=== design 1 ===
design_1/congestion.png
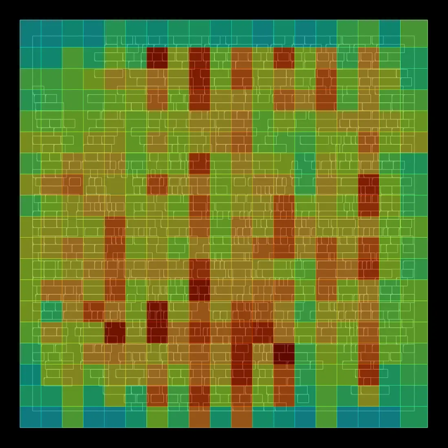

===== src/rtl/fetch_sequencer.sv =====
// Instruction-fetch controller: owns the PC, issues req/ack fetches to instruction memory
// and hands each word with its PC to decode over valid/ready, honouring branch redirects.
module fetch_sequencer #(
    parameter logic [31:0] RESET_PC = 32'h0040_0020,
    parameter logic [31:0] PC_STEP  = 32'd4
) (
    input  logic        clock,
    input  logic        reset_n,
    input  logic        redirect_valid,
    input  logic [31:0] redirect_addr,
    output logic        mem_req,
    output logic [31:0] mem_addr,
    input  logic        mem_ack,
    input  logic [31:0] mem_rdata,
    output logic        instr_valid,
    output logic [31:0] instr,
    output logic [31:0] instr_pc,
    input  logic        instr_ready,
    output logic        misalign_fault,
    output logic [31:0] fetch_count
);

    typedef enum logic [1:0] {StStart, StFetch, StHold, StHalt} state_e;

    state_e      state_q, state_d;
    logic [31:0] pc_q, pc_d;
    logic        redirect_pend_q, redirect_pend_d;
    logic        mem_req_q, mem_req_d;
    logic [31:0] mem_addr_q, mem_addr_d;
    logic        instr_valid_q, instr_valid_d;
    logic [31:0] instr_q, instr_d;
    logic [31:0] instr_pc_q, instr_pc_d;
    logic        fault_q, fault_d;
    logic [31:0] fetch_count_q, fetch_count_d;

    logic redirect_misaligned;
    logic redirect_aligned;

    assign redirect_misaligned = redirect_valid && (redirect_addr[1:0] != 2'b00);
    assign redirect_aligned    = redirect_valid && (redirect_addr[1:0] == 2'b00);

    always_ff @(posedge clock or negedge reset_n) begin
        if (!reset_n) begin
            state_q         <= StStart;
            pc_q            <= RESET_PC;
            redirect_pend_q <= 1'b0;
            mem_req_q       <= 1'b0;
            mem_addr_q      <= 32'd0;
            instr_valid_q   <= 1'b0;
            instr_q         <= 32'd0;
            instr_pc_q      <= 32'd0;
            fault_q         <= 1'b0;
            fetch_count_q   <= 32'd0;
        end else begin
            state_q         <= state_d;
            pc_q            <= pc_d;
            redirect_pend_q <= redirect_pend_d;
            mem_req_q       <= mem_req_d;
            mem_addr_q      <= mem_addr_d;
            instr_valid_q   <= instr_valid_d;
            instr_q         <= instr_d;
            instr_pc_q      <= instr_pc_d;
            fault_q         <= fault_d;
            fetch_count_q   <= fetch_count_d;
        end
    end

    always_comb begin
        state_d         = state_q;
        pc_d            = pc_q;
        redirect_pend_d = redirect_pend_q;
        mem_req_d       = mem_req_q;
        mem_addr_d      = mem_addr_q;
        instr_valid_d   = instr_valid_q;
        instr_d         = instr_q;
        instr_pc_d      = instr_pc_q;
        fault_d         = fault_q;
        fetch_count_d   = fetch_count_q;

        unique case (state_q)
            StStart: begin
                mem_req_d  = 1'b1;
                mem_addr_d = pc_q;
                state_d    = StFetch;
            end

            StFetch: begin
                if (redirect_misaligned) begin
                    fault_d       = 1'b1;
                    mem_req_d     = 1'b0;
                    instr_valid_d = 1'b0;
                    state_d       = StHalt;
                end else if (mem_ack) begin
                    if (redirect_pend_q || redirect_aligned) begin
                        // Word belongs to the wrong path: drop it and re-issue at the target.
                        redirect_pend_d = 1'b0;
                        pc_d            = redirect_aligned ? redirect_addr : pc_q;
                        mem_addr_d      = redirect_aligned ? redirect_addr : pc_q;
                    end else begin
                        instr_d       = mem_rdata;
                        instr_pc_d    = mem_addr_q;
                        instr_valid_d = 1'b1;
                        pc_d          = mem_addr_q + PC_STEP;
                        mem_req_d     = 1'b0;
                        state_d       = StHold;
                    end
                end else if (redirect_aligned) begin
                    // Request stays in flight; the target is remembered until its ack.
                    pc_d            = redirect_addr;
                    redirect_pend_d = 1'b1;
                end
            end

            StHold: begin
                if (redirect_misaligned) begin
                    fault_d       = 1'b1;
                    mem_req_d     = 1'b0;
                    instr_valid_d = 1'b0;
                    state_d       = StHalt;
                end else if (redirect_aligned) begin
                    if (instr_ready) begin
                        fetch_count_d = fetch_count_q + 32'd1;
                    end
                    instr_valid_d = 1'b0;
                    pc_d          = redirect_addr;
                    mem_req_d     = 1'b1;
                    mem_addr_d    = redirect_addr;
                    state_d       = StFetch;
                end else if (instr_ready) begin
                    fetch_count_d = fetch_count_q + 32'd1;
                    instr_valid_d = 1'b0;
                    mem_req_d     = 1'b1;
                    mem_addr_d    = pc_q;
                    state_d       = StFetch;
                end
            end

            StHalt: begin
                state_d = StHalt;
            end

            default: begin
                state_d = StHalt;
            end
        endcase
    end

    assign mem_req        = mem_req_q;
    assign mem_addr       = mem_addr_q;
    assign instr_valid    = instr_valid_q;
    assign instr          = instr_q;
    assign instr_pc       = instr_pc_q;
    assign misalign_fault = fault_q;
    assign fetch_count    = fetch_count_q;

endmodule


===== config.mk =====
export PLATFORM = sky130hd
export DESIGN_NAME = fetch_sequencer
export DESIGN_NICKNAME = d
export VERILOG_FILES = /design/src/rtl/fetch_sequencer.sv
export SDC_FILE = /design/constraint.sdc
export NUM_CORES = 1
export LEC_CHECK = 0
export CORE_MARGIN = 4
export CORE_UTILIZATION = 49
export CTS_CLUSTER_SIZE = 28
export DETAILED_ROUTE_END_ITERATION = 6
export PLACE_DENSITY = 0.79
export SLEW_MARGIN = 0
export SYNTH_ARGS = -nofsm -noshare
export SYNTH_HDL_FRONTEND = slang
export SYNTH_SLANG_ARGS = --single-unit

===== constraint.sdc =====
create_clock -name clock -period 2.8 [get_ports clock]
set_clock_uncertainty 0.15 [all_clocks]
set_input_delay 0.7 -clock clock [delete_from_list [all_inputs] [get_ports clock]]
set_output_delay 0.7 -clock clock [all_outputs]
set_load 0.02 [all_outputs]

=== design 2 ===
File: config.mk
export PLATFORM = sky130hd
export DESIGN_NAME = instr_fetch_seq_flat
export DESIGN_NICKNAME = d
export VERILOG_FILES = /design/src/rtl/instr_fetch_seq_pkg.sv /design/src/rtl/instr_fetch_seq_if.sv /design/src/rtl/instr_fetch_seq_pc_counter.sv /design/src/rtl/instr_fetch_seq.sv /design/src/flat_wrapper.sv
export SDC_FILE = /design/constraint.sdc
export NUM_CORES = 1
export LEC_CHECK = 0
export CORE_MARGIN = 5
export CORE_UTILIZATION = 30
export CTS_BUF_LIST = sky130_fd_sc_hd__clkbuf_8
export DETAILED_ROUTE_END_ITERATION = 8
export SLEW_MARGIN = 10
export SYNTH_ARGS = -nofsm -noshare
export SYNTH_HDL_FRONTEND = slang
export SYNTH_SLANG_ARGS = --single-unit
File: constraint.sdc
create_clock -name clk -period 2.4 [get_ports clk]
set_input_delay 0.48 -clock clk [delete_from_list [all_inputs] [get_ports clk]]
set_output_delay 0.48 -clock clk [all_outputs]
set_load 0.01 [all_outputs]
File: src/rtl/instr_fetch_seq_pkg.sv
// fetch_pkg: shared types and widths for the instruction fetch sequencer.
//   state_t          : fetch FSM states (IDLE, FH, FHC, FL, FLC, EXEC, HALT)
//   ROM_DATA_W       : ROM byte width
//   INSTR_W          : assembled instruction width
//   OPCODE_W         : opcode field width
//   HALT_OP_DEFAULT  : opcode that stops fetching
package fetch_pkg;
    localparam int ROM_DATA_W = 8;
    localparam int INSTR_W    = 16;
    localparam int OPCODE_W   = 4;
    localparam logic [OPCODE_W-1:0] HALT_OP_DEFAULT = 4'hF;
    typedef enum logic [2:0] {IDLE, FH, FHC, FL, FLC, EXEC, HALT} state_t;
endpackage

File: src/rtl/instr_fetch_seq_if.sv
// instr_fetch_seq_if: bus bundle between the fetch sequencer and its environment.
//   master (fetch side): drives rom_rd/rom_addr, opcode/operand/ir_valid, pc_out,
//                        halted, fetch_busy; receives start, rom_data, exec_done,
//                        jmp_en, jmp_addr.
//   slave (ROM/control/datapath side): the reverse.
interface instr_fetch_seq_if
    import fetch_pkg::*;
#(
    parameter int ADDR_W = 8
);
    logic                          start;
    logic                          rom_rd;
    logic [ADDR_W-1:0]             rom_addr;
    logic [ROM_DATA_W-1:0]         rom_data;
    logic [OPCODE_W-1:0]           opcode;
    logic [INSTR_W-OPCODE_W-1:0]   operand;
    logic                          ir_valid;
    logic                          exec_done;
    logic                          jmp_en;
    logic [ADDR_W-1:0]             jmp_addr;
    logic [ADDR_W-1:0]             pc_out;
    logic                          halted;
    logic                          fetch_busy;

    modport master (
        input  start, rom_data, exec_done, jmp_en, jmp_addr,
        output rom_rd, rom_addr, opcode, operand, ir_valid, pc_out, halted, fetch_busy
    );

    modport slave (
        output start, rom_data, exec_done, jmp_en, jmp_addr,
        input  rom_rd, rom_addr, opcode, operand, ir_valid, pc_out, halted, fetch_busy
    );
endinterface

File: src/rtl/instr_fetch_seq_pc_counter.sv
// pc_counter: program counter with load (priority) and increment, wrapping mod 2^ADDR_W.
//   clk, rst (async active-low), inc, load, load_val -> pc
module pc_counter #(
    parameter int                ADDR_W   = 8,
    parameter logic [ADDR_W-1:0] RESET_PC = '0
) (
    input  logic              clk,
    input  logic              rst,
    input  logic              inc,
    input  logic              load,
    input  logic [ADDR_W-1:0] load_val,
    output logic [ADDR_W-1:0] pc
);
    always_ff @(posedge clk or negedge rst)
        if (!rst)
            pc <= RESET_PC;
        else if (load)
            pc <= load_val;
        else if (inc)
            pc <= pc + 1'b1;
endmodule

File: src/rtl/instr_fetch_seq.sv
// instr_fetch_seq: fetches 16-bit instructions as two ROM byte reads (high, then low),
// holds them for execution and advances or jumps the PC on exec_done.
//   clk  : rising-edge clock
//   rst  : asynchronous active-low reset
//   bus  : instr_fetch_seq_if.master (ROM port, instruction outputs, exec handshake, status)
module instr_fetch_seq
    import fetch_pkg::*;
#(
    parameter int                  ADDR_W   = 8,
    parameter logic [ADDR_W-1:0]   RESET_PC = '0,
    parameter logic [OPCODE_W-1:0] HALT_OP  = HALT_OP_DEFAULT
) (
    input  logic               clk,
    input  logic               rst,
    instr_fetch_seq_if.master  bus
);
    state_t               state;
    logic [INSTR_W-1:0]   ir;
    logic                 ir_valid_q;
    logic                 halted_q;
    logic [ADDR_W-1:0]    pc;
    logic                 pc_inc;
    logic                 pc_load;

    // PC steps past each byte as it is captured; a jump only lands on a completed instruction.
    assign pc_inc  = (state == FHC) || (state == FLC);
    assign pc_load = (state == EXEC) && bus.exec_done && bus.jmp_en;

    pc_counter #(.ADDR_W(ADDR_W), .RESET_PC(RESET_PC)) u_pc (
        .clk      (clk),
        .rst      (rst),
        .inc      (pc_inc),
        .load     (pc_load),
        .load_val (bus.jmp_addr),
        .pc       (pc)
    );

    always_ff @(posedge clk or negedge rst)
        if (!rst) begin
            state      <= IDLE;
            ir         <= '0;
            ir_valid_q <= 1'b0;
            halted_q   <= 1'b0;
        end else begin
            case (state)
                IDLE: if (bus.start) state <= FH;
                FH:   state <= FHC;
                FHC: begin
                    ir[15:8] <= bus.rom_data;
                    state    <= FL;
                end
                FL:   state <= FLC;
                FLC: begin
                    ir[7:0] <= bus.rom_data;
                    // Opcode lives entirely in the high byte, already captured.
                    if (ir[15:12] == HALT_OP) begin
                        halted_q <= 1'b1;
                        state    <= HALT;
                    end else begin
                        ir_valid_q <= 1'b1;
                        state      <= EXEC;
                    end
                end
                EXEC: if (bus.exec_done) begin
                    ir_valid_q <= 1'b0;
                    state      <= FH;
                end
                HALT: state <= HALT;
                default: state <= IDLE;
            endcase
        end

    assign bus.rom_rd     = (state == FH) || (state == FL);
    assign bus.rom_addr   = pc;
    assign bus.pc_out     = pc;
    assign bus.opcode     = ir[15:12];
    assign bus.operand    = ir[11:0];
    assign bus.ir_valid   = ir_valid_q;
    assign bus.halted     = halted_q;
    assign bus.fetch_busy = (state == FH) || (state == FHC) || (state == FL) || (state == FLC);
endmodule
File: src/flat_wrapper.sv
// flat-port wrapper written by rule: the top's interface ports become plain ports
module instr_fetch_seq_flat import fetch_pkg::*;
#(
    parameter int                  ADDR_W   = 8,
    parameter logic [ADDR_W-1:0]   RESET_PC = '0,
    parameter logic [OPCODE_W-1:0] HALT_OP  = HALT_OP_DEFAULT
)
  (clk, rst, bus_start, bus_rom_data, bus_exec_done, bus_jmp_en, bus_jmp_addr, bus_rom_rd, bus_rom_addr, bus_opcode, bus_operand, bus_ir_valid, bus_pc_out, bus_halted, bus_fetch_busy);
  instr_fetch_seq_if #(.ADDR_W(ADDR_W)) bus_i ();
  input  logic clk;
  input  logic rst;
  input wire logic [$bits(bus_i.start)-1:0] bus_start;
  input wire logic [$bits(bus_i.rom_data)-1:0] bus_rom_data;
  input wire logic [$bits(bus_i.exec_done)-1:0] bus_exec_done;
  input wire logic [$bits(bus_i.jmp_en)-1:0] bus_jmp_en;
  input wire logic [$bits(bus_i.jmp_addr)-1:0] bus_jmp_addr;
  output wire logic [$bits(bus_i.rom_rd)-1:0] bus_rom_rd;
  output wire logic [$bits(bus_i.rom_addr)-1:0] bus_rom_addr;
  output wire logic [$bits(bus_i.opcode)-1:0] bus_opcode;
  output wire logic [$bits(bus_i.operand)-1:0] bus_operand;
  output wire logic [$bits(bus_i.ir_valid)-1:0] bus_ir_valid;
  output wire logic [$bits(bus_i.pc_out)-1:0] bus_pc_out;
  output wire logic [$bits(bus_i.halted)-1:0] bus_halted;
  output wire logic [$bits(bus_i.fetch_busy)-1:0] bus_fetch_busy;
  assign bus_i.start = bus_start;
  assign bus_i.rom_data = bus_rom_data;
  assign bus_i.exec_done = bus_exec_done;
  assign bus_i.jmp_en = bus_jmp_en;
  assign bus_i.jmp_addr = bus_jmp_addr;
  assign bus_rom_rd = bus_i.rom_rd;
  assign bus_rom_addr = bus_i.rom_addr;
  assign bus_opcode = bus_i.opcode;
  assign bus_operand = bus_i.operand;
  assign bus_ir_valid = bus_i.ir_valid;
  assign bus_pc_out = bus_i.pc_out;
  assign bus_halted = bus_i.halted;
  assign bus_fetch_busy = bus_i.fetch_busy;
  instr_fetch_seq #(.ADDR_W(ADDR_W), .RESET_PC(RESET_PC), .HALT_OP(HALT_OP)) u_core (.clk(clk), .rst(rst), .bus(bus_i));
endmodule
=== design 3 ===
## src/rtl/flag_branch_unit_pkg.sv

```systemverilog
// Shared encodings for the ALU flag / branch resolution path.
package flag_branch_unit_pkg;

  // ALU opcodes as seen on the EX stage
  localparam logic [2:0] OP_ADD    = 3'b000;
  localparam logic [2:0] OP_SUB    = 3'b001;
  localparam logic [2:0] OP_RED    = 3'b010;
  localparam logic [2:0] OP_XOR    = 3'b011;
  localparam logic [2:0] OP_SLL    = 3'b100;
  localparam logic [2:0] OP_SRA    = 3'b101;
  localparam logic [2:0] OP_ROR    = 3'b110;
  localparam logic [2:0] OP_PADDSB = 3'b111;

  // Branch condition codes
  localparam logic [2:0] CC_NE = 3'b000;
  localparam logic [2:0] CC_EQ = 3'b001;
  localparam logic [2:0] CC_GT = 3'b010;
  localparam logic [2:0] CC_LT = 3'b011;
  localparam logic [2:0] CC_GE = 3'b100;
  localparam logic [2:0] CC_LE = 3'b101;
  localparam logic [2:0] CC_OV = 3'b110;
  localparam logic [2:0] CC_UN = 3'b111;

  // Bit positions inside {N,Z,V}
  localparam int FLAG_N = 2;
  localparam int FLAG_Z = 1;
  localparam int FLAG_V = 0;

  typedef enum logic {ST_IDLE, ST_HOLD} br_state_e;

  // True for ops that write at least one flag (RED/PADDSB leave flags alone)
  function automatic logic op_sets_flags(input logic [2:0] op);
    case (op)
      OP_RED, OP_PADDSB: return 1'b0;
      default:           return 1'b1;
    endcase
  endfunction

endpackage

```

## src/rtl/flag_branch_unit_br_cond_eval.sv

```systemverilog
// Pure combinational condition-code evaluator over {N,Z,V}.
module br_cond_eval
  import flag_branch_unit_pkg::*;
(
  input  logic [2:0] cond,
  input  logic [2:0] flags,
  output logic       taken
);

  logic w_n, w_z, w_v;
  assign w_n = flags[FLAG_N];
  assign w_z = flags[FLAG_Z];
  assign w_v = flags[FLAG_V];

  // Decode the condition against the supplied flags
  always_comb begin
    taken = 1'b0;
    case (cond)
      CC_NE:   taken = ~w_z;
      CC_EQ:   taken = w_z;
      CC_GT:   taken = ~w_z & ~w_n;
      CC_LT:   taken = w_n;
      CC_GE:   taken = w_z | (~w_z & ~w_n);
      CC_LE:   taken = w_n | w_z;
      CC_OV:   taken = w_v;
      default: taken = 1'b1;
    endcase
  end

endmodule

```

## src/rtl/flag_branch_unit.sv

```systemverilog
// Architectural flag register plus conditional-branch resolver with hazard stall.
module flag_branch_unit
  import flag_branch_unit_pkg::*;
#(
  parameter int         FWD         = 0,
  parameter logic [2:0] RESET_FLAGS = 3'b000
) (
  input  logic        clk,
  input  logic        rst_n,
  input  logic        ex_valid,
  input  logic        ex_flush,
  input  logic [2:0]  ex_op,
  input  logic [2:0]  alu_flag,
  input  logic [15:0] alu_out,
  input  logic        br_valid,
  input  logic [2:0]  br_cond,
  output logic        br_ready,
  output logic        br_done,
  output logic        br_taken,
  output logic [2:0]  flag_q,
  output logic        stall
);

  localparam logic USE_FWD = (FWD != 0);

  br_state_e   r_state, w_state_nxt;
  logic [2:0]  r_flag_q, w_flag_nxt, w_eff;
  logic [2:0]  r_cond;
  logic        r_done, r_taken;
  logic        w_flag_set, w_ex_live;
  logic        w_ready, w_stall, w_capture, w_taken;
  logic [2:0]  w_eval_cond, w_eval_flags;

  assign w_ex_live  = ex_valid & ~ex_flush;
  assign w_flag_set = w_ex_live & op_sets_flags(ex_op);

  // Value the flag register takes at this edge
  always_comb begin
    w_flag_nxt = r_flag_q;
    if (w_ex_live) begin
      case (ex_op)
        OP_ADD, OP_SUB:                 w_flag_nxt = alu_flag;
        OP_XOR, OP_SLL, OP_SRA, OP_ROR: w_flag_nxt[FLAG_Z] = (alu_out == 16'h0000);
        default:                        w_flag_nxt = r_flag_q;
      endcase
    end
  end

  // Bypass the in-flight update only when forwarding is built in
  assign w_eff = (USE_FWD && w_flag_set) ? w_flag_nxt : r_flag_q;

  // Branch FSM: accept, or stall one cycle behind a flag writer
  always_comb begin
    w_state_nxt  = r_state;
    w_ready      = 1'b0;
    w_stall      = 1'b0;
    w_capture    = 1'b0;
    w_eval_cond  = br_cond;
    w_eval_flags = w_eff;
    case (r_state)
      ST_IDLE: begin
        if (br_valid) begin
          if (!USE_FWD && w_flag_set) begin
            w_stall     = 1'b1;
            w_capture   = 1'b1;
            w_state_nxt = ST_HOLD;
          end else begin
            w_ready = 1'b1;
          end
        end
      end
      ST_HOLD: begin
        // Flags are settled; a flag write this cycle lands after the branch
        w_ready      = 1'b1;
        w_eval_cond  = r_cond;
        w_eval_flags = r_flag_q;
        w_state_nxt  = ST_IDLE;
      end
      default: w_state_nxt = ST_IDLE;
    endcase
  end

  br_cond_eval u_eval (
    .cond  (w_eval_cond),
    .flags (w_eval_flags),
    .taken (w_taken)
  );

  // State, captured condition, resolution pulse and flag register
  always_ff @(posedge clk or negedge rst_n) begin
    if (!rst_n) begin
      r_state  <= ST_IDLE;
      r_cond   <= 3'b000;
      r_done   <= 1'b0;
      r_taken  <= 1'b0;
      r_flag_q <= RESET_FLAGS;
    end else begin
      r_state  <= w_state_nxt;
      r_done   <= w_ready;
      r_flag_q <= w_flag_nxt;
      if (w_capture) r_cond  <= br_cond;
      if (w_ready)   r_taken <= w_taken;
    end
  end

  assign br_ready = w_ready;
  assign br_done  = r_done;
  assign br_taken = r_taken;
  assign flag_q   = r_flag_q;
  assign stall    = w_stall;

endmodule
```

## config.mk

```make
export PLATFORM = sky130hd
export DESIGN_NAME = flag_branch_unit
export DESIGN_NICKNAME = d
export VERILOG_FILES = /design/src/rtl/flag_branch_unit_pkg.sv /design/src/rtl/flag_branch_unit_br_cond_eval.sv /design/src/rtl/flag_branch_unit.sv
export SDC_FILE = /design/constraint.sdc
export NUM_CORES = 1
export LEC_CHECK = 0
export CAP_MARGIN = 20
export CORE_MARGIN = 4
export CORE_UTILIZATION = 29
export DETAILED_ROUTE_END_ITERATION = 10
export PLACE_DENSITY = 0.82
export SYNTH_ARGS = -nofsm -noshare
export SYNTH_HDL_FRONTEND = slang
export SYNTH_SLANG_ARGS = --single-unit
```

## constraint.sdc

```tcl
create_clock -name clk -period 1.26 [get_ports clk]
set_input_delay 0.189 -clock clk [delete_from_list [all_inputs] [get_ports clk]]
set_output_delay 0.189 -clock clk [all_outputs]
set_load 0.01 [all_outputs]
```

=== design 4 ===
File: src/rtl/svc_rv_ex_div.sv
// Iterative radix-2 restoring divider for RV32M DIV/DIVU/REM/REMU.
// A normal divide takes XLEN CALC cycles followed by a one-cycle done pulse.
// Divide-by-zero and signed overflow skip CALC and go straight to DONE.
module svc_rv_ex_div #(
  parameter int XLEN = 32
) (
  input  logic            clk,
  input  logic            rst,
  input  logic            flush,
  input  logic            start,
  input  logic [1:0]      op,
  input  logic [XLEN-1:0] dividend,
  input  logic [XLEN-1:0] divisor,
  output logic            busy,
  output logic            stall,
  output logic            done,
  output logic [XLEN-1:0] result
);

  localparam int CW = $clog2(XLEN);

  typedef enum logic [1:0] {IDLE, CALC, DONE} state_t;

  state_t          state;
  logic [XLEN-1:0] quo;
  logic [XLEN-1:0] rem;
  logic [XLEN-1:0] div_abs;
  logic [CW-1:0]   cnt;
  logic            is_rem;
  logic            is_signed;
  logic            sign_a;
  logic            sign_b;

  // Operand preparation for the IDLE accept cycle.
  // op[0] clear means signed, op[1] set means the remainder is wanted.
  logic            in_signed;
  logic            a_neg;
  logic            b_neg;
  logic [XLEN-1:0] a_abs;
  logic [XLEN-1:0] b_abs;
  logic            div_zero;
  logic            ovf;
  logic [XLEN-1:0] fast_res;

  assign in_signed = ~op[0];
  assign a_neg     = in_signed & dividend[XLEN-1];
  assign b_neg     = in_signed & divisor[XLEN-1];
  assign a_abs     = a_neg ? -dividend : dividend;
  assign b_abs     = b_neg ? -divisor  : divisor;
  assign div_zero  = (divisor == '0);
  assign ovf       = in_signed && (dividend == {1'b1, {(XLEN-1){1'b0}}}) && (divisor == '1);

  // x/0 gives all-ones with remainder x; MIN/-1 gives MIN with remainder 0.
  // The overflow quotient equals the dividend itself.
  assign fast_res  = div_zero ? (op[1] ? dividend : '1)
                              : (op[1] ? '0 : dividend);

  // One restoring step: shift {rem,quo} left, subtract if it fits.
  // One extra bit on rem keeps the shifted value from overflowing the compare.
  logic [XLEN:0]   rem_sh;
  logic [XLEN:0]   diff;
  logic            ge;
  logic [XLEN-1:0] rem_nx;
  logic [XLEN-1:0] quo_nx;
  logic [XLEN-1:0] q_fix;
  logic [XLEN-1:0] r_fix;

  assign rem_sh = {rem, quo[XLEN-1]};
  assign diff   = rem_sh - {1'b0, div_abs};
  assign ge     = ~diff[XLEN];
  assign rem_nx = ge ? diff[XLEN-1:0] : rem_sh[XLEN-1:0];
  assign quo_nx = {quo[XLEN-2:0], ge};

  // Signed fixup: quotient negative iff signs differ, remainder follows dividend.
  assign q_fix  = (is_signed && (sign_a ^ sign_b)) ? -quo_nx : quo_nx;
  assign r_fix  = (is_signed && sign_a) ? -rem_nx : rem_nx;

  // Hold the front of the pipeline while a divide is outstanding.
  assign stall  = start & ~done & ~flush;

  // Control FSM with registered busy/done/result.
  always_ff @(posedge clk) begin
    if (rst) begin
      state     <= IDLE;
      busy      <= 1'b0;
      done      <= 1'b0;
      result    <= '0;
      quo       <= '0;
      rem       <= '0;
      div_abs   <= '0;
      cnt       <= '0;
      is_rem    <= 1'b0;
      is_signed <= 1'b0;
      sign_a    <= 1'b0;
      sign_b    <= 1'b0;
    end else begin
      done <= 1'b0;
      if (flush) begin
        state <= IDLE;
        busy  <= 1'b0;
      end else begin
        case (state)
          IDLE: begin
            if (start) begin
              is_rem    <= op[1];
              is_signed <= in_signed;
              sign_a    <= a_neg;
              sign_b    <= b_neg;
              if (div_zero || ovf) begin
                result <= fast_res;
                done   <= 1'b1;
                state  <= DONE;
              end else begin
                quo     <= a_abs;
                rem     <= '0;
                div_abs <= b_abs;
                cnt     <= CW'(XLEN-1);
                busy    <= 1'b1;
                state   <= CALC;
              end
            end
          end
          CALC: begin
            quo <= quo_nx;
            rem <= rem_nx;
            cnt <= cnt - 1'b1;
            if (cnt == '0) begin
              result <= is_rem ? r_fix : q_fix;
              done   <= 1'b1;
              busy   <= 1'b0;
              state  <= DONE;
            end
          end
          DONE:    state <= IDLE;
          default: state <= IDLE;
        endcase
      end
    end
  end

endmodule

File: config.mk
export PLATFORM = sky130hd
export DESIGN_NAME = svc_rv_ex_div
export DESIGN_NICKNAME = d
export VERILOG_FILES = /design/src/rtl/svc_rv_ex_div.sv
export SDC_FILE = /design/constraint.sdc
export NUM_CORES = 1
export LEC_CHECK = 0
export CAP_MARGIN = 5
export CORE_MARGIN = 2
export CORE_UTILIZATION = 50
export DETAILED_ROUTE_END_ITERATION = 7
export PLACE_DENSITY = 0.78
export SETUP_SLACK_MARGIN = 0.05
export SKIP_CTS_REPAIR_TIMING = 1
export SLEW_MARGIN = 20
export SYNTH_ARGS = -nofsm -noshare
export SYNTH_HDL_FRONTEND = slang
export SYNTH_SLANG_ARGS = --single-unit
File: constraint.sdc
create_clock -name clk -period 4.65 [get_ports clk]
set_input_delay 0.93 -clock clk [delete_from_list [all_inputs] [get_ports clk]]
set_output_delay 0.93 -clock clk [all_outputs]
set_load 0.02 [all_outputs]
design_1/io_placement.png
(4 px per micron) Pins as bars across the die edge, other pins in gray.
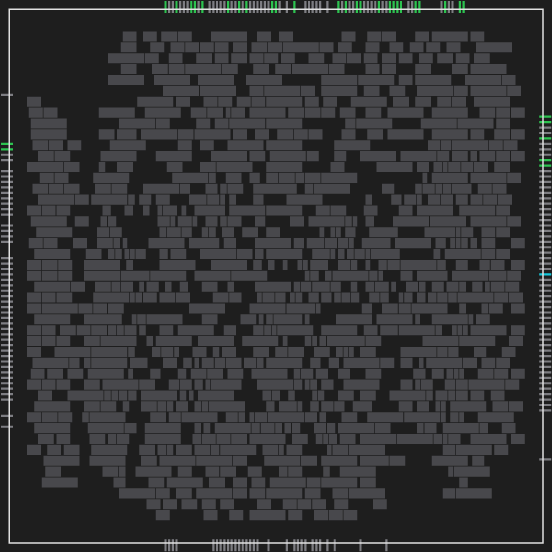
Key: green = `instr` [pins 32, direction output, edge 25 top, 5 right, 2 left]; cyan = `redirect_valid` [pins 1, direction input, edge right]
All pins by edge: 67 top, 56 right, 47 left, 30 bottom.

design_1/layer_met2.png
(4 px per micron)
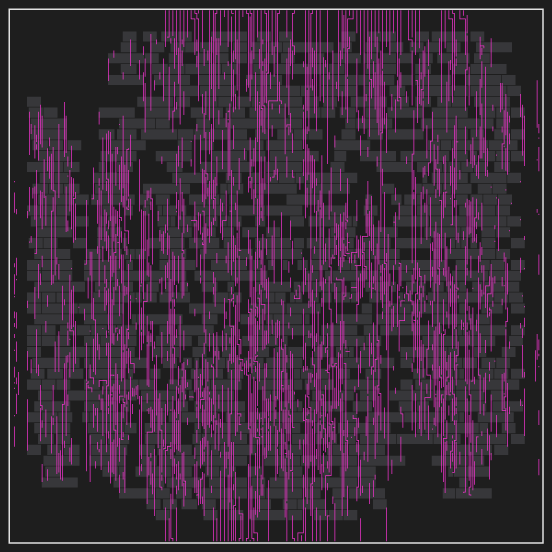
The layer holds 51% of the routed length. The wires run mostly vertical.

About design_1/congestion.png:
GR Util met2: 0.400
GRT busiest layer: met2
WL/cell: 18.9 microns
GRT Util Overall: 0.234
GR Util met1: 0.292

==> metrics.csv, design 1 <==
metric,value,unit
drt first pass iters,5,
Worst path slowest cell,clkdlybuf4s50_1,
register share after synthesis,0.542,
Worst Tran Pin Value,638,ps
CTS tree,built,
logic gate fraction of the total cell area,0.314,
Sink Count,166,
Clock Tree Root,clkbuf_16,
status,"complete, no violations",
asr flop ratio synth,1.00,
total stage count of the critical path,1,
Max VDD drop,0.000683,V
clock latency on the worst-skew pair,430,ps
1st-iter DRT viols,303,
Logic area,3340,sq um
CP Buf/Inv Count,1,
H-tree levels,4,
## design 1: registers in the layout, indices dropped and copies added (netlist names)
| name | cells |
|---|---|
| instr | 32 |
| misalign_fault | 1 |
| instr_valid | 1 |
| pc_q | 32 |
| mem_addr | 32 |
| redirect_pend_q | 1 |
| fetch_count | 32 |
| instr_pc | 32 |
| mem_req | 1 |
| state_q | 2 |
## design 1: cells by family after synthesis
group | share of synthesized area
simple gates | 0.107
compound gates | 0.0635
buf+inv | 0.0235
mux | 0.188
flops | 0.542
fa+ha+maj | 0.00979
xor+xnor | 0.0663
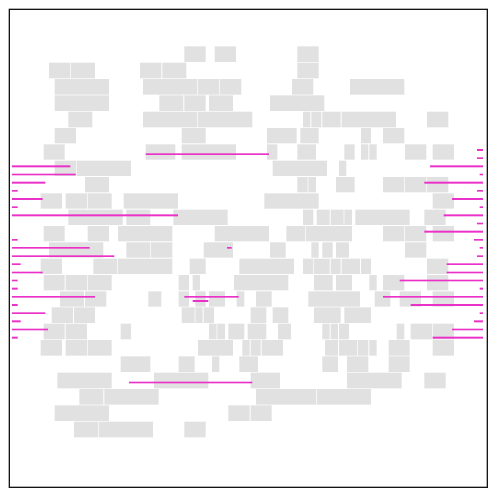
design_2/layer_met3.png
(6 px per micron)
The wires run mostly horizontal. 47 nets have wire on it.
detailed-route via count: 1123
met3 usage: 0.0451
Routed WL: 3640 microns

==> metrics.csv, design 2 <==
metric,value,unit
hold_sp,u_core.bus.halted$_DFFE_PN0P_,
gpl congestion,0.773,
CTS tree,built,
Logic area,606,sq um
register share after synthesis,0.502,
Power Internal,1910,uW
Synth Warn #,0,
Hold Path Stages,1,
"count leader, synth",dfrtp_1,
Period minus WS final,2280,ps
combinational share of power,0.540,
dpl cell area,2020,sq um
worst setup path endpoint,bus_fetch_busy,
flop count,29,
max_slew headroom,0.708,
reg2reg path depth,5,
pin count of the biggest net entering global routing,30,
Logic family by area,simple AND/OR/NAND/NOR gates,
placeable core area,4690,sq um
Non-clk bufs,63,
Critical Path RT,1920,ps
Post-synth top cells,"29 x dfrtp_1, 16 x mux2_2, 11 x nor2_1",
GR Util met2,0.196,
crit path from,u_core.state[2]$_DFFE_PN0P_,
max_cap viols,0,
Combinational Gates,76,
P_comb,1630,uW
P_clk,395,uW
Syn Inst Count,122,
status,"complete, no violations",
hold crit path type,flip-flop to flip-flop,
asr flop ratio synth,1.00,
Post-DP HPWL,2650,microns
unrepaired setup endpoints after global routing,false,
dominant cell type by area after synthesis,dfrtp_1,
Clock Tree Root,clkbuf_8,
Synth Area in Adders,0.00865,
first-pass GRT wire length,5840,microns
Top-area cell share,0.502,
ys cells,122,
clk_buf instances,5,
Non-clock buffer share,0.291,
Chip Width,79.4,microns
## design 2: worst max-delay path, cell delays in order, from the launching register on
cell and delay, ps:
dfrtp_1 450, buf_4 210, nor2b_1 80, or2_2 300
clkdlybuf4s50_1 490
## design 2: sequential cells by signal, indices dropped and copies added, names as in the netlist
register,count
u_core.bus.halted,1
u_core.bus.ir_valid,1
u_core.ir,16
u_core.state,3
u_core.u_pc.pc,8
## design 2: per-layer routing
metal	part of all wire	wire length (microns)	up-vias
met1	0.44	1600	544
met2	0.47	1720	53
li1	-	-	523
met3	0.079	286	3
met4	0.010	38	0
met5	0	0	-
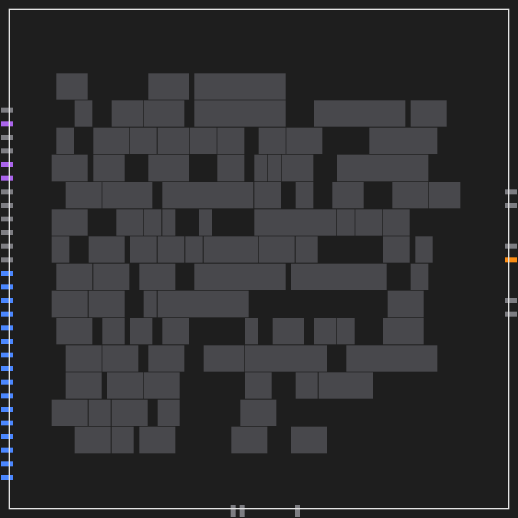
design_3/io_placement.png
(10 px per micron) Pins as bars across the die edge, other pins in gray.
Key: blue = `alu_out` [pins 16, direction input, edge left]; orange = `br_valid` [pins 1, direction input, edge right]; purple = `flag_q` [pins 3, direction output, edge left]
Chip Width: 49.8 microns
count of input and output buffers: 36
Die Height: 49.8 microns

design_3/layer_met3.png
(10 px per micron)
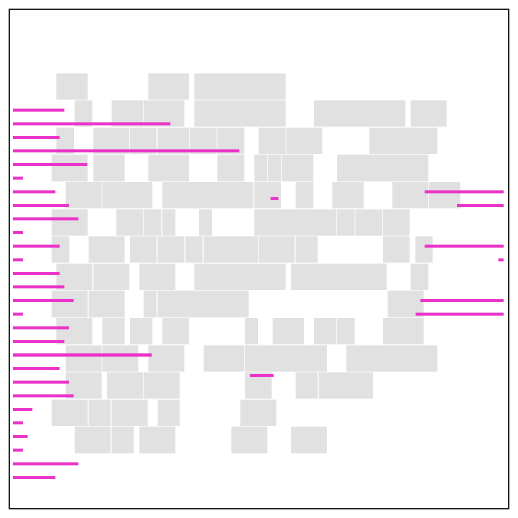
The layer holds 12% of the routed length. 35 nets have wire on it. The longest straight run is 22.3 microns. The layer carries 184 microns of wire.

==> metrics.csv, design 3 <==
metric,value,unit
Max Slew Vio Count,0,
"Area growth, synth to finish",97.0,%
ao+oa area frac,0.148,
H-tree levels,1,
gpl congestion,0.686,
register share after synthesis,0.444,
Routed WL,1550,microns
crit-path max cell delay,500,ps
setup ws final,-162,ps
wl on met1,605,microns
Critical Path AT,1570,ps
failing checks,setup timing,
XORs/XNORs by Area,0.0173,
GR Util met2,0.236,
reg2reg path depth,5,
combinational share of power,0.363,
dominant synthesized flop cell,dfrtp_1,
hold crit path type,input port to async pin,
ys cells,46,
tap cells,16,
IO Count,37,
crit path from,r_state$_DFF_PN0_,
# setup viols final,7,
clock-pin slew on the worst setup and hold paths,60,ps
CTS buffer count,3,
synth top area cells,"dfrtp_1 44%, mux2_2 11%, mux2i_1 5.9%, nor4_1 4.9%, nor3b_4 3.7%",
simple share,0.175,
Sink Count,9,
Top-area cell share,0.444,
Non-clk bufs,46,
Post-Syn Area,507,sq um
sequential power share,0.408,
Logic area,309,sq um
post-synth net total,76,
dominant cell type by area after synthesis,dfrtp_1,
Yosys cell types,24,
GR Util met1,0.140,
CTS Buffer Depth,2,
remaining global-route overflow,0,
YS chip area,507,sq um
1st-iter DRT viols,2,
met3 usage,0.0482,
Reg area,226,sq um
status,finished with violations,
[design 3: stage by stage]
step                setup WS [ps]  hold slack [ps]  cell area, sq um   util  TNS, ps
global route                 -253              259               998  0.633     -717
CTS                          -170              231               997  0.633     -426
detailed placement           -690              509               942  0.598    -4640
finish                       -162              228               998  0.633     -370
global placement             -646              496               942  0.598    -4190
floorplan                   -60.8             -107               528      -     -167
[design 3: worst reg2reg max path: cells and delay by family, from the launching register on]
family,cells,cell delay (ps)
flops,1,500
mux,2,420
compound gates,3,390
design_4/congestion.png
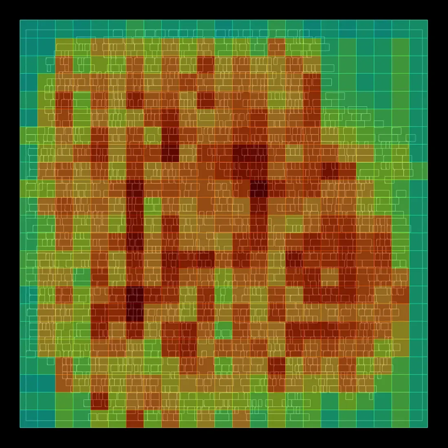
GR Util met1: 0.450
GRT Util Overall: 0.329

==> metrics.csv, design 4 <==
metric,value,unit
Power Sequential,1310,uW
Top Consumer,clock,
crit-path max cell delay,540,ps
Synth Warn #,0,
"Area growth, synth to finish",22.3,%
Fin. Hold Viols,0,
wl on met1,18000,microns
max_slew headroom,0.376,
Max Clock Skew,14.0,ps
post-route cell area,14700,sq um
remaining global-route overflow,0,
Post-synth EDFFs,0,
inverters,64,
Synth Area in Adders,0.0563,
Worst Tran Pin Value,933,ps
post-synth net total,1785,
final worst path period share,0.975,
Chip Width,159,microns
cell area power density,257,nW/um^2
YS chip area,12000,sq um
drt drc,0,
reg-to-reg startpoint,div_abs[11]$_SDFFE_PP0P_,
syn avg cell area,7.15,sq um
number of global-route vias before repair,12426,
CP Class,flip-flop to flip-flop,
# setup viols final,0,
Syn Inst Count,1676,
Non-clock buffer share,0.136,
sw power,1250,uW
dominant synthesized flop cell,dfxtp_1,
setup ws final,118,ps
dpl cell area,13900,sq um
flop count,141,
Net Sw Frac,0.333,
total stage count of the critical path,21,
Largest cell class,logic gates,
Critical Path RT,4950,ps
status,"complete, no violations",
pin count of the biggest net entering global routing,63,
Mux area share,0.0240,
## design 4: flip-flops by register name (all words and copies together) (netlist names)
| name | flops |
|---|---|
| div_abs | 32 |
| done | 1 |
| is_rem | 1 |
| quo | 32 |
| busy | 1 |
| cnt | 5 |
| state | 2 |
| rem | 32 |
| sign_a | 1 |
| sign_b | 1 |
| is_signed | 1 |
| result | 32 |
## design 4: per-layer routing
| layer | vias up | GRT usage |
|---|---|---|
| met5 | - | 0 |
| met1 | 6224 | 0.450 |
| li1 | 6360 | - |
| met3 | 116 | 0.0729 |
| met4 | 0 | 0.112 |
| met2 | 810 | 0.510 |

==> notes/layouts.md <==
Pictures saved along the way, in no particular order.

Wire density map.
shot_01.png
(8 px per micron) The die is cut into 10 by 10 equal tiles; dark blue is low, red is high, scaled to the fullest tile. Values are wire area over tile area, all layers added.
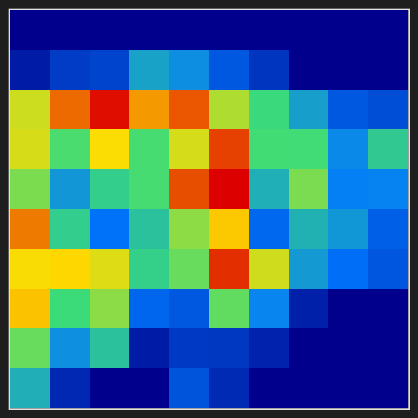
shot_02.png
(4 px per micron) The die is cut into 16 by 16 equal tiles; dark blue is low, red is high, scaled to the fullest tile. Values are wire area over tile area, all layers added.
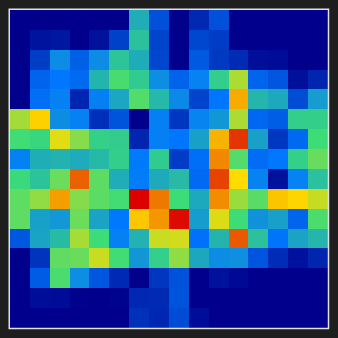
shot_03.png
(2 px per micron) The die is cut into 32 by 32 equal tiles; dark blue is low, red is high, scaled to the fullest tile. Values are wire area over tile area, all layers added.
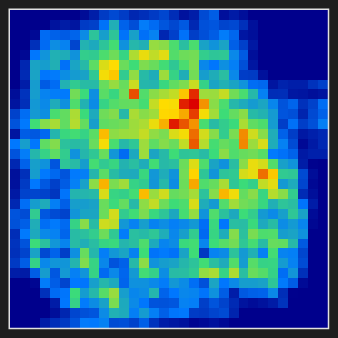
shot_04.png
(3 px per micron) The die is cut into 27 by 27 equal tiles; dark blue is low, red is high, scaled to the fullest tile. Values are wire area over tile area, all layers added.
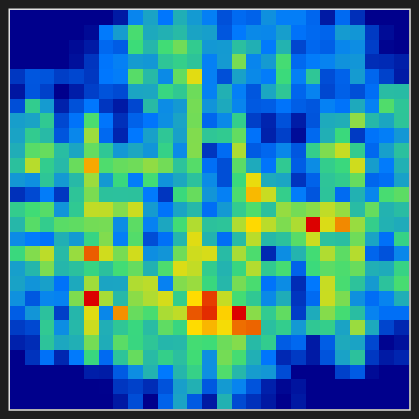
The one with the largest die is shot_03.png.
| from | picture |
|---|---|
| design 2 | shot_02.png |
| design 4 | shot_03.png |
| design 3 | shot_01.png |
| design 1 | shot_04.png |

Key to shot_01.png:
The fullest tile reaches 0.31. The densest ninth of the die: middle. The emptiest ninth of the die: bottom right. 32% of the tiles are over half the peak. The mean over all tiles is 0.11.


=== design 5 ===
design_5/layer_met2.png
(4 px per micron)
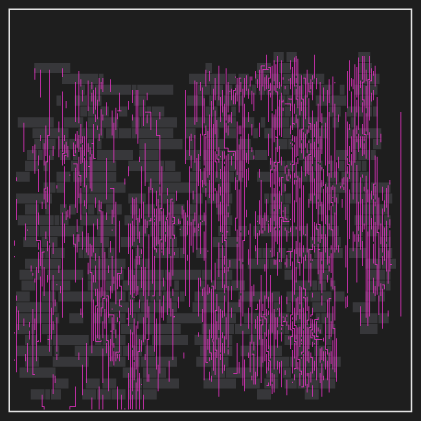

### config.mk
export PLATFORM = sky130hd
export DESIGN_NAME = sync_rr_merge_arbiter
export DESIGN_NICKNAME = d
export VERILOG_FILES = /design/src/rtl/sync_rr_merge_arbiter_pkg.sv /design/src/rtl/sync_rr_merge_arbiter_rr_pick.sv /design/src/rtl/sync_rr_merge_arbiter.sv
export SDC_FILE = /design/constraint.sdc
export NUM_CORES = 1
export LEC_CHECK = 0
export CAP_MARGIN = 30
export CORE_UTILIZATION = 45
export CTS_BUF_LIST = sky130_fd_sc_hd__clkbuf_8
export DETAILED_ROUTE_END_ITERATION = 10
export PLACE_DENSITY = 0.66
export SLEW_MARGIN = 0
export SYNTH_ARGS = -nofsm -noshare
export SYNTH_HDL_FRONTEND = slang
export SYNTH_SLANG_ARGS = --single-unit
export TNS_END_PERCENT = 50
### constraint.sdc
create_clock -name clk -period 8 [get_ports clk]
set_input_delay 1.2 -clock clk [delete_from_list [all_inputs] [get_ports clk]]
set_output_delay 1.2 -clock clk [all_outputs]
set_load 0.01 [all_outputs]
### src/rtl/sync_rr_merge_arbiter_pkg.sv
// Shared definitions for the round-robin merge arbiter.
//   state_t   : arbiter FSM encoding (IDLE, ISSUE, WAIT)
//   cnt_width : width of the WAIT-cycle counter for a given TIMEOUT
package sync_rr_merge_arbiter_pkg;

    typedef enum logic [1:0] {
        IDLE  = 2'd0,
        ISSUE = 2'd1,
        WAIT  = 2'd2
    } state_t;

    // The counter only has to reach TIMEOUT-1, the value on which the
    // timeout flag is raised.
    function automatic int cnt_width(input int timeout);
        return (timeout <= 2) ? 1 : $clog2(timeout);
    endfunction

endpackage

### src/rtl/sync_rr_merge_arbiter_rr_pick.sv
// Round-robin picker: first set bit of pending at or above ptr, wrapping
// modulo N.
//   pending : request vector
//   ptr     : search start index (< N)
//   valid   : at least one bit of pending is set
//   idx     : winning index
module sync_rr_merge_arbiter_rr_pick #(
    parameter int N    = 9,
    parameter int IDXW = 4
) (
    input  logic [N-1:0]    pending,
    input  logic [IDXW-1:0] ptr,
    output logic            valid,
    output logic [IDXW-1:0] idx
);

    localparam logic [IDXW:0] N_EXT = (IDXW + 1)'(N);

    logic [N-1:0] rot;

    // Rotate so that bit 0 of rot is pending[ptr]; the wrapped copy in the
    // upper half supplies the bits below ptr.
    assign rot = N'({pending, pending} >> ptr);

    always_comb begin
        logic [IDXW:0] sum;
        valid = 1'b0;
        idx   = '0;
        sum   = '0;
        // Descending scan so the lowest rotated offset is the one kept.
        for (int i = N - 1; i >= 0; i--) begin
            if (rot[i]) begin
                valid = 1'b1;
                sum   = {1'b0, ptr} + (IDXW + 1)'(i);
                if (sum >= N_EXT) begin
                    sum = sum - N_EXT;
                end
                idx = sum[IDXW-1:0];
            end
        end
    end

endmodule

### src/rtl/sync_rr_merge_arbiter.sv
// N-way round-robin arbiter sharing one downstream stage over a drive/free
// handshake. Requests are latched as pending, granted one at a time, and
// released when the shared stage returns its free pulse.
//   clk, rst     : clock, asynchronous active-high reset
//   i_drive[N]   : per-requester drive pulse
//   o_free[N]    : one-hot free pulse back to the grantee
//   o_driveNext  : drive pulse to the shared stage
//   i_freeNext   : free pulse from the shared stage
//   o_sel        : current grantee index (steers the shared stage mux)
//   o_busy       : grant in progress (ISSUE or WAIT)
//   o_err        : sticky protocol error (re-drive while pending/granted)
//   o_timeout    : sticky, WAIT lasted TIMEOUT cycles without a free
module sync_rr_merge_arbiter
    import sync_rr_merge_arbiter_pkg::*;
#(
    parameter int N       = 9,
    parameter int IDXW    = 4,
    parameter int TIMEOUT = 255
) (
    input  logic            clk,
    input  logic            rst,
    input  logic [N-1:0]    i_drive,
    output logic [N-1:0]    o_free,
    output logic            o_driveNext,
    input  logic            i_freeNext,
    output logic [IDXW-1:0] o_sel,
    output logic            o_busy,
    output logic            o_err,
    output logic            o_timeout
);

    localparam int              CNTW     = cnt_width(TIMEOUT);
    localparam logic [CNTW-1:0] CNT_LAST = CNTW'((TIMEOUT > 0) ? TIMEOUT - 1 : 0);
    localparam logic [IDXW:0]   N_EXT    = (IDXW + 1)'(N);
    localparam logic [N-1:0]    ONE      = N'(1);

    state_t            state;
    logic [N-1:0]      pending;
    logic [IDXW-1:0]   ptr;
    logic [CNTW-1:0]   wait_cnt;

    logic              pick_valid;
    logic [IDXW-1:0]   pick_idx;
    logic [IDXW:0]     pick_inc;
    logic [N-1:0]      pend_clr;
    logic [N-1:0]      grant_mask;
    logic              grant_now;

    sync_rr_merge_arbiter_rr_pick #(
        .N    (N),
        .IDXW (IDXW)
    ) u_rr_pick (
        .pending (pending),
        .ptr     (ptr),
        .valid   (pick_valid),
        .idx     (pick_idx)
    );

    assign grant_now  = (state == IDLE) && pick_valid;
    assign pend_clr   = grant_now ? (ONE << pick_idx) : '0;
    assign grant_mask = (state != IDLE) ? (ONE << o_sel) : '0;
    assign pick_inc   = {1'b0, pick_idx} + (IDXW + 1)'(1);

    always_ff @(posedge clk or posedge rst) begin
        if (rst) begin
            state       <= IDLE;
            pending     <= '0;
            ptr         <= '0;
            wait_cnt    <= '0;
            o_sel       <= '0;
            o_driveNext <= 1'b0;
            o_free      <= '0;
            o_busy      <= 1'b0;
            o_err       <= 1'b0;
            o_timeout   <= 1'b0;
        end else begin
            o_driveNext <= 1'b0;
            o_free      <= '0;

            // A new drive always sets its bit, so it wins over the grant clear.
            pending <= (pending & ~pend_clr) | i_drive;

            // Re-drive from a requester that is still pending or granted.
            if (|(i_drive & (pending | grant_mask))) begin
                o_err <= 1'b1;
            end

            case (state)
                IDLE: begin
                    if (pick_valid) begin
                        o_sel       <= pick_idx;
                        o_driveNext <= 1'b1;
                        o_busy      <= 1'b1;
                        ptr         <= (pick_inc >= N_EXT) ? '0 : pick_inc[IDXW-1:0];
                        state       <= ISSUE;
                    end
                end
                ISSUE: begin
                    wait_cnt <= '0;
                    state    <= WAIT;
                end
                WAIT: begin
                    if (i_freeNext) begin
                        o_free   <= ONE << o_sel;
                        o_busy   <= 1'b0;
                        wait_cnt <= '0;
                        state    <= IDLE;
                    end else if (TIMEOUT != 0) begin
                        // Saturate; the flag is only a report, the grant is held.
                        if (wait_cnt >= CNT_LAST) begin
                            o_timeout <= 1'b1;
                        end else begin
                            wait_cnt <= wait_cnt + 1'b1;
                        end
                    end
                end
                default: begin
                    state  <= IDLE;
                    o_busy <= 1'b0;
                end
            endcase
        end
    end

endmodule
=== design 6 ===
$ cat src/rtl/alu_seq_unit_if.sv
// Request/result handshake bundle for the multi-cycle MUL/DIV sequencer.
// The master side issues operations and consumes results; the slave is the unit.
interface alu_seq_unit_if;
    logic        in_valid;
    logic        in_ready;
    logic        op;
    logic [15:0] a;
    logic [15:0] b;
    logic        out_valid;
    logic        out_ready;
    logic [15:0] result;
    logic [15:0] remainder;
    logic        zr;
    logic        ng;
    logic        dz;

    modport master (
        output in_valid, op, a, b, out_ready,
        input  in_ready, out_valid, result, remainder, zr, ng, dz
    );

    modport slave (
        input  in_valid, op, a, b, out_ready,
        output in_ready, out_valid, result, remainder, zr, ng, dz
    );
endinterface

$ cat src/rtl/alu_seq_unit.sv
// Multi-cycle 16x16 multiply (low half) and unsigned restoring divide, sequenced
// as 16 iterations through a single 16-bit zx/nx/zy/ny/f/no ALU.
module alu_seq_unit #(
    parameter bit EARLY_EXIT = 1'b0
) (
    input logic          clk,
    input logic          reset,
    alu_seq_unit_if.slave bus
);

    typedef enum logic [1:0] {IDLE, RUN, DONE} state_e;

    state_e      state_q;
    logic        op_q;
    // Datapath registers are shared: MUL uses acc/mcand/mplier, DIV uses rem/divisor/quo.
    logic [15:0] acc_q;
    logic [15:0] opnd_q;
    logic [15:0] sh_q;
    logic [4:0]  cnt_q;
    logic [15:0] result_q;
    logic [15:0] remainder_q;
    logic        zr_q;
    logic        ng_q;
    logic        dz_q;
    logic        in_ready_q;
    logic        out_valid_q;

    logic [5:0]  alu_ctrl;
    logic [15:0] alu_x;
    logic [15:0] alu_y;
    logic [15:0] alu_out;
    logic [16:0] div_t;
    logic        div_ge;

    logic [15:0] acc_d;
    logic [15:0] opnd_d;
    logic [15:0] sh_d;
    logic [15:0] res_d;
    logic [4:0]  cnt_d;
    logic        finish;

    always_comb begin
        div_t  = {acc_q, sh_q[15]};
        div_ge = (div_t >= {1'b0, opnd_q});
        if (op_q) begin
            alu_ctrl = 6'b010011;
            alu_x    = div_t[15:0];
            alu_y    = opnd_q;
        end else begin
            alu_ctrl = 6'b000010;
            alu_x    = acc_q;
            alu_y    = opnd_q;
        end
    end

    always_comb begin : alu16
        logic [15:0] x;
        logic [15:0] y;
        logic [15:0] f;
        x       = alu_ctrl[5] ? '0 : alu_x;
        x       = alu_ctrl[4] ? ~x : x;
        y       = alu_ctrl[3] ? '0 : alu_y;
        y       = alu_ctrl[2] ? ~y : y;
        f       = alu_ctrl[1] ? (x + y) : (x & y);
        alu_out = alu_ctrl[0] ? ~f : f;
    end

    always_comb begin
        if (op_q) begin
            // t - b < b whenever t >= b, so the 16-bit subtract result is exact.
            acc_d  = div_ge ? alu_out : div_t[15:0];
            sh_d   = {sh_q[14:0], div_ge};
            opnd_d = opnd_q;
            res_d  = sh_d;
        end else begin
            acc_d  = sh_q[0] ? alu_out : acc_q;
            sh_d   = {1'b0, sh_q[15:1]};
            opnd_d = {opnd_q[14:0], 1'b0};
            res_d  = acc_d;
        end
        cnt_d  = cnt_q + 5'd1;
        finish = (cnt_q == 5'd15) || (EARLY_EXIT && !op_q && (sh_d == '0));
    end

    always_ff @(posedge clk) begin
        if (reset) begin
            state_q     <= IDLE;
            op_q        <= 1'b0;
            acc_q       <= '0;
            opnd_q      <= '0;
            sh_q        <= '0;
            cnt_q       <= '0;
            result_q    <= '0;
            remainder_q <= '0;
            zr_q        <= 1'b1;
            ng_q        <= 1'b0;
            dz_q        <= 1'b0;
            in_ready_q  <= 1'b1;
            out_valid_q <= 1'b0;
        end else begin
            case (state_q)
                IDLE: begin
                    if (bus.in_valid && in_ready_q) begin
                        op_q       <= bus.op;
                        cnt_q      <= '0;
                        in_ready_q <= 1'b0;
                        if (bus.op && (bus.b == '0)) begin
                            state_q     <= DONE;
                            out_valid_q <= 1'b1;
                            result_q    <= '1;
                            remainder_q <= bus.a;
                            zr_q        <= 1'b0;
                            ng_q        <= 1'b1;
                            dz_q        <= 1'b1;
                        end else begin
                            state_q <= RUN;
                            acc_q   <= '0;
                            opnd_q  <= bus.op ? bus.b : bus.a;
                            sh_q    <= bus.op ? bus.a : bus.b;
                        end
                    end
                end
                RUN: begin
                    acc_q  <= acc_d;
                    opnd_q <= opnd_d;
                    sh_q   <= sh_d;
                    cnt_q  <= cnt_d;
                    if (finish) begin
                        state_q     <= DONE;
                        out_valid_q <= 1'b1;
                        result_q    <= res_d;
                        remainder_q <= op_q ? acc_d : '0;
                        zr_q        <= (res_d == '0);
                        ng_q        <= res_d[15];
                        dz_q        <= 1'b0;
                    end
                end
                DONE: begin
                    if (bus.out_ready) begin
                        state_q     <= IDLE;
                        out_valid_q <= 1'b0;
                        in_ready_q  <= 1'b1;
                    end
                end
                default: state_q <= IDLE;
            endcase
        end
    end

    assign bus.in_ready  = in_ready_q;
    assign bus.out_valid = out_valid_q;
    assign bus.result    = result_q;
    assign bus.remainder = remainder_q;
    assign bus.zr        = zr_q;
    assign bus.ng        = ng_q;
    assign bus.dz        = dz_q;

endmodule

$ cat src/flat_wrapper.sv
// flat-port wrapper written by rule: the top's interface ports become plain ports
module alu_seq_unit_flat 
#(
    parameter bit EARLY_EXIT = 1'b0
)
  (clk, reset, bus_in_valid, bus_op, bus_a, bus_b, bus_out_ready, bus_in_ready, bus_out_valid, bus_result, bus_remainder, bus_zr, bus_ng, bus_dz);
  alu_seq_unit_if bus_i ();
  input logic clk;
  input logic reset;
  input wire logic [$bits(bus_i.in_valid)-1:0] bus_in_valid;
  input wire logic [$bits(bus_i.op)-1:0] bus_op;
  input wire logic [$bits(bus_i.a)-1:0] bus_a;
  input wire logic [$bits(bus_i.b)-1:0] bus_b;
  input wire logic [$bits(bus_i.out_ready)-1:0] bus_out_ready;
  output wire logic [$bits(bus_i.in_ready)-1:0] bus_in_ready;
  output wire logic [$bits(bus_i.out_valid)-1:0] bus_out_valid;
  output wire logic [$bits(bus_i.result)-1:0] bus_result;
  output wire logic [$bits(bus_i.remainder)-1:0] bus_remainder;
  output wire logic [$bits(bus_i.zr)-1:0] bus_zr;
  output wire logic [$bits(bus_i.ng)-1:0] bus_ng;
  output wire logic [$bits(bus_i.dz)-1:0] bus_dz;
  assign bus_i.in_valid = bus_in_valid;
  assign bus_i.op = bus_op;
  assign bus_i.a = bus_a;
  assign bus_i.b = bus_b;
  assign bus_i.out_ready = bus_out_ready;
  assign bus_in_ready = bus_i.in_ready;
  assign bus_out_valid = bus_i.out_valid;
  assign bus_result = bus_i.result;
  assign bus_remainder = bus_i.remainder;
  assign bus_zr = bus_i.zr;
  assign bus_ng = bus_i.ng;
  assign bus_dz = bus_i.dz;
  alu_seq_unit #(.EARLY_EXIT(EARLY_EXIT)) u_core (.clk(clk), .reset(reset), .bus(bus_i));
endmodule
$ cat config.mk
export PLATFORM = sky130hd
export DESIGN_NAME = alu_seq_unit_flat
export DESIGN_NICKNAME = d
export VERILOG_FILES = /design/src/rtl/alu_seq_unit_if.sv /design/src/rtl/alu_seq_unit.sv /design/src/flat_wrapper.sv
export SDC_FILE = /design/constraint.sdc
export NUM_CORES = 1
export LEC_CHECK = 0
export ABC_AREA = 0
export CORE_MARGIN = 10
export CORE_UTILIZATION = 50
export CTS_CLUSTER_SIZE = 25
export DETAILED_ROUTE_END_ITERATION = 16
export DONT_BUFFER_PORTS = 1
export SLEW_MARGIN = 40
export SYNTH_ARGS = -nofsm -noshare
export SYNTH_HDL_FRONTEND = slang
export SYNTH_SLANG_ARGS = --single-unit
$ cat constraint.sdc
create_clock -name clk -period 11 [get_ports clk]
set_input_delay 2.2 -clock clk [delete_from_list [all_inputs] [get_ports clk]]
set_output_delay 2.2 -clock clk [all_outputs]
set_load 0.1 [all_outputs]
=== design 7 ===
--- config.mk ---
export PLATFORM = sky130hd
export DESIGN_NAME = conv_feeder
export DESIGN_NICKNAME = d
export VERILOG_FILES = /design/src/rtl/conv_pkg.sv /design/src/rtl/conv_feeder_pix_pack.sv /design/src/rtl/conv_feeder.sv
export SDC_FILE = /design/constraint.sdc
export NUM_CORES = 1
export LEC_CHECK = 0
export ABC_AREA = 1
export CAP_MARGIN = 25
export CORE_MARGIN = 2
export CORE_UTILIZATION = 50
export DETAILED_ROUTE_END_ITERATION = 8
export PLACE_DENSITY = 0.72
export SKIP_CTS_REPAIR_TIMING = 1
export SYNTH_ARGS = -nofsm -noshare
export SYNTH_HDL_FRONTEND = slang
export SYNTH_SLANG_ARGS = --single-unit
export TNS_END_PERCENT = 50
--- constraint.sdc ---
create_clock -name clk -period 2.6 [get_ports clk]
set_input_delay 0.39 -clock clk [delete_from_list [all_inputs] [get_ports clk]]
set_output_delay 0.39 -clock clk [all_outputs]
set_load 0.05 [all_outputs]
--- src/rtl/conv_pkg.sv ---
// Shared types and sizing helpers for the convolution feeder (state encoding,
// default geometry, counter-width function).
package conv_pkg;

    typedef enum logic [1:0] {
        IDLE,
        CLEAR,
        STREAM,
        FLUSH
    } state_t;

    localparam int DEF_IM_LEN    = 520;
    localparam int DEF_IM_ROWS   = 520;
    localparam int DEF_UNITS     = 4;
    localparam int WORDS_PER_ROW = DEF_IM_LEN / DEF_UNITS;

    // Width of a counter that must hold values 0..n-1, never narrower than 1 bit.
    function automatic int cnt_w(input int n);
        return (n <= 2) ? 1 : $clog2(n);
    endfunction

endpackage

--- src/rtl/conv_feeder_pix_pack.sv ---
// N-lane pixel packer: lane 0 can be force-loaded, other lanes are written by
// index, and the word that would complete on the current insert is exposed.
module pix_pack #(
    parameter int N      = 4,
    parameter int LANE_W = 2
)(
    input  logic              clk,
    input  logic              i_load0,
    input  logic              i_insert,
    input  logic [LANE_W-1:0] i_lane,
    input  logic [7:0]        i_data,
    output logic [N*8-1:0]    o_word,
    output logic              o_complete
);

    logic [N*8-1:0] r_word;
    logic [N*8-1:0] w_word;

    always_ff @(posedge clk) begin
        for (int k = 0; k < N; k++) begin
            if ((i_load0 && k == 0) ||
                (i_insert && !i_load0 && i_lane == LANE_W'(k))) begin
                r_word[k*8 +: 8] <= i_data;
            end
        end
    end

    // The top lane is taken straight from the input so the word can be registered on its last handshake.
    always_comb begin
        w_word                = r_word;
        w_word[N*8-1 -: 8]    = i_data;
    end

    assign o_word     = w_word;
    assign o_complete = i_insert && (i_lane == LANE_W'(N - 1));

endmodule

--- src/rtl/conv_feeder.sv ---
// Raster pixel stream to parallel-word feeder for the 3x3 convolver, with frame
// framing, line-buffer clear and post-frame flush. Define CONV_FEEDER_EDGE_REP_EN
// to flush with the last image word instead of zeros.
module conv_feeder
    import conv_pkg::*;
#(
    parameter int IM_LEN            = DEF_IM_LEN,
    parameter int IM_ROWS           = DEF_IM_ROWS,
    parameter int NO_PARALLEL_UNITS = DEF_UNITS,
    parameter int FLUSH_WORDS       = 2*IM_LEN/NO_PARALLEL_UNITS+1
)(
    input  logic                           clk,
    input  logic                           res,
    input  logic                           s_valid,
    output logic                           s_ready,
    input  logic [7:0]                     s_data,
    input  logic                           s_sof,
    output logic [NO_PARALLEL_UNITS*8-1:0] data_out,
    output logic [1:0]                     rowend,
    output logic                           clrbuffer,
    output logic                           stall,
    output logic                           frame_done,
    output logic                           err_sof
);

    localparam int DW     = NO_PARALLEL_UNITS * 8;
    localparam int WPR    = IM_LEN / NO_PARALLEL_UNITS;
    localparam int LANE_W = cnt_w(NO_PARALLEL_UNITS);
    localparam int COL_W  = cnt_w(WPR);
    localparam int ROW_W  = cnt_w(IM_ROWS);
    localparam int FL_W   = cnt_w(FLUSH_WORDS + 1);

    localparam logic [COL_W-1:0] COL_LAST = COL_W'(WPR - 1);
    localparam logic [ROW_W-1:0] ROW_LAST = ROW_W'(IM_ROWS - 1);
    localparam logic [FL_W-1:0]  FL_END   = FL_W'(FLUSH_WORDS);

    state_t             r_state, w_state_nxt;
    logic [LANE_W-1:0]  r_lane,  w_lane_nxt;
    logic [COL_W-1:0]   r_col,   w_col_nxt;
    logic [ROW_W-1:0]   r_row,   w_row_nxt;
    logic [FL_W-1:0]    r_fcnt,  w_fcnt_nxt;
    logic [DW-1:0]      r_data_out, w_data_nxt;
    logic [1:0]         r_rowend,   w_rowend_nxt;
    logic               r_clr,   w_clr_nxt;
    logic               r_stall, w_stall_nxt;
    logic               r_done,  w_done_nxt;
    logic               r_err,   w_err_nxt;
    logic               r_s_ready, w_ready_nxt;

    logic               w_hs;
    logic               w_cnt_zero;
    logic               w_sof_err;
    logic               w_load0;
    logic               w_insert;
    logic [DW-1:0]      w_word;
    logic               w_word_done;
    logic [DW-1:0]      w_flush_word;

    assign w_hs       = s_valid & r_s_ready;
    assign w_cnt_zero = (r_lane == '0) && (r_col == '0) && (r_row == '0);
    assign w_sof_err  = (r_state == STREAM) && w_hs && s_sof && !w_cnt_zero;
    assign w_load0    = ((r_state == IDLE) && w_hs && s_sof) || w_sof_err;
    assign w_insert   = (r_state == STREAM) && w_hs && !w_sof_err;

    pix_pack #(
        .N      (NO_PARALLEL_UNITS),
        .LANE_W (LANE_W)
    ) u_pack (
        .clk        (clk),
        .i_load0    (w_load0),
        .i_insert   (w_insert),
        .i_lane     (r_lane),
        .i_data     (s_data),
        .o_word     (w_word),
        .o_complete (w_word_done)
    );

`ifdef CONV_FEEDER_EDGE_REP_EN
    logic [DW-1:0] r_last_word;

    always_ff @(posedge clk) begin
        if (w_word_done) begin
            r_last_word <= w_word;
        end
    end

    assign w_flush_word = r_last_word;
`else
    assign w_flush_word = '0;
`endif

    always_comb begin
        w_state_nxt  = r_state;
        w_lane_nxt   = r_lane;
        w_col_nxt    = r_col;
        w_row_nxt    = r_row;
        w_fcnt_nxt   = r_fcnt;
        w_data_nxt   = r_data_out;
        w_rowend_nxt = r_rowend;
        w_stall_nxt  = 1'b1;
        w_done_nxt   = 1'b0;
        w_err_nxt    = 1'b0;

        case (r_state)
            IDLE: begin
                if (w_load0) begin
                    w_lane_nxt  = LANE_W'(1);
                    w_col_nxt   = '0;
                    w_row_nxt   = '0;
                    w_state_nxt = CLEAR;
                end
            end
            CLEAR: begin
                w_state_nxt = STREAM;
            end
            STREAM: begin
                if (w_sof_err) begin
                    // Restart the frame on the offending pixel; the partial word is abandoned.
                    w_err_nxt   = 1'b1;
                    w_lane_nxt  = LANE_W'(1);
                    w_col_nxt   = '0;
                    w_row_nxt   = '0;
                    w_state_nxt = CLEAR;
                end else if (w_word_done) begin
                    w_data_nxt   = w_word;
                    w_stall_nxt  = 1'b0;
                    w_rowend_nxt = {r_row == ROW_LAST, r_col == COL_LAST};
                    w_lane_nxt   = '0;
                    if (r_col == COL_LAST) begin
                        w_col_nxt = '0;
                        if (r_row == ROW_LAST) begin
                            w_row_nxt   = '0;
                            w_fcnt_nxt  = '0;
                            w_state_nxt = FLUSH;
                        end else begin
                            w_row_nxt = r_row + ROW_W'(1);
                        end
                    end else begin
                        w_col_nxt = r_col + COL_W'(1);
                    end
                end else if (w_insert) begin
                    w_lane_nxt = r_lane + LANE_W'(1);
                end
            end
            FLUSH: begin
                if (r_fcnt == FL_END) begin
                    w_done_nxt  = 1'b1;
                    w_fcnt_nxt  = '0;
                    w_state_nxt = IDLE;
                end else begin
                    w_data_nxt   = w_flush_word;
                    w_rowend_nxt = 2'b00;
                    w_stall_nxt  = 1'b0;
                    w_fcnt_nxt   = r_fcnt + FL_W'(1);
                end
            end
            default: begin
                w_state_nxt = IDLE;
            end
        endcase

        w_clr_nxt   = (w_state_nxt == CLEAR);
        w_ready_nxt = (w_state_nxt == IDLE) || (w_state_nxt == STREAM);
    end

    always_ff @(posedge clk or negedge res) begin
        if (!res) begin
            r_state    <= IDLE;
            r_lane     <= '0;
            r_col      <= '0;
            r_row      <= '0;
            r_fcnt     <= '0;
            r_data_out <= '0;
            r_rowend   <= 2'b00;
            r_clr      <= 1'b0;
            r_stall    <= 1'b1;
            r_done     <= 1'b0;
            r_err      <= 1'b0;
            r_s_ready  <= 1'b0;
        end else begin
            r_state    <= w_state_nxt;
            r_lane     <= w_lane_nxt;
            r_col      <= w_col_nxt;
            r_row      <= w_row_nxt;
            r_fcnt     <= w_fcnt_nxt;
            r_data_out <= w_data_nxt;
            r_rowend   <= w_rowend_nxt;
            r_clr      <= w_clr_nxt;
            r_stall    <= w_stall_nxt;
            r_done     <= w_done_nxt;
            r_err      <= w_err_nxt;
            r_s_ready  <= w_ready_nxt;
        end
    end

    assign s_ready    = r_s_ready;
    assign data_out   = r_data_out;
    assign rowend     = r_rowend;
    assign clrbuffer  = r_clr;
    assign stall      = r_stall;
    assign frame_done = r_done;
    assign err_sof    = r_err;

endmodule

=== design 8 ===
--- src/rtl/ahb_pkg.sv ---
// AHB-Lite encodings and LSU master FSM state type, shared by the ahb_lsu_master
// block and its helper modules.
package ahb_pkg;

  localparam logic [1:0] HTRANS_IDLE   = 2'b00;
  localparam logic [1:0] HTRANS_NONSEQ = 2'b10;

  localparam logic [2:0] HBURST_SINGLE = 3'b000;

  localparam logic [2:0] HSIZE_BYTE = 3'b000;
  localparam logic [2:0] HSIZE_HALF = 3'b001;
  localparam logic [2:0] HSIZE_WORD = 3'b010;

  localparam logic HRESP_OKAY  = 1'b0;
  localparam logic HRESP_ERROR = 1'b1;

  // StIdle: nothing outstanding; StData: one data phase outstanding;
  // StErr2: second cycle of an ERROR response; StMerr: local misalignment pending.
  typedef enum logic [1:0] {
    StIdle = 2'b00,
    StData = 2'b01,
    StErr2 = 2'b10,
    StMerr = 2'b11
  } lsu_state_e;

endpackage

--- src/rtl/ahb_lsu_align_chk.sv ---
// Combinational misalignment check for an LSU access.
// Ports:
//   size_i        access size (0 byte, 1 half, 2 word, others illegal)
//   addr_i        low two bits of the byte address
//   misaligned_o  1 when the access cannot be issued on the bus
module ahb_lsu_align_chk
  import ahb_pkg::*;
(
  input  logic [2:0] size_i,
  input  logic [1:0] addr_i,
  output logic       misaligned_o
);

  always_comb begin
    misaligned_o = 1'b0;
    case (size_i)
      HSIZE_BYTE: misaligned_o = 1'b0;
      HSIZE_HALF: misaligned_o = addr_i[0];
      HSIZE_WORD: misaligned_o = |addr_i;
      default:    misaligned_o = 1'b1;  // wider than the 32-bit bus
    endcase
  end

endmodule

--- src/rtl/ahb_lsu_master.sv ---
// AHB-Lite master bridge: turns LSU req/gnt/rvalid handshakes into pipelined
// AHB-Lite SINGLE transfers (one transfer per cycle at zero wait states).
// Handles slave wait states, the two-cycle ERROR response and local
// misalignment errors.
// Optional feature (macro AHB_LSU_MASTER_TIMEOUT_EN): abandon a data phase
// with an error response after TIMEOUT_CYCLES consecutive stalled cycles.
// Ports:
//   hclk, hreset                  clock, synchronous active-high reset
//   req_i/we_i/size_i/addr_i/wdata_i  LSU request, held until gnt_o
//   gnt_o                         request accepted (address phase done)
//   rvalid_o/rdata_o/err_o        one response pulse per grant, in order
//   haddr_o/htrans_o/hwrite_o/hsize_o/hburst_o/hwdata_o  AHB master outputs
//   hready_i/hresp_i/hrdata_i     AHB slave responses
module ahb_lsu_master
  import ahb_pkg::*;
#(
  parameter int unsigned AWIDTH         = 32,
  parameter int unsigned DWIDTH         = 32,
  parameter int unsigned TIMEOUT_CYCLES = 256
) (
  input  logic              hclk,
  input  logic              hreset,
  input  logic              req_i,
  input  logic              we_i,
  input  logic [2:0]        size_i,
  input  logic [AWIDTH-1:0] addr_i,
  input  logic [DWIDTH-1:0] wdata_i,
  output logic              gnt_o,
  output logic              rvalid_o,
  output logic [DWIDTH-1:0] rdata_o,
  output logic              err_o,
  output logic [AWIDTH-1:0] haddr_o,
  output logic [1:0]        htrans_o,
  output logic              hwrite_o,
  output logic [2:0]        hsize_o,
  output logic [2:0]        hburst_o,
  output logic [DWIDTH-1:0] hwdata_o,
  input  logic              hready_i,
  input  logic              hresp_i,
  input  logic [DWIDTH-1:0] hrdata_i
);

  lsu_state_e        state_q, state_d;
  logic              we_q;
  logic [DWIDTH-1:0] wdata_q;
  logic [AWIDTH-1:0] haddr_q;
  logic              hwrite_q;
  logic [2:0]        hsize_q;

  logic misaligned;
  logic present;   // a new request may be shown on the bus this cycle
  logic issue;     // NONSEQ driven this cycle
  logic gnt;
  logic done;      // response pulse this cycle
  logic rsp_err;
  logic timeout;

  ahb_lsu_align_chk u_align_chk (
    .size_i       (size_i),
    .addr_i       (addr_i[1:0]),
    .misaligned_o (misaligned)
  );

`ifdef AHB_LSU_MASTER_TIMEOUT_EN
  localparam int unsigned CntW = $clog2(TIMEOUT_CYCLES + 1);
  logic [CntW-1:0] stall_cnt_q;

  assign timeout = (state_q == StData) && (stall_cnt_q == CntW'(TIMEOUT_CYCLES));

  always_ff @(posedge hclk) begin
    if (hreset) begin
      stall_cnt_q <= '0;
    end else if (state_q == StData && !timeout && !hready_i && hresp_i == HRESP_OKAY) begin
      stall_cnt_q <= stall_cnt_q + 1'b1;
    end else begin
      stall_cnt_q <= '0;
    end
  end
`else
  assign timeout = 1'b0;
`endif

  always_comb begin
    state_d = state_q;
    present = 1'b0;
    done    = 1'b0;
    rsp_err = 1'b0;

    unique case (state_q)
      StIdle: present = 1'b1;
      StData: begin
        if (timeout) begin
          done    = 1'b1;
          rsp_err = 1'b1;
          state_d = StIdle;
        end else if (hresp_i == HRESP_ERROR) begin
          // First ERROR cycle cancels any pipelined request.
          if (hready_i) begin
            done    = 1'b1;
            rsp_err = 1'b1;
            state_d = StIdle;
          end else begin
            state_d = StErr2;
          end
        end else begin
          // During wait states the next address is shown but not granted.
          present = 1'b1;
          if (hready_i) begin
            done    = 1'b1;
            state_d = StIdle;
          end
        end
      end
      StErr2: begin
        if (hready_i) begin
          done    = 1'b1;
          rsp_err = 1'b1;
          state_d = StIdle;
        end
      end
      StMerr: begin
        done    = 1'b1;
        rsp_err = 1'b1;
        present = 1'b1;
        state_d = StIdle;
      end
      default: state_d = StIdle;
    endcase

    gnt   = req_i && present && hready_i && !hreset;
    issue = req_i && present && !misaligned && !hreset;
    if (hreset) begin
      done = 1'b0;
    end
    if (gnt) begin
      state_d = misaligned ? StMerr : StData;
    end
  end

  always_ff @(posedge hclk) begin
    if (hreset) begin
      state_q  <= StIdle;
      we_q     <= 1'b0;
      wdata_q  <= '0;
      haddr_q  <= '0;
      hwrite_q <= 1'b0;
      hsize_q  <= HSIZE_BYTE;
    end else begin
      state_q <= state_d;
      if (gnt) begin
        we_q    <= we_i;
        wdata_q <= wdata_i;
      end
      if (issue) begin
        haddr_q  <= addr_i;
        hwrite_q <= we_i;
        hsize_q  <= size_i;
      end
    end
  end

  assign gnt_o    = gnt;
  assign rvalid_o = done;
  assign err_o    = done && rsp_err;
  assign rdata_o  = (done && !rsp_err && !we_q) ? hrdata_i : '0;
  assign htrans_o = issue ? HTRANS_NONSEQ : HTRANS_IDLE;
  assign haddr_o  = issue ? addr_i : haddr_q;
  assign hwrite_o = issue ? we_i : hwrite_q;
  assign hsize_o  = issue ? size_i : hsize_q;
  assign hburst_o = HBURST_SINGLE;
  assign hwdata_o = wdata_q;

endmodule
--- config.mk ---
export PLATFORM = sky130hd
export DESIGN_NAME = ahb_lsu_master
export DESIGN_NICKNAME = d
export VERILOG_FILES = /design/src/rtl/ahb_pkg.sv /design/src/rtl/ahb_lsu_align_chk.sv /design/src/rtl/ahb_lsu_master.sv
export SDC_FILE = /design/constraint.sdc
export NUM_CORES = 1
export LEC_CHECK = 0
export CAP_MARGIN = 40
export CORE_ASPECT_RATIO = 0.7
export CORE_MARGIN = 1
export CORE_UTILIZATION = 27
export CTS_CLUSTER_DIAMETER = 200
export DETAILED_ROUTE_END_ITERATION = 6
export PLACE_DENSITY = 0.68
export SYNTH_ARGS = -nofsm -noshare
export SYNTH_HDL_FRONTEND = slang
export SYNTH_SLANG_ARGS = --single-unit
--- constraint.sdc ---
create_clock -name hclk -period 1.94 [get_ports hclk]
set_input_delay 0.291 -clock hclk [delete_from_list [all_inputs] [get_ports hclk]]
set_output_delay 0.291 -clock hclk [all_outputs]
set_load 0.01 [all_outputs]
design_6/layer_met3.png
(4 px per micron)
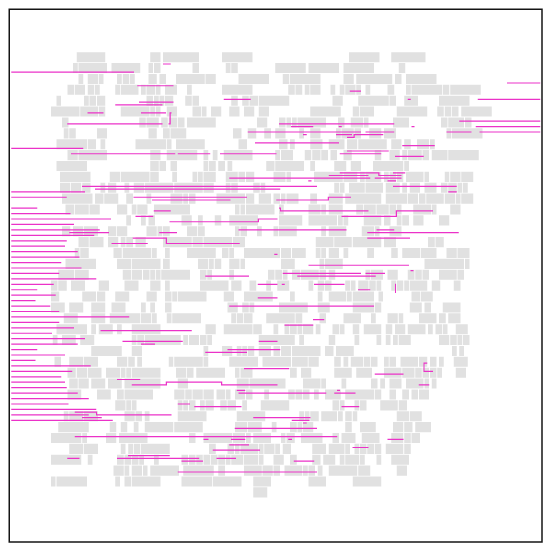
The longest straight run is 65.3 microns. 123 nets have wire on it.
met3 usage: 0.0647
detailed-route via count: 6097

design_6/congestion.png
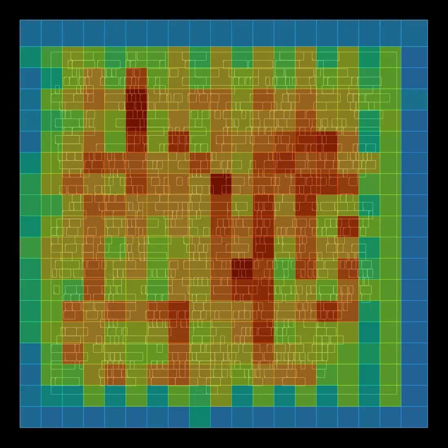
WL/cell: 21.8 microns
GRT busiest layer: met2
GRT Util Overall: 0.229
GR Util met1: 0.312
GR Util met2: 0.333

==> metrics.csv, design 6 <==
metric,value,unit
number of global-route vias before repair,5627,
simple share,0.186,
reg2reg end,u_core.bus.zr$_SDFFE_PP1P_,
post-synthesis register bit count,92,
Mux area share,0.0731,
1st-iter DRT viols,604,
ao+oa area frac,0.292,
post-CTS setup buffer count,0,
reg-to-reg startpoint,u_core.op_q$_SDFFE_PP0P_,
dominant synthesized flop cell,dfxtp_1,
Top Metal Used,met4,
first-pass GRT wire length,32400,microns
Post-DP HPWL,15700,microns
placeable core area,12600,sq um
dominant cell type by area after synthesis,dfxtp_1,
Routed Antenna Nets,0,
max_slew headroom,0.452,
Synth Warn #,0,
post-synth net total,892,
reg2reg path depth,14,
CP Buf/Inv Count,2,
Clock Tree Root,clkbuf_16,
register share after synthesis,0.289,
total stage count of the critical path,14,
status,"complete, no violations",
chip area,17600,sq um
Via density,6.38,
count of input and output buffers,0,
ys cells,818,
crit-path max cell delay,670,ps
H-tree levels,3,
post-route cell area,6700,sq um
IO Count,74,
hold crit path type,flip-flop to flip-flop,
Logic family by area,AND-OR/OR-AND gates,
Hold Crit Endpoint,u_core.cnt_q[3]$_SDFFE_PP0P_,
design 6: power breakdown:
| group | switching, uW | total (uW) | internal [uW] | leakage (uW) |
|---|---|---|---|---|
| logic | 261 | 418 | 156 | 0.00169 |
| registers | 110 | 477 | 368 | 0.000766 |
| clock network | 141 | 295 | 154 | 0.000126 |
design 6: area by class of cell:
type / count / area [sq um]
clock inverter: 5 / 37.5
inverter: 33 / 124
clock buffer: 11 / 233
tap: 172 / 215
timing repair buffer: 7 / 52.6
multi-input combinational: 635 / 4150
fill: 1188 / 5870
sequential: 92 / 1890
design_5/congestion.png
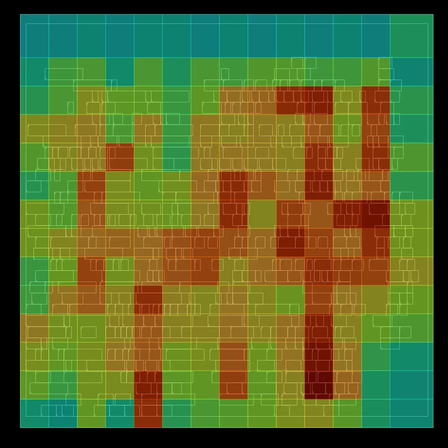
GR Util met1: 0.325
GRT Util Overall: 0.248
Final Core Density: 0.519
WL/cell: 18.1 microns

design_5/metal_density.png
(4 px per micron) The die is cut into 20 by 20 equal tiles; dark blue is low, red is high, scaled to the fullest tile. Values are wire area over tile area, all layers added.
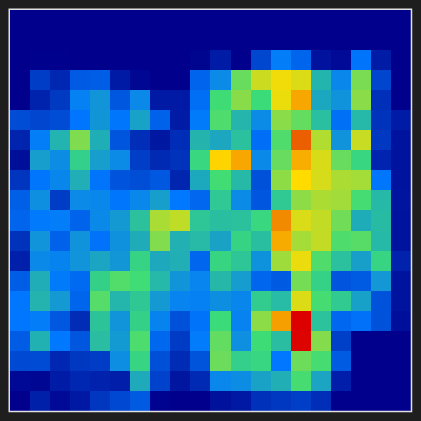
The densest ninth of the die: right middle. 17% of the tiles are over half the peak. 20% of the tiles are nearly empty. The fullest tile reaches 0.72. The emptiest ninth of the die: top left. The mean over all tiles is 0.19.

About design_5/layer_met2.png:
The longest straight run is 51.0 microns. The layer carries 5670 microns of wire.
GR Util met2: 0.423
Routed WL: 12000 microns
detailed-route via count: 4203

==> metrics.csv, design 5 <==
metric,value,unit
Post-CTS Hold Buffers,0,
Power Sequential,326,uW
fmax,174,MHz
Non-Filler Instances,664,
hold crit path type,flip-flop to flip-flop,
Worst Path Max Fanout,39,
Sink Count,40,
Hold Path Stages,2,
status,"complete, no violations",
reg-to-reg startpoint,ptr[2]$_DFFE_PP0P_,
Synth Warn #,0,
CTS buffer count,5,
synth top area cells,"dfrtp_1 23%, ha_1 7.5%, o21ai_0 4.3%, mux4_2 4.2%, mux2i_1 3.7%",
reg2reg end,ptr[2]$_DFFE_PP0P_,
total stage count of the critical path,16,
XORs/XNORs by Area,0.0465,
share of layout cells above drive strength 1,0.0766,
Syn Inst Count,525,
dominant synthesized flop cell,dfrtp_1,
Critical Path RT,8180,ps
==> design 5: final cells by class <==
cell class / count / area, sq um / area share
multi-input cells: 427 / 3070 / 0.638
inverters: 26 / 97.6 / 0.0203
well taps: 129 / 161 / 0.0335
repair buffers: 34 / 325 / 0.0675
clock inverters: 3 / 90.1 / 0.0187
flip-flops and latches: 40 / 1000 / 0.208
clock buffers: 5 / 68.8 / 0.0143
==> design 5: metal layers <==
| metal | track usage | part of all wire |
|---|---|---|
| met5 | 0 | 0 |
| met4 | 0.0914 | 0.023 |
| met3 | 0.0272 | 0.062 |
| met2 | 0.423 | 0.47 |
| met1 | 0.325 | 0.44 |
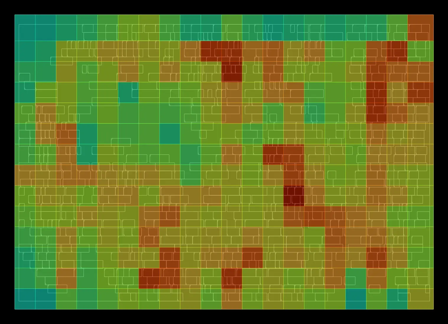
design_8/congestion.png
GR Util met1: 0.229
GRT Util Overall: 0.200
GR Util met2: 0.360
WL/cell: 16.9 microns
met3 usage: 0.0627

==> metrics.csv, design 8 <==
metric,value,unit
wire length on met2,7700,microns
Critical Path End Type,output pin,
Fin. Hold Viols,0,
# setup viols final,86,
hold_sp,hwdata_o[3]$_SDFFE_PP0P_,
failing checks,setup timing,
Worst path slowest cell,a2111o_2,
Via density,4.67,
Clock Tree Root,clkbuf_16,
setup ws final,-545,ps
chip area,13800,sq um
detailed-route via count,4202,
tool warnings,33,
crit-path max cell delay,480,ps
ao+oa area frac,0.240,
final hold slack,455,ps
dominant synthesized flop cell,dfxtp_1,
pin count of the biggest net entering global routing,43,
status,finished with violations,
pre-CTS setup slack,-759,ps
Post-Syn Area,3590,sq um
Top Consumer,clock,
1st-iter DRT viols,118,
Max Clock Skew,4.11,ps
Top Metal Used,met4,
remaining global-route overflow,0,
Net Sw Frac,0.274,
-- design 8: kinds of logic (layout without fill, tap and decap cells) --
kind of cell               count (synthesis)  in the layout
and+or+nand+nor                          181            181
AOI/OAI and AO/OA                        116            116
DFF                                       71             71
buffers and inverters                     41            361
adders and majority gates                  5              5
other                                      1              4
-- design 8: final timing paths --
path                              endpoint  slack (ps)  cells after the start
hold reg to reg   hwdata_o[3]$_SDFFE_PP0P_         460                      2
setup reg to reg    haddr_q[28]$_SDFF_PP0_        -110                     10
hold / removal    hwdata_o[3]$_SDFFE_PP0P_         460                      2
setup / recovery               haddr_o[29]        -550                      9
design_7/layer_met2.png
(4 px per micron)
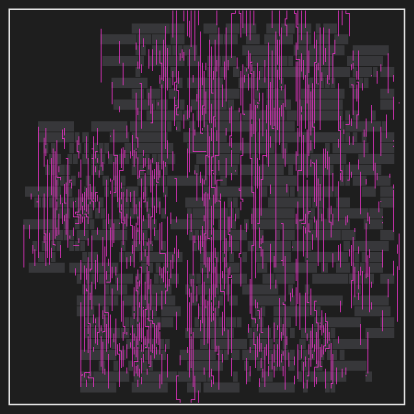
The layer carries 4500 microns of wire. The wires run mostly vertical. The layer holds 48% of the routed length.

==> metrics.csv, design 7 <==
metric,value,unit
r2r setup slk,370,ps
failing checks,hold timing,
sw power,3090,uW
drt first pass iters,4,
Period minus WS final,2230,ps
max_slew headroom,0.550,
number of global-route vias before repair,3335,
Fin. Hold Viols,19,
clock network fraction of total power,0.145,
cell mode on critical path,nand2_1,
post-synth net total,557,
H-tree levels,3,
"CP delay by family, top",simple AND/OR/NAND/NOR gates,
Total Power,6420,uW
YS chip area,4460,sq um
pin count of the biggest net entering global routing,51,
wire length on met2,4500,microns
Commonest Layout Cell,nand2_1,
final hold slack,-17.7,ps
# setup viols final,0,
CTS Buffer Depth,2,
CP Buf/Inv Count,4,
fmax,448,MHz
initial antenna violation count,0,
Top Consumer,combinational cells,
CP Class,flip-flop to flip-flop,
Power Internal,3330,uW
status,finished with violations,
Syn Inst Count,534,
syn avg cell area,8.35,sq um
## design 7: cell type report
cell class / count / area [sq um]
timing repair buffer: 58 / 568
tap: 108 / 135
sequential: 94 / 2470
clock inverter: 7 / 62.6
clock buffer: 9 / 124
multi-input combinational: 363 / 1670
inverter: 59 / 224
fill: 766 / 3420
## design 7: kinds of logic (layout without fill, tap and decap cells)
group / count (synthesis) / in the layout
buffers and inverters: 77 / 133
adders and majority gates: 11 / 11
xor gates and xnor gates: 5 / 5
AOI/OAI and AO/OA: 19 / 19
DFF: 94 / 94
and+or+nand+nor: 328 / 328


## Gallery

M3 wires.
(a)
(3 px per micron)
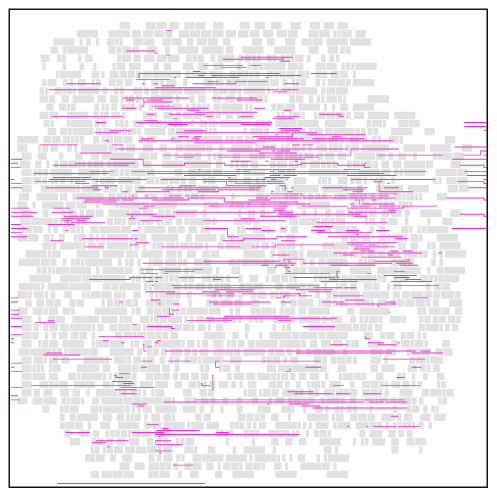
(b)
(4 px per micron)
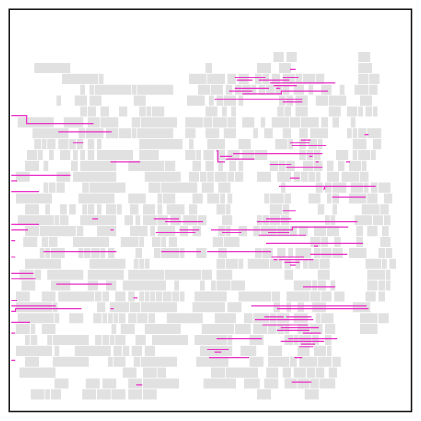
(c)
(4 px per micron)
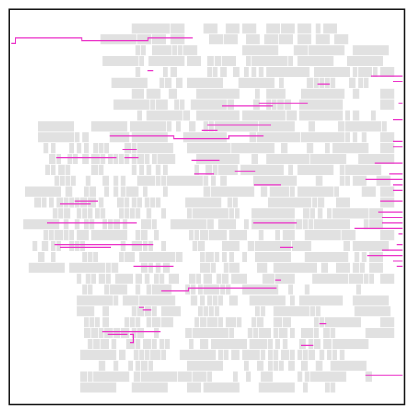
(d)
(4 px per micron)
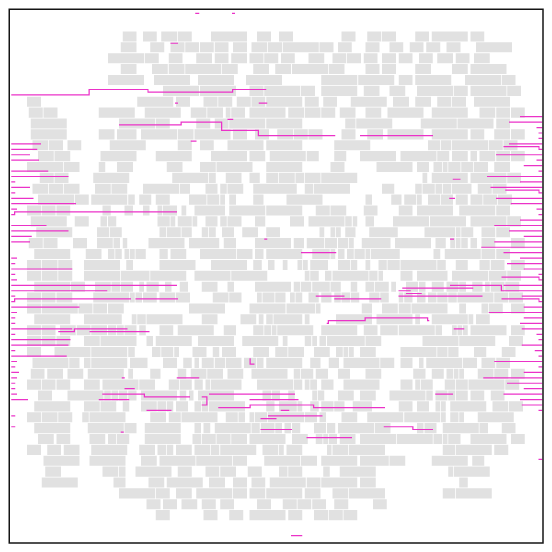
(e)
(3 px per micron)
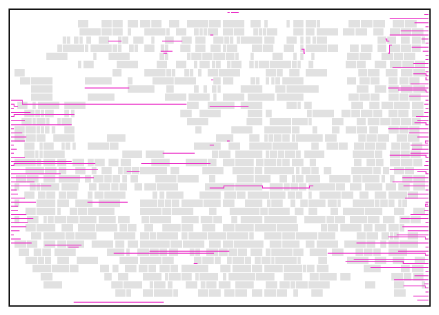
- design 8 = (e)
- design 4 = (a)
- design 7 = (c)
- design 5 = (b)
- design 1 = (d)
The one with the largest die is (a).

Key to (b):
75 nets have wire on it. The wires run mostly horizontal.


==> gallery <==
M2 wires.
image #1
(3 px per micron)
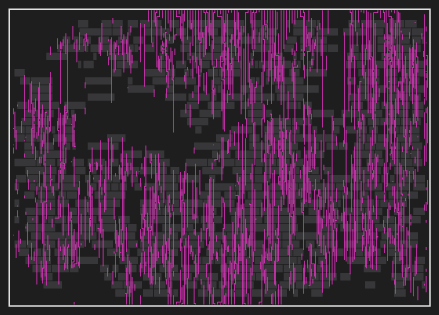
image #2
(10 px per micron)
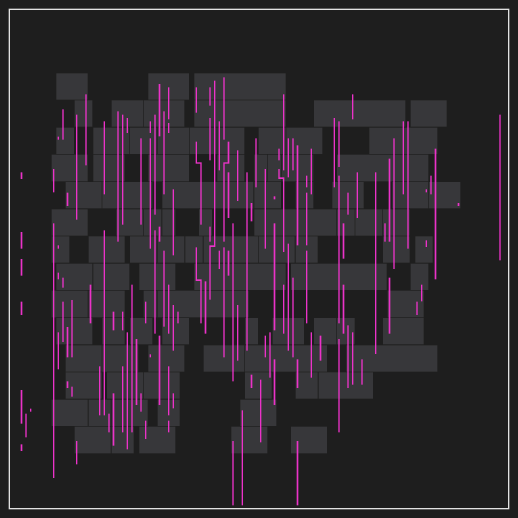
image #3
(3 px per micron)
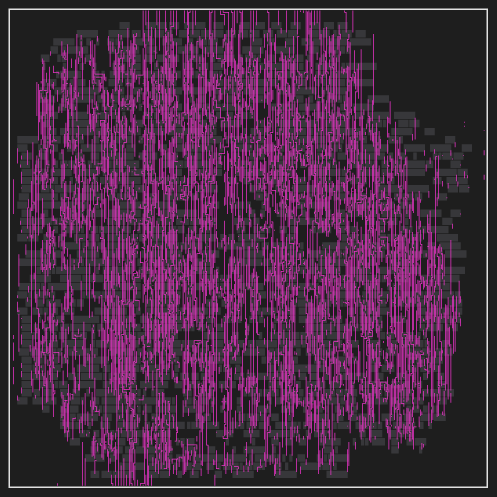
image #4
(4 px per micron)
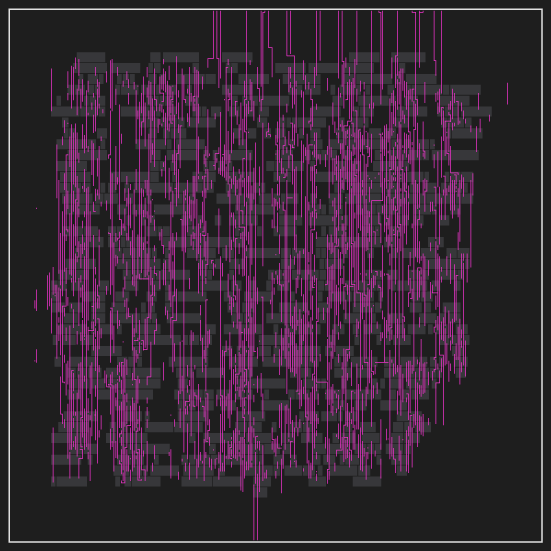
image #5
(6 px per micron)
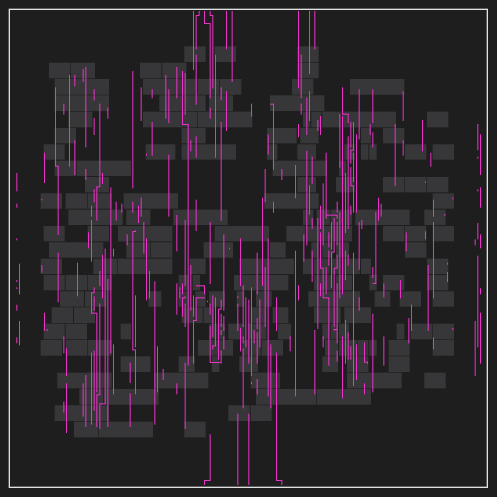
Image #5 is design 2.
Image #4 is design 6.
Image #2 is design 3.
Image #1 is design 8.
Image #3 is design 4.
Of these, largest die: image #3
Of these, smallest die: image #2

No activity file was given, so power comes from the tool's default toggle rates.
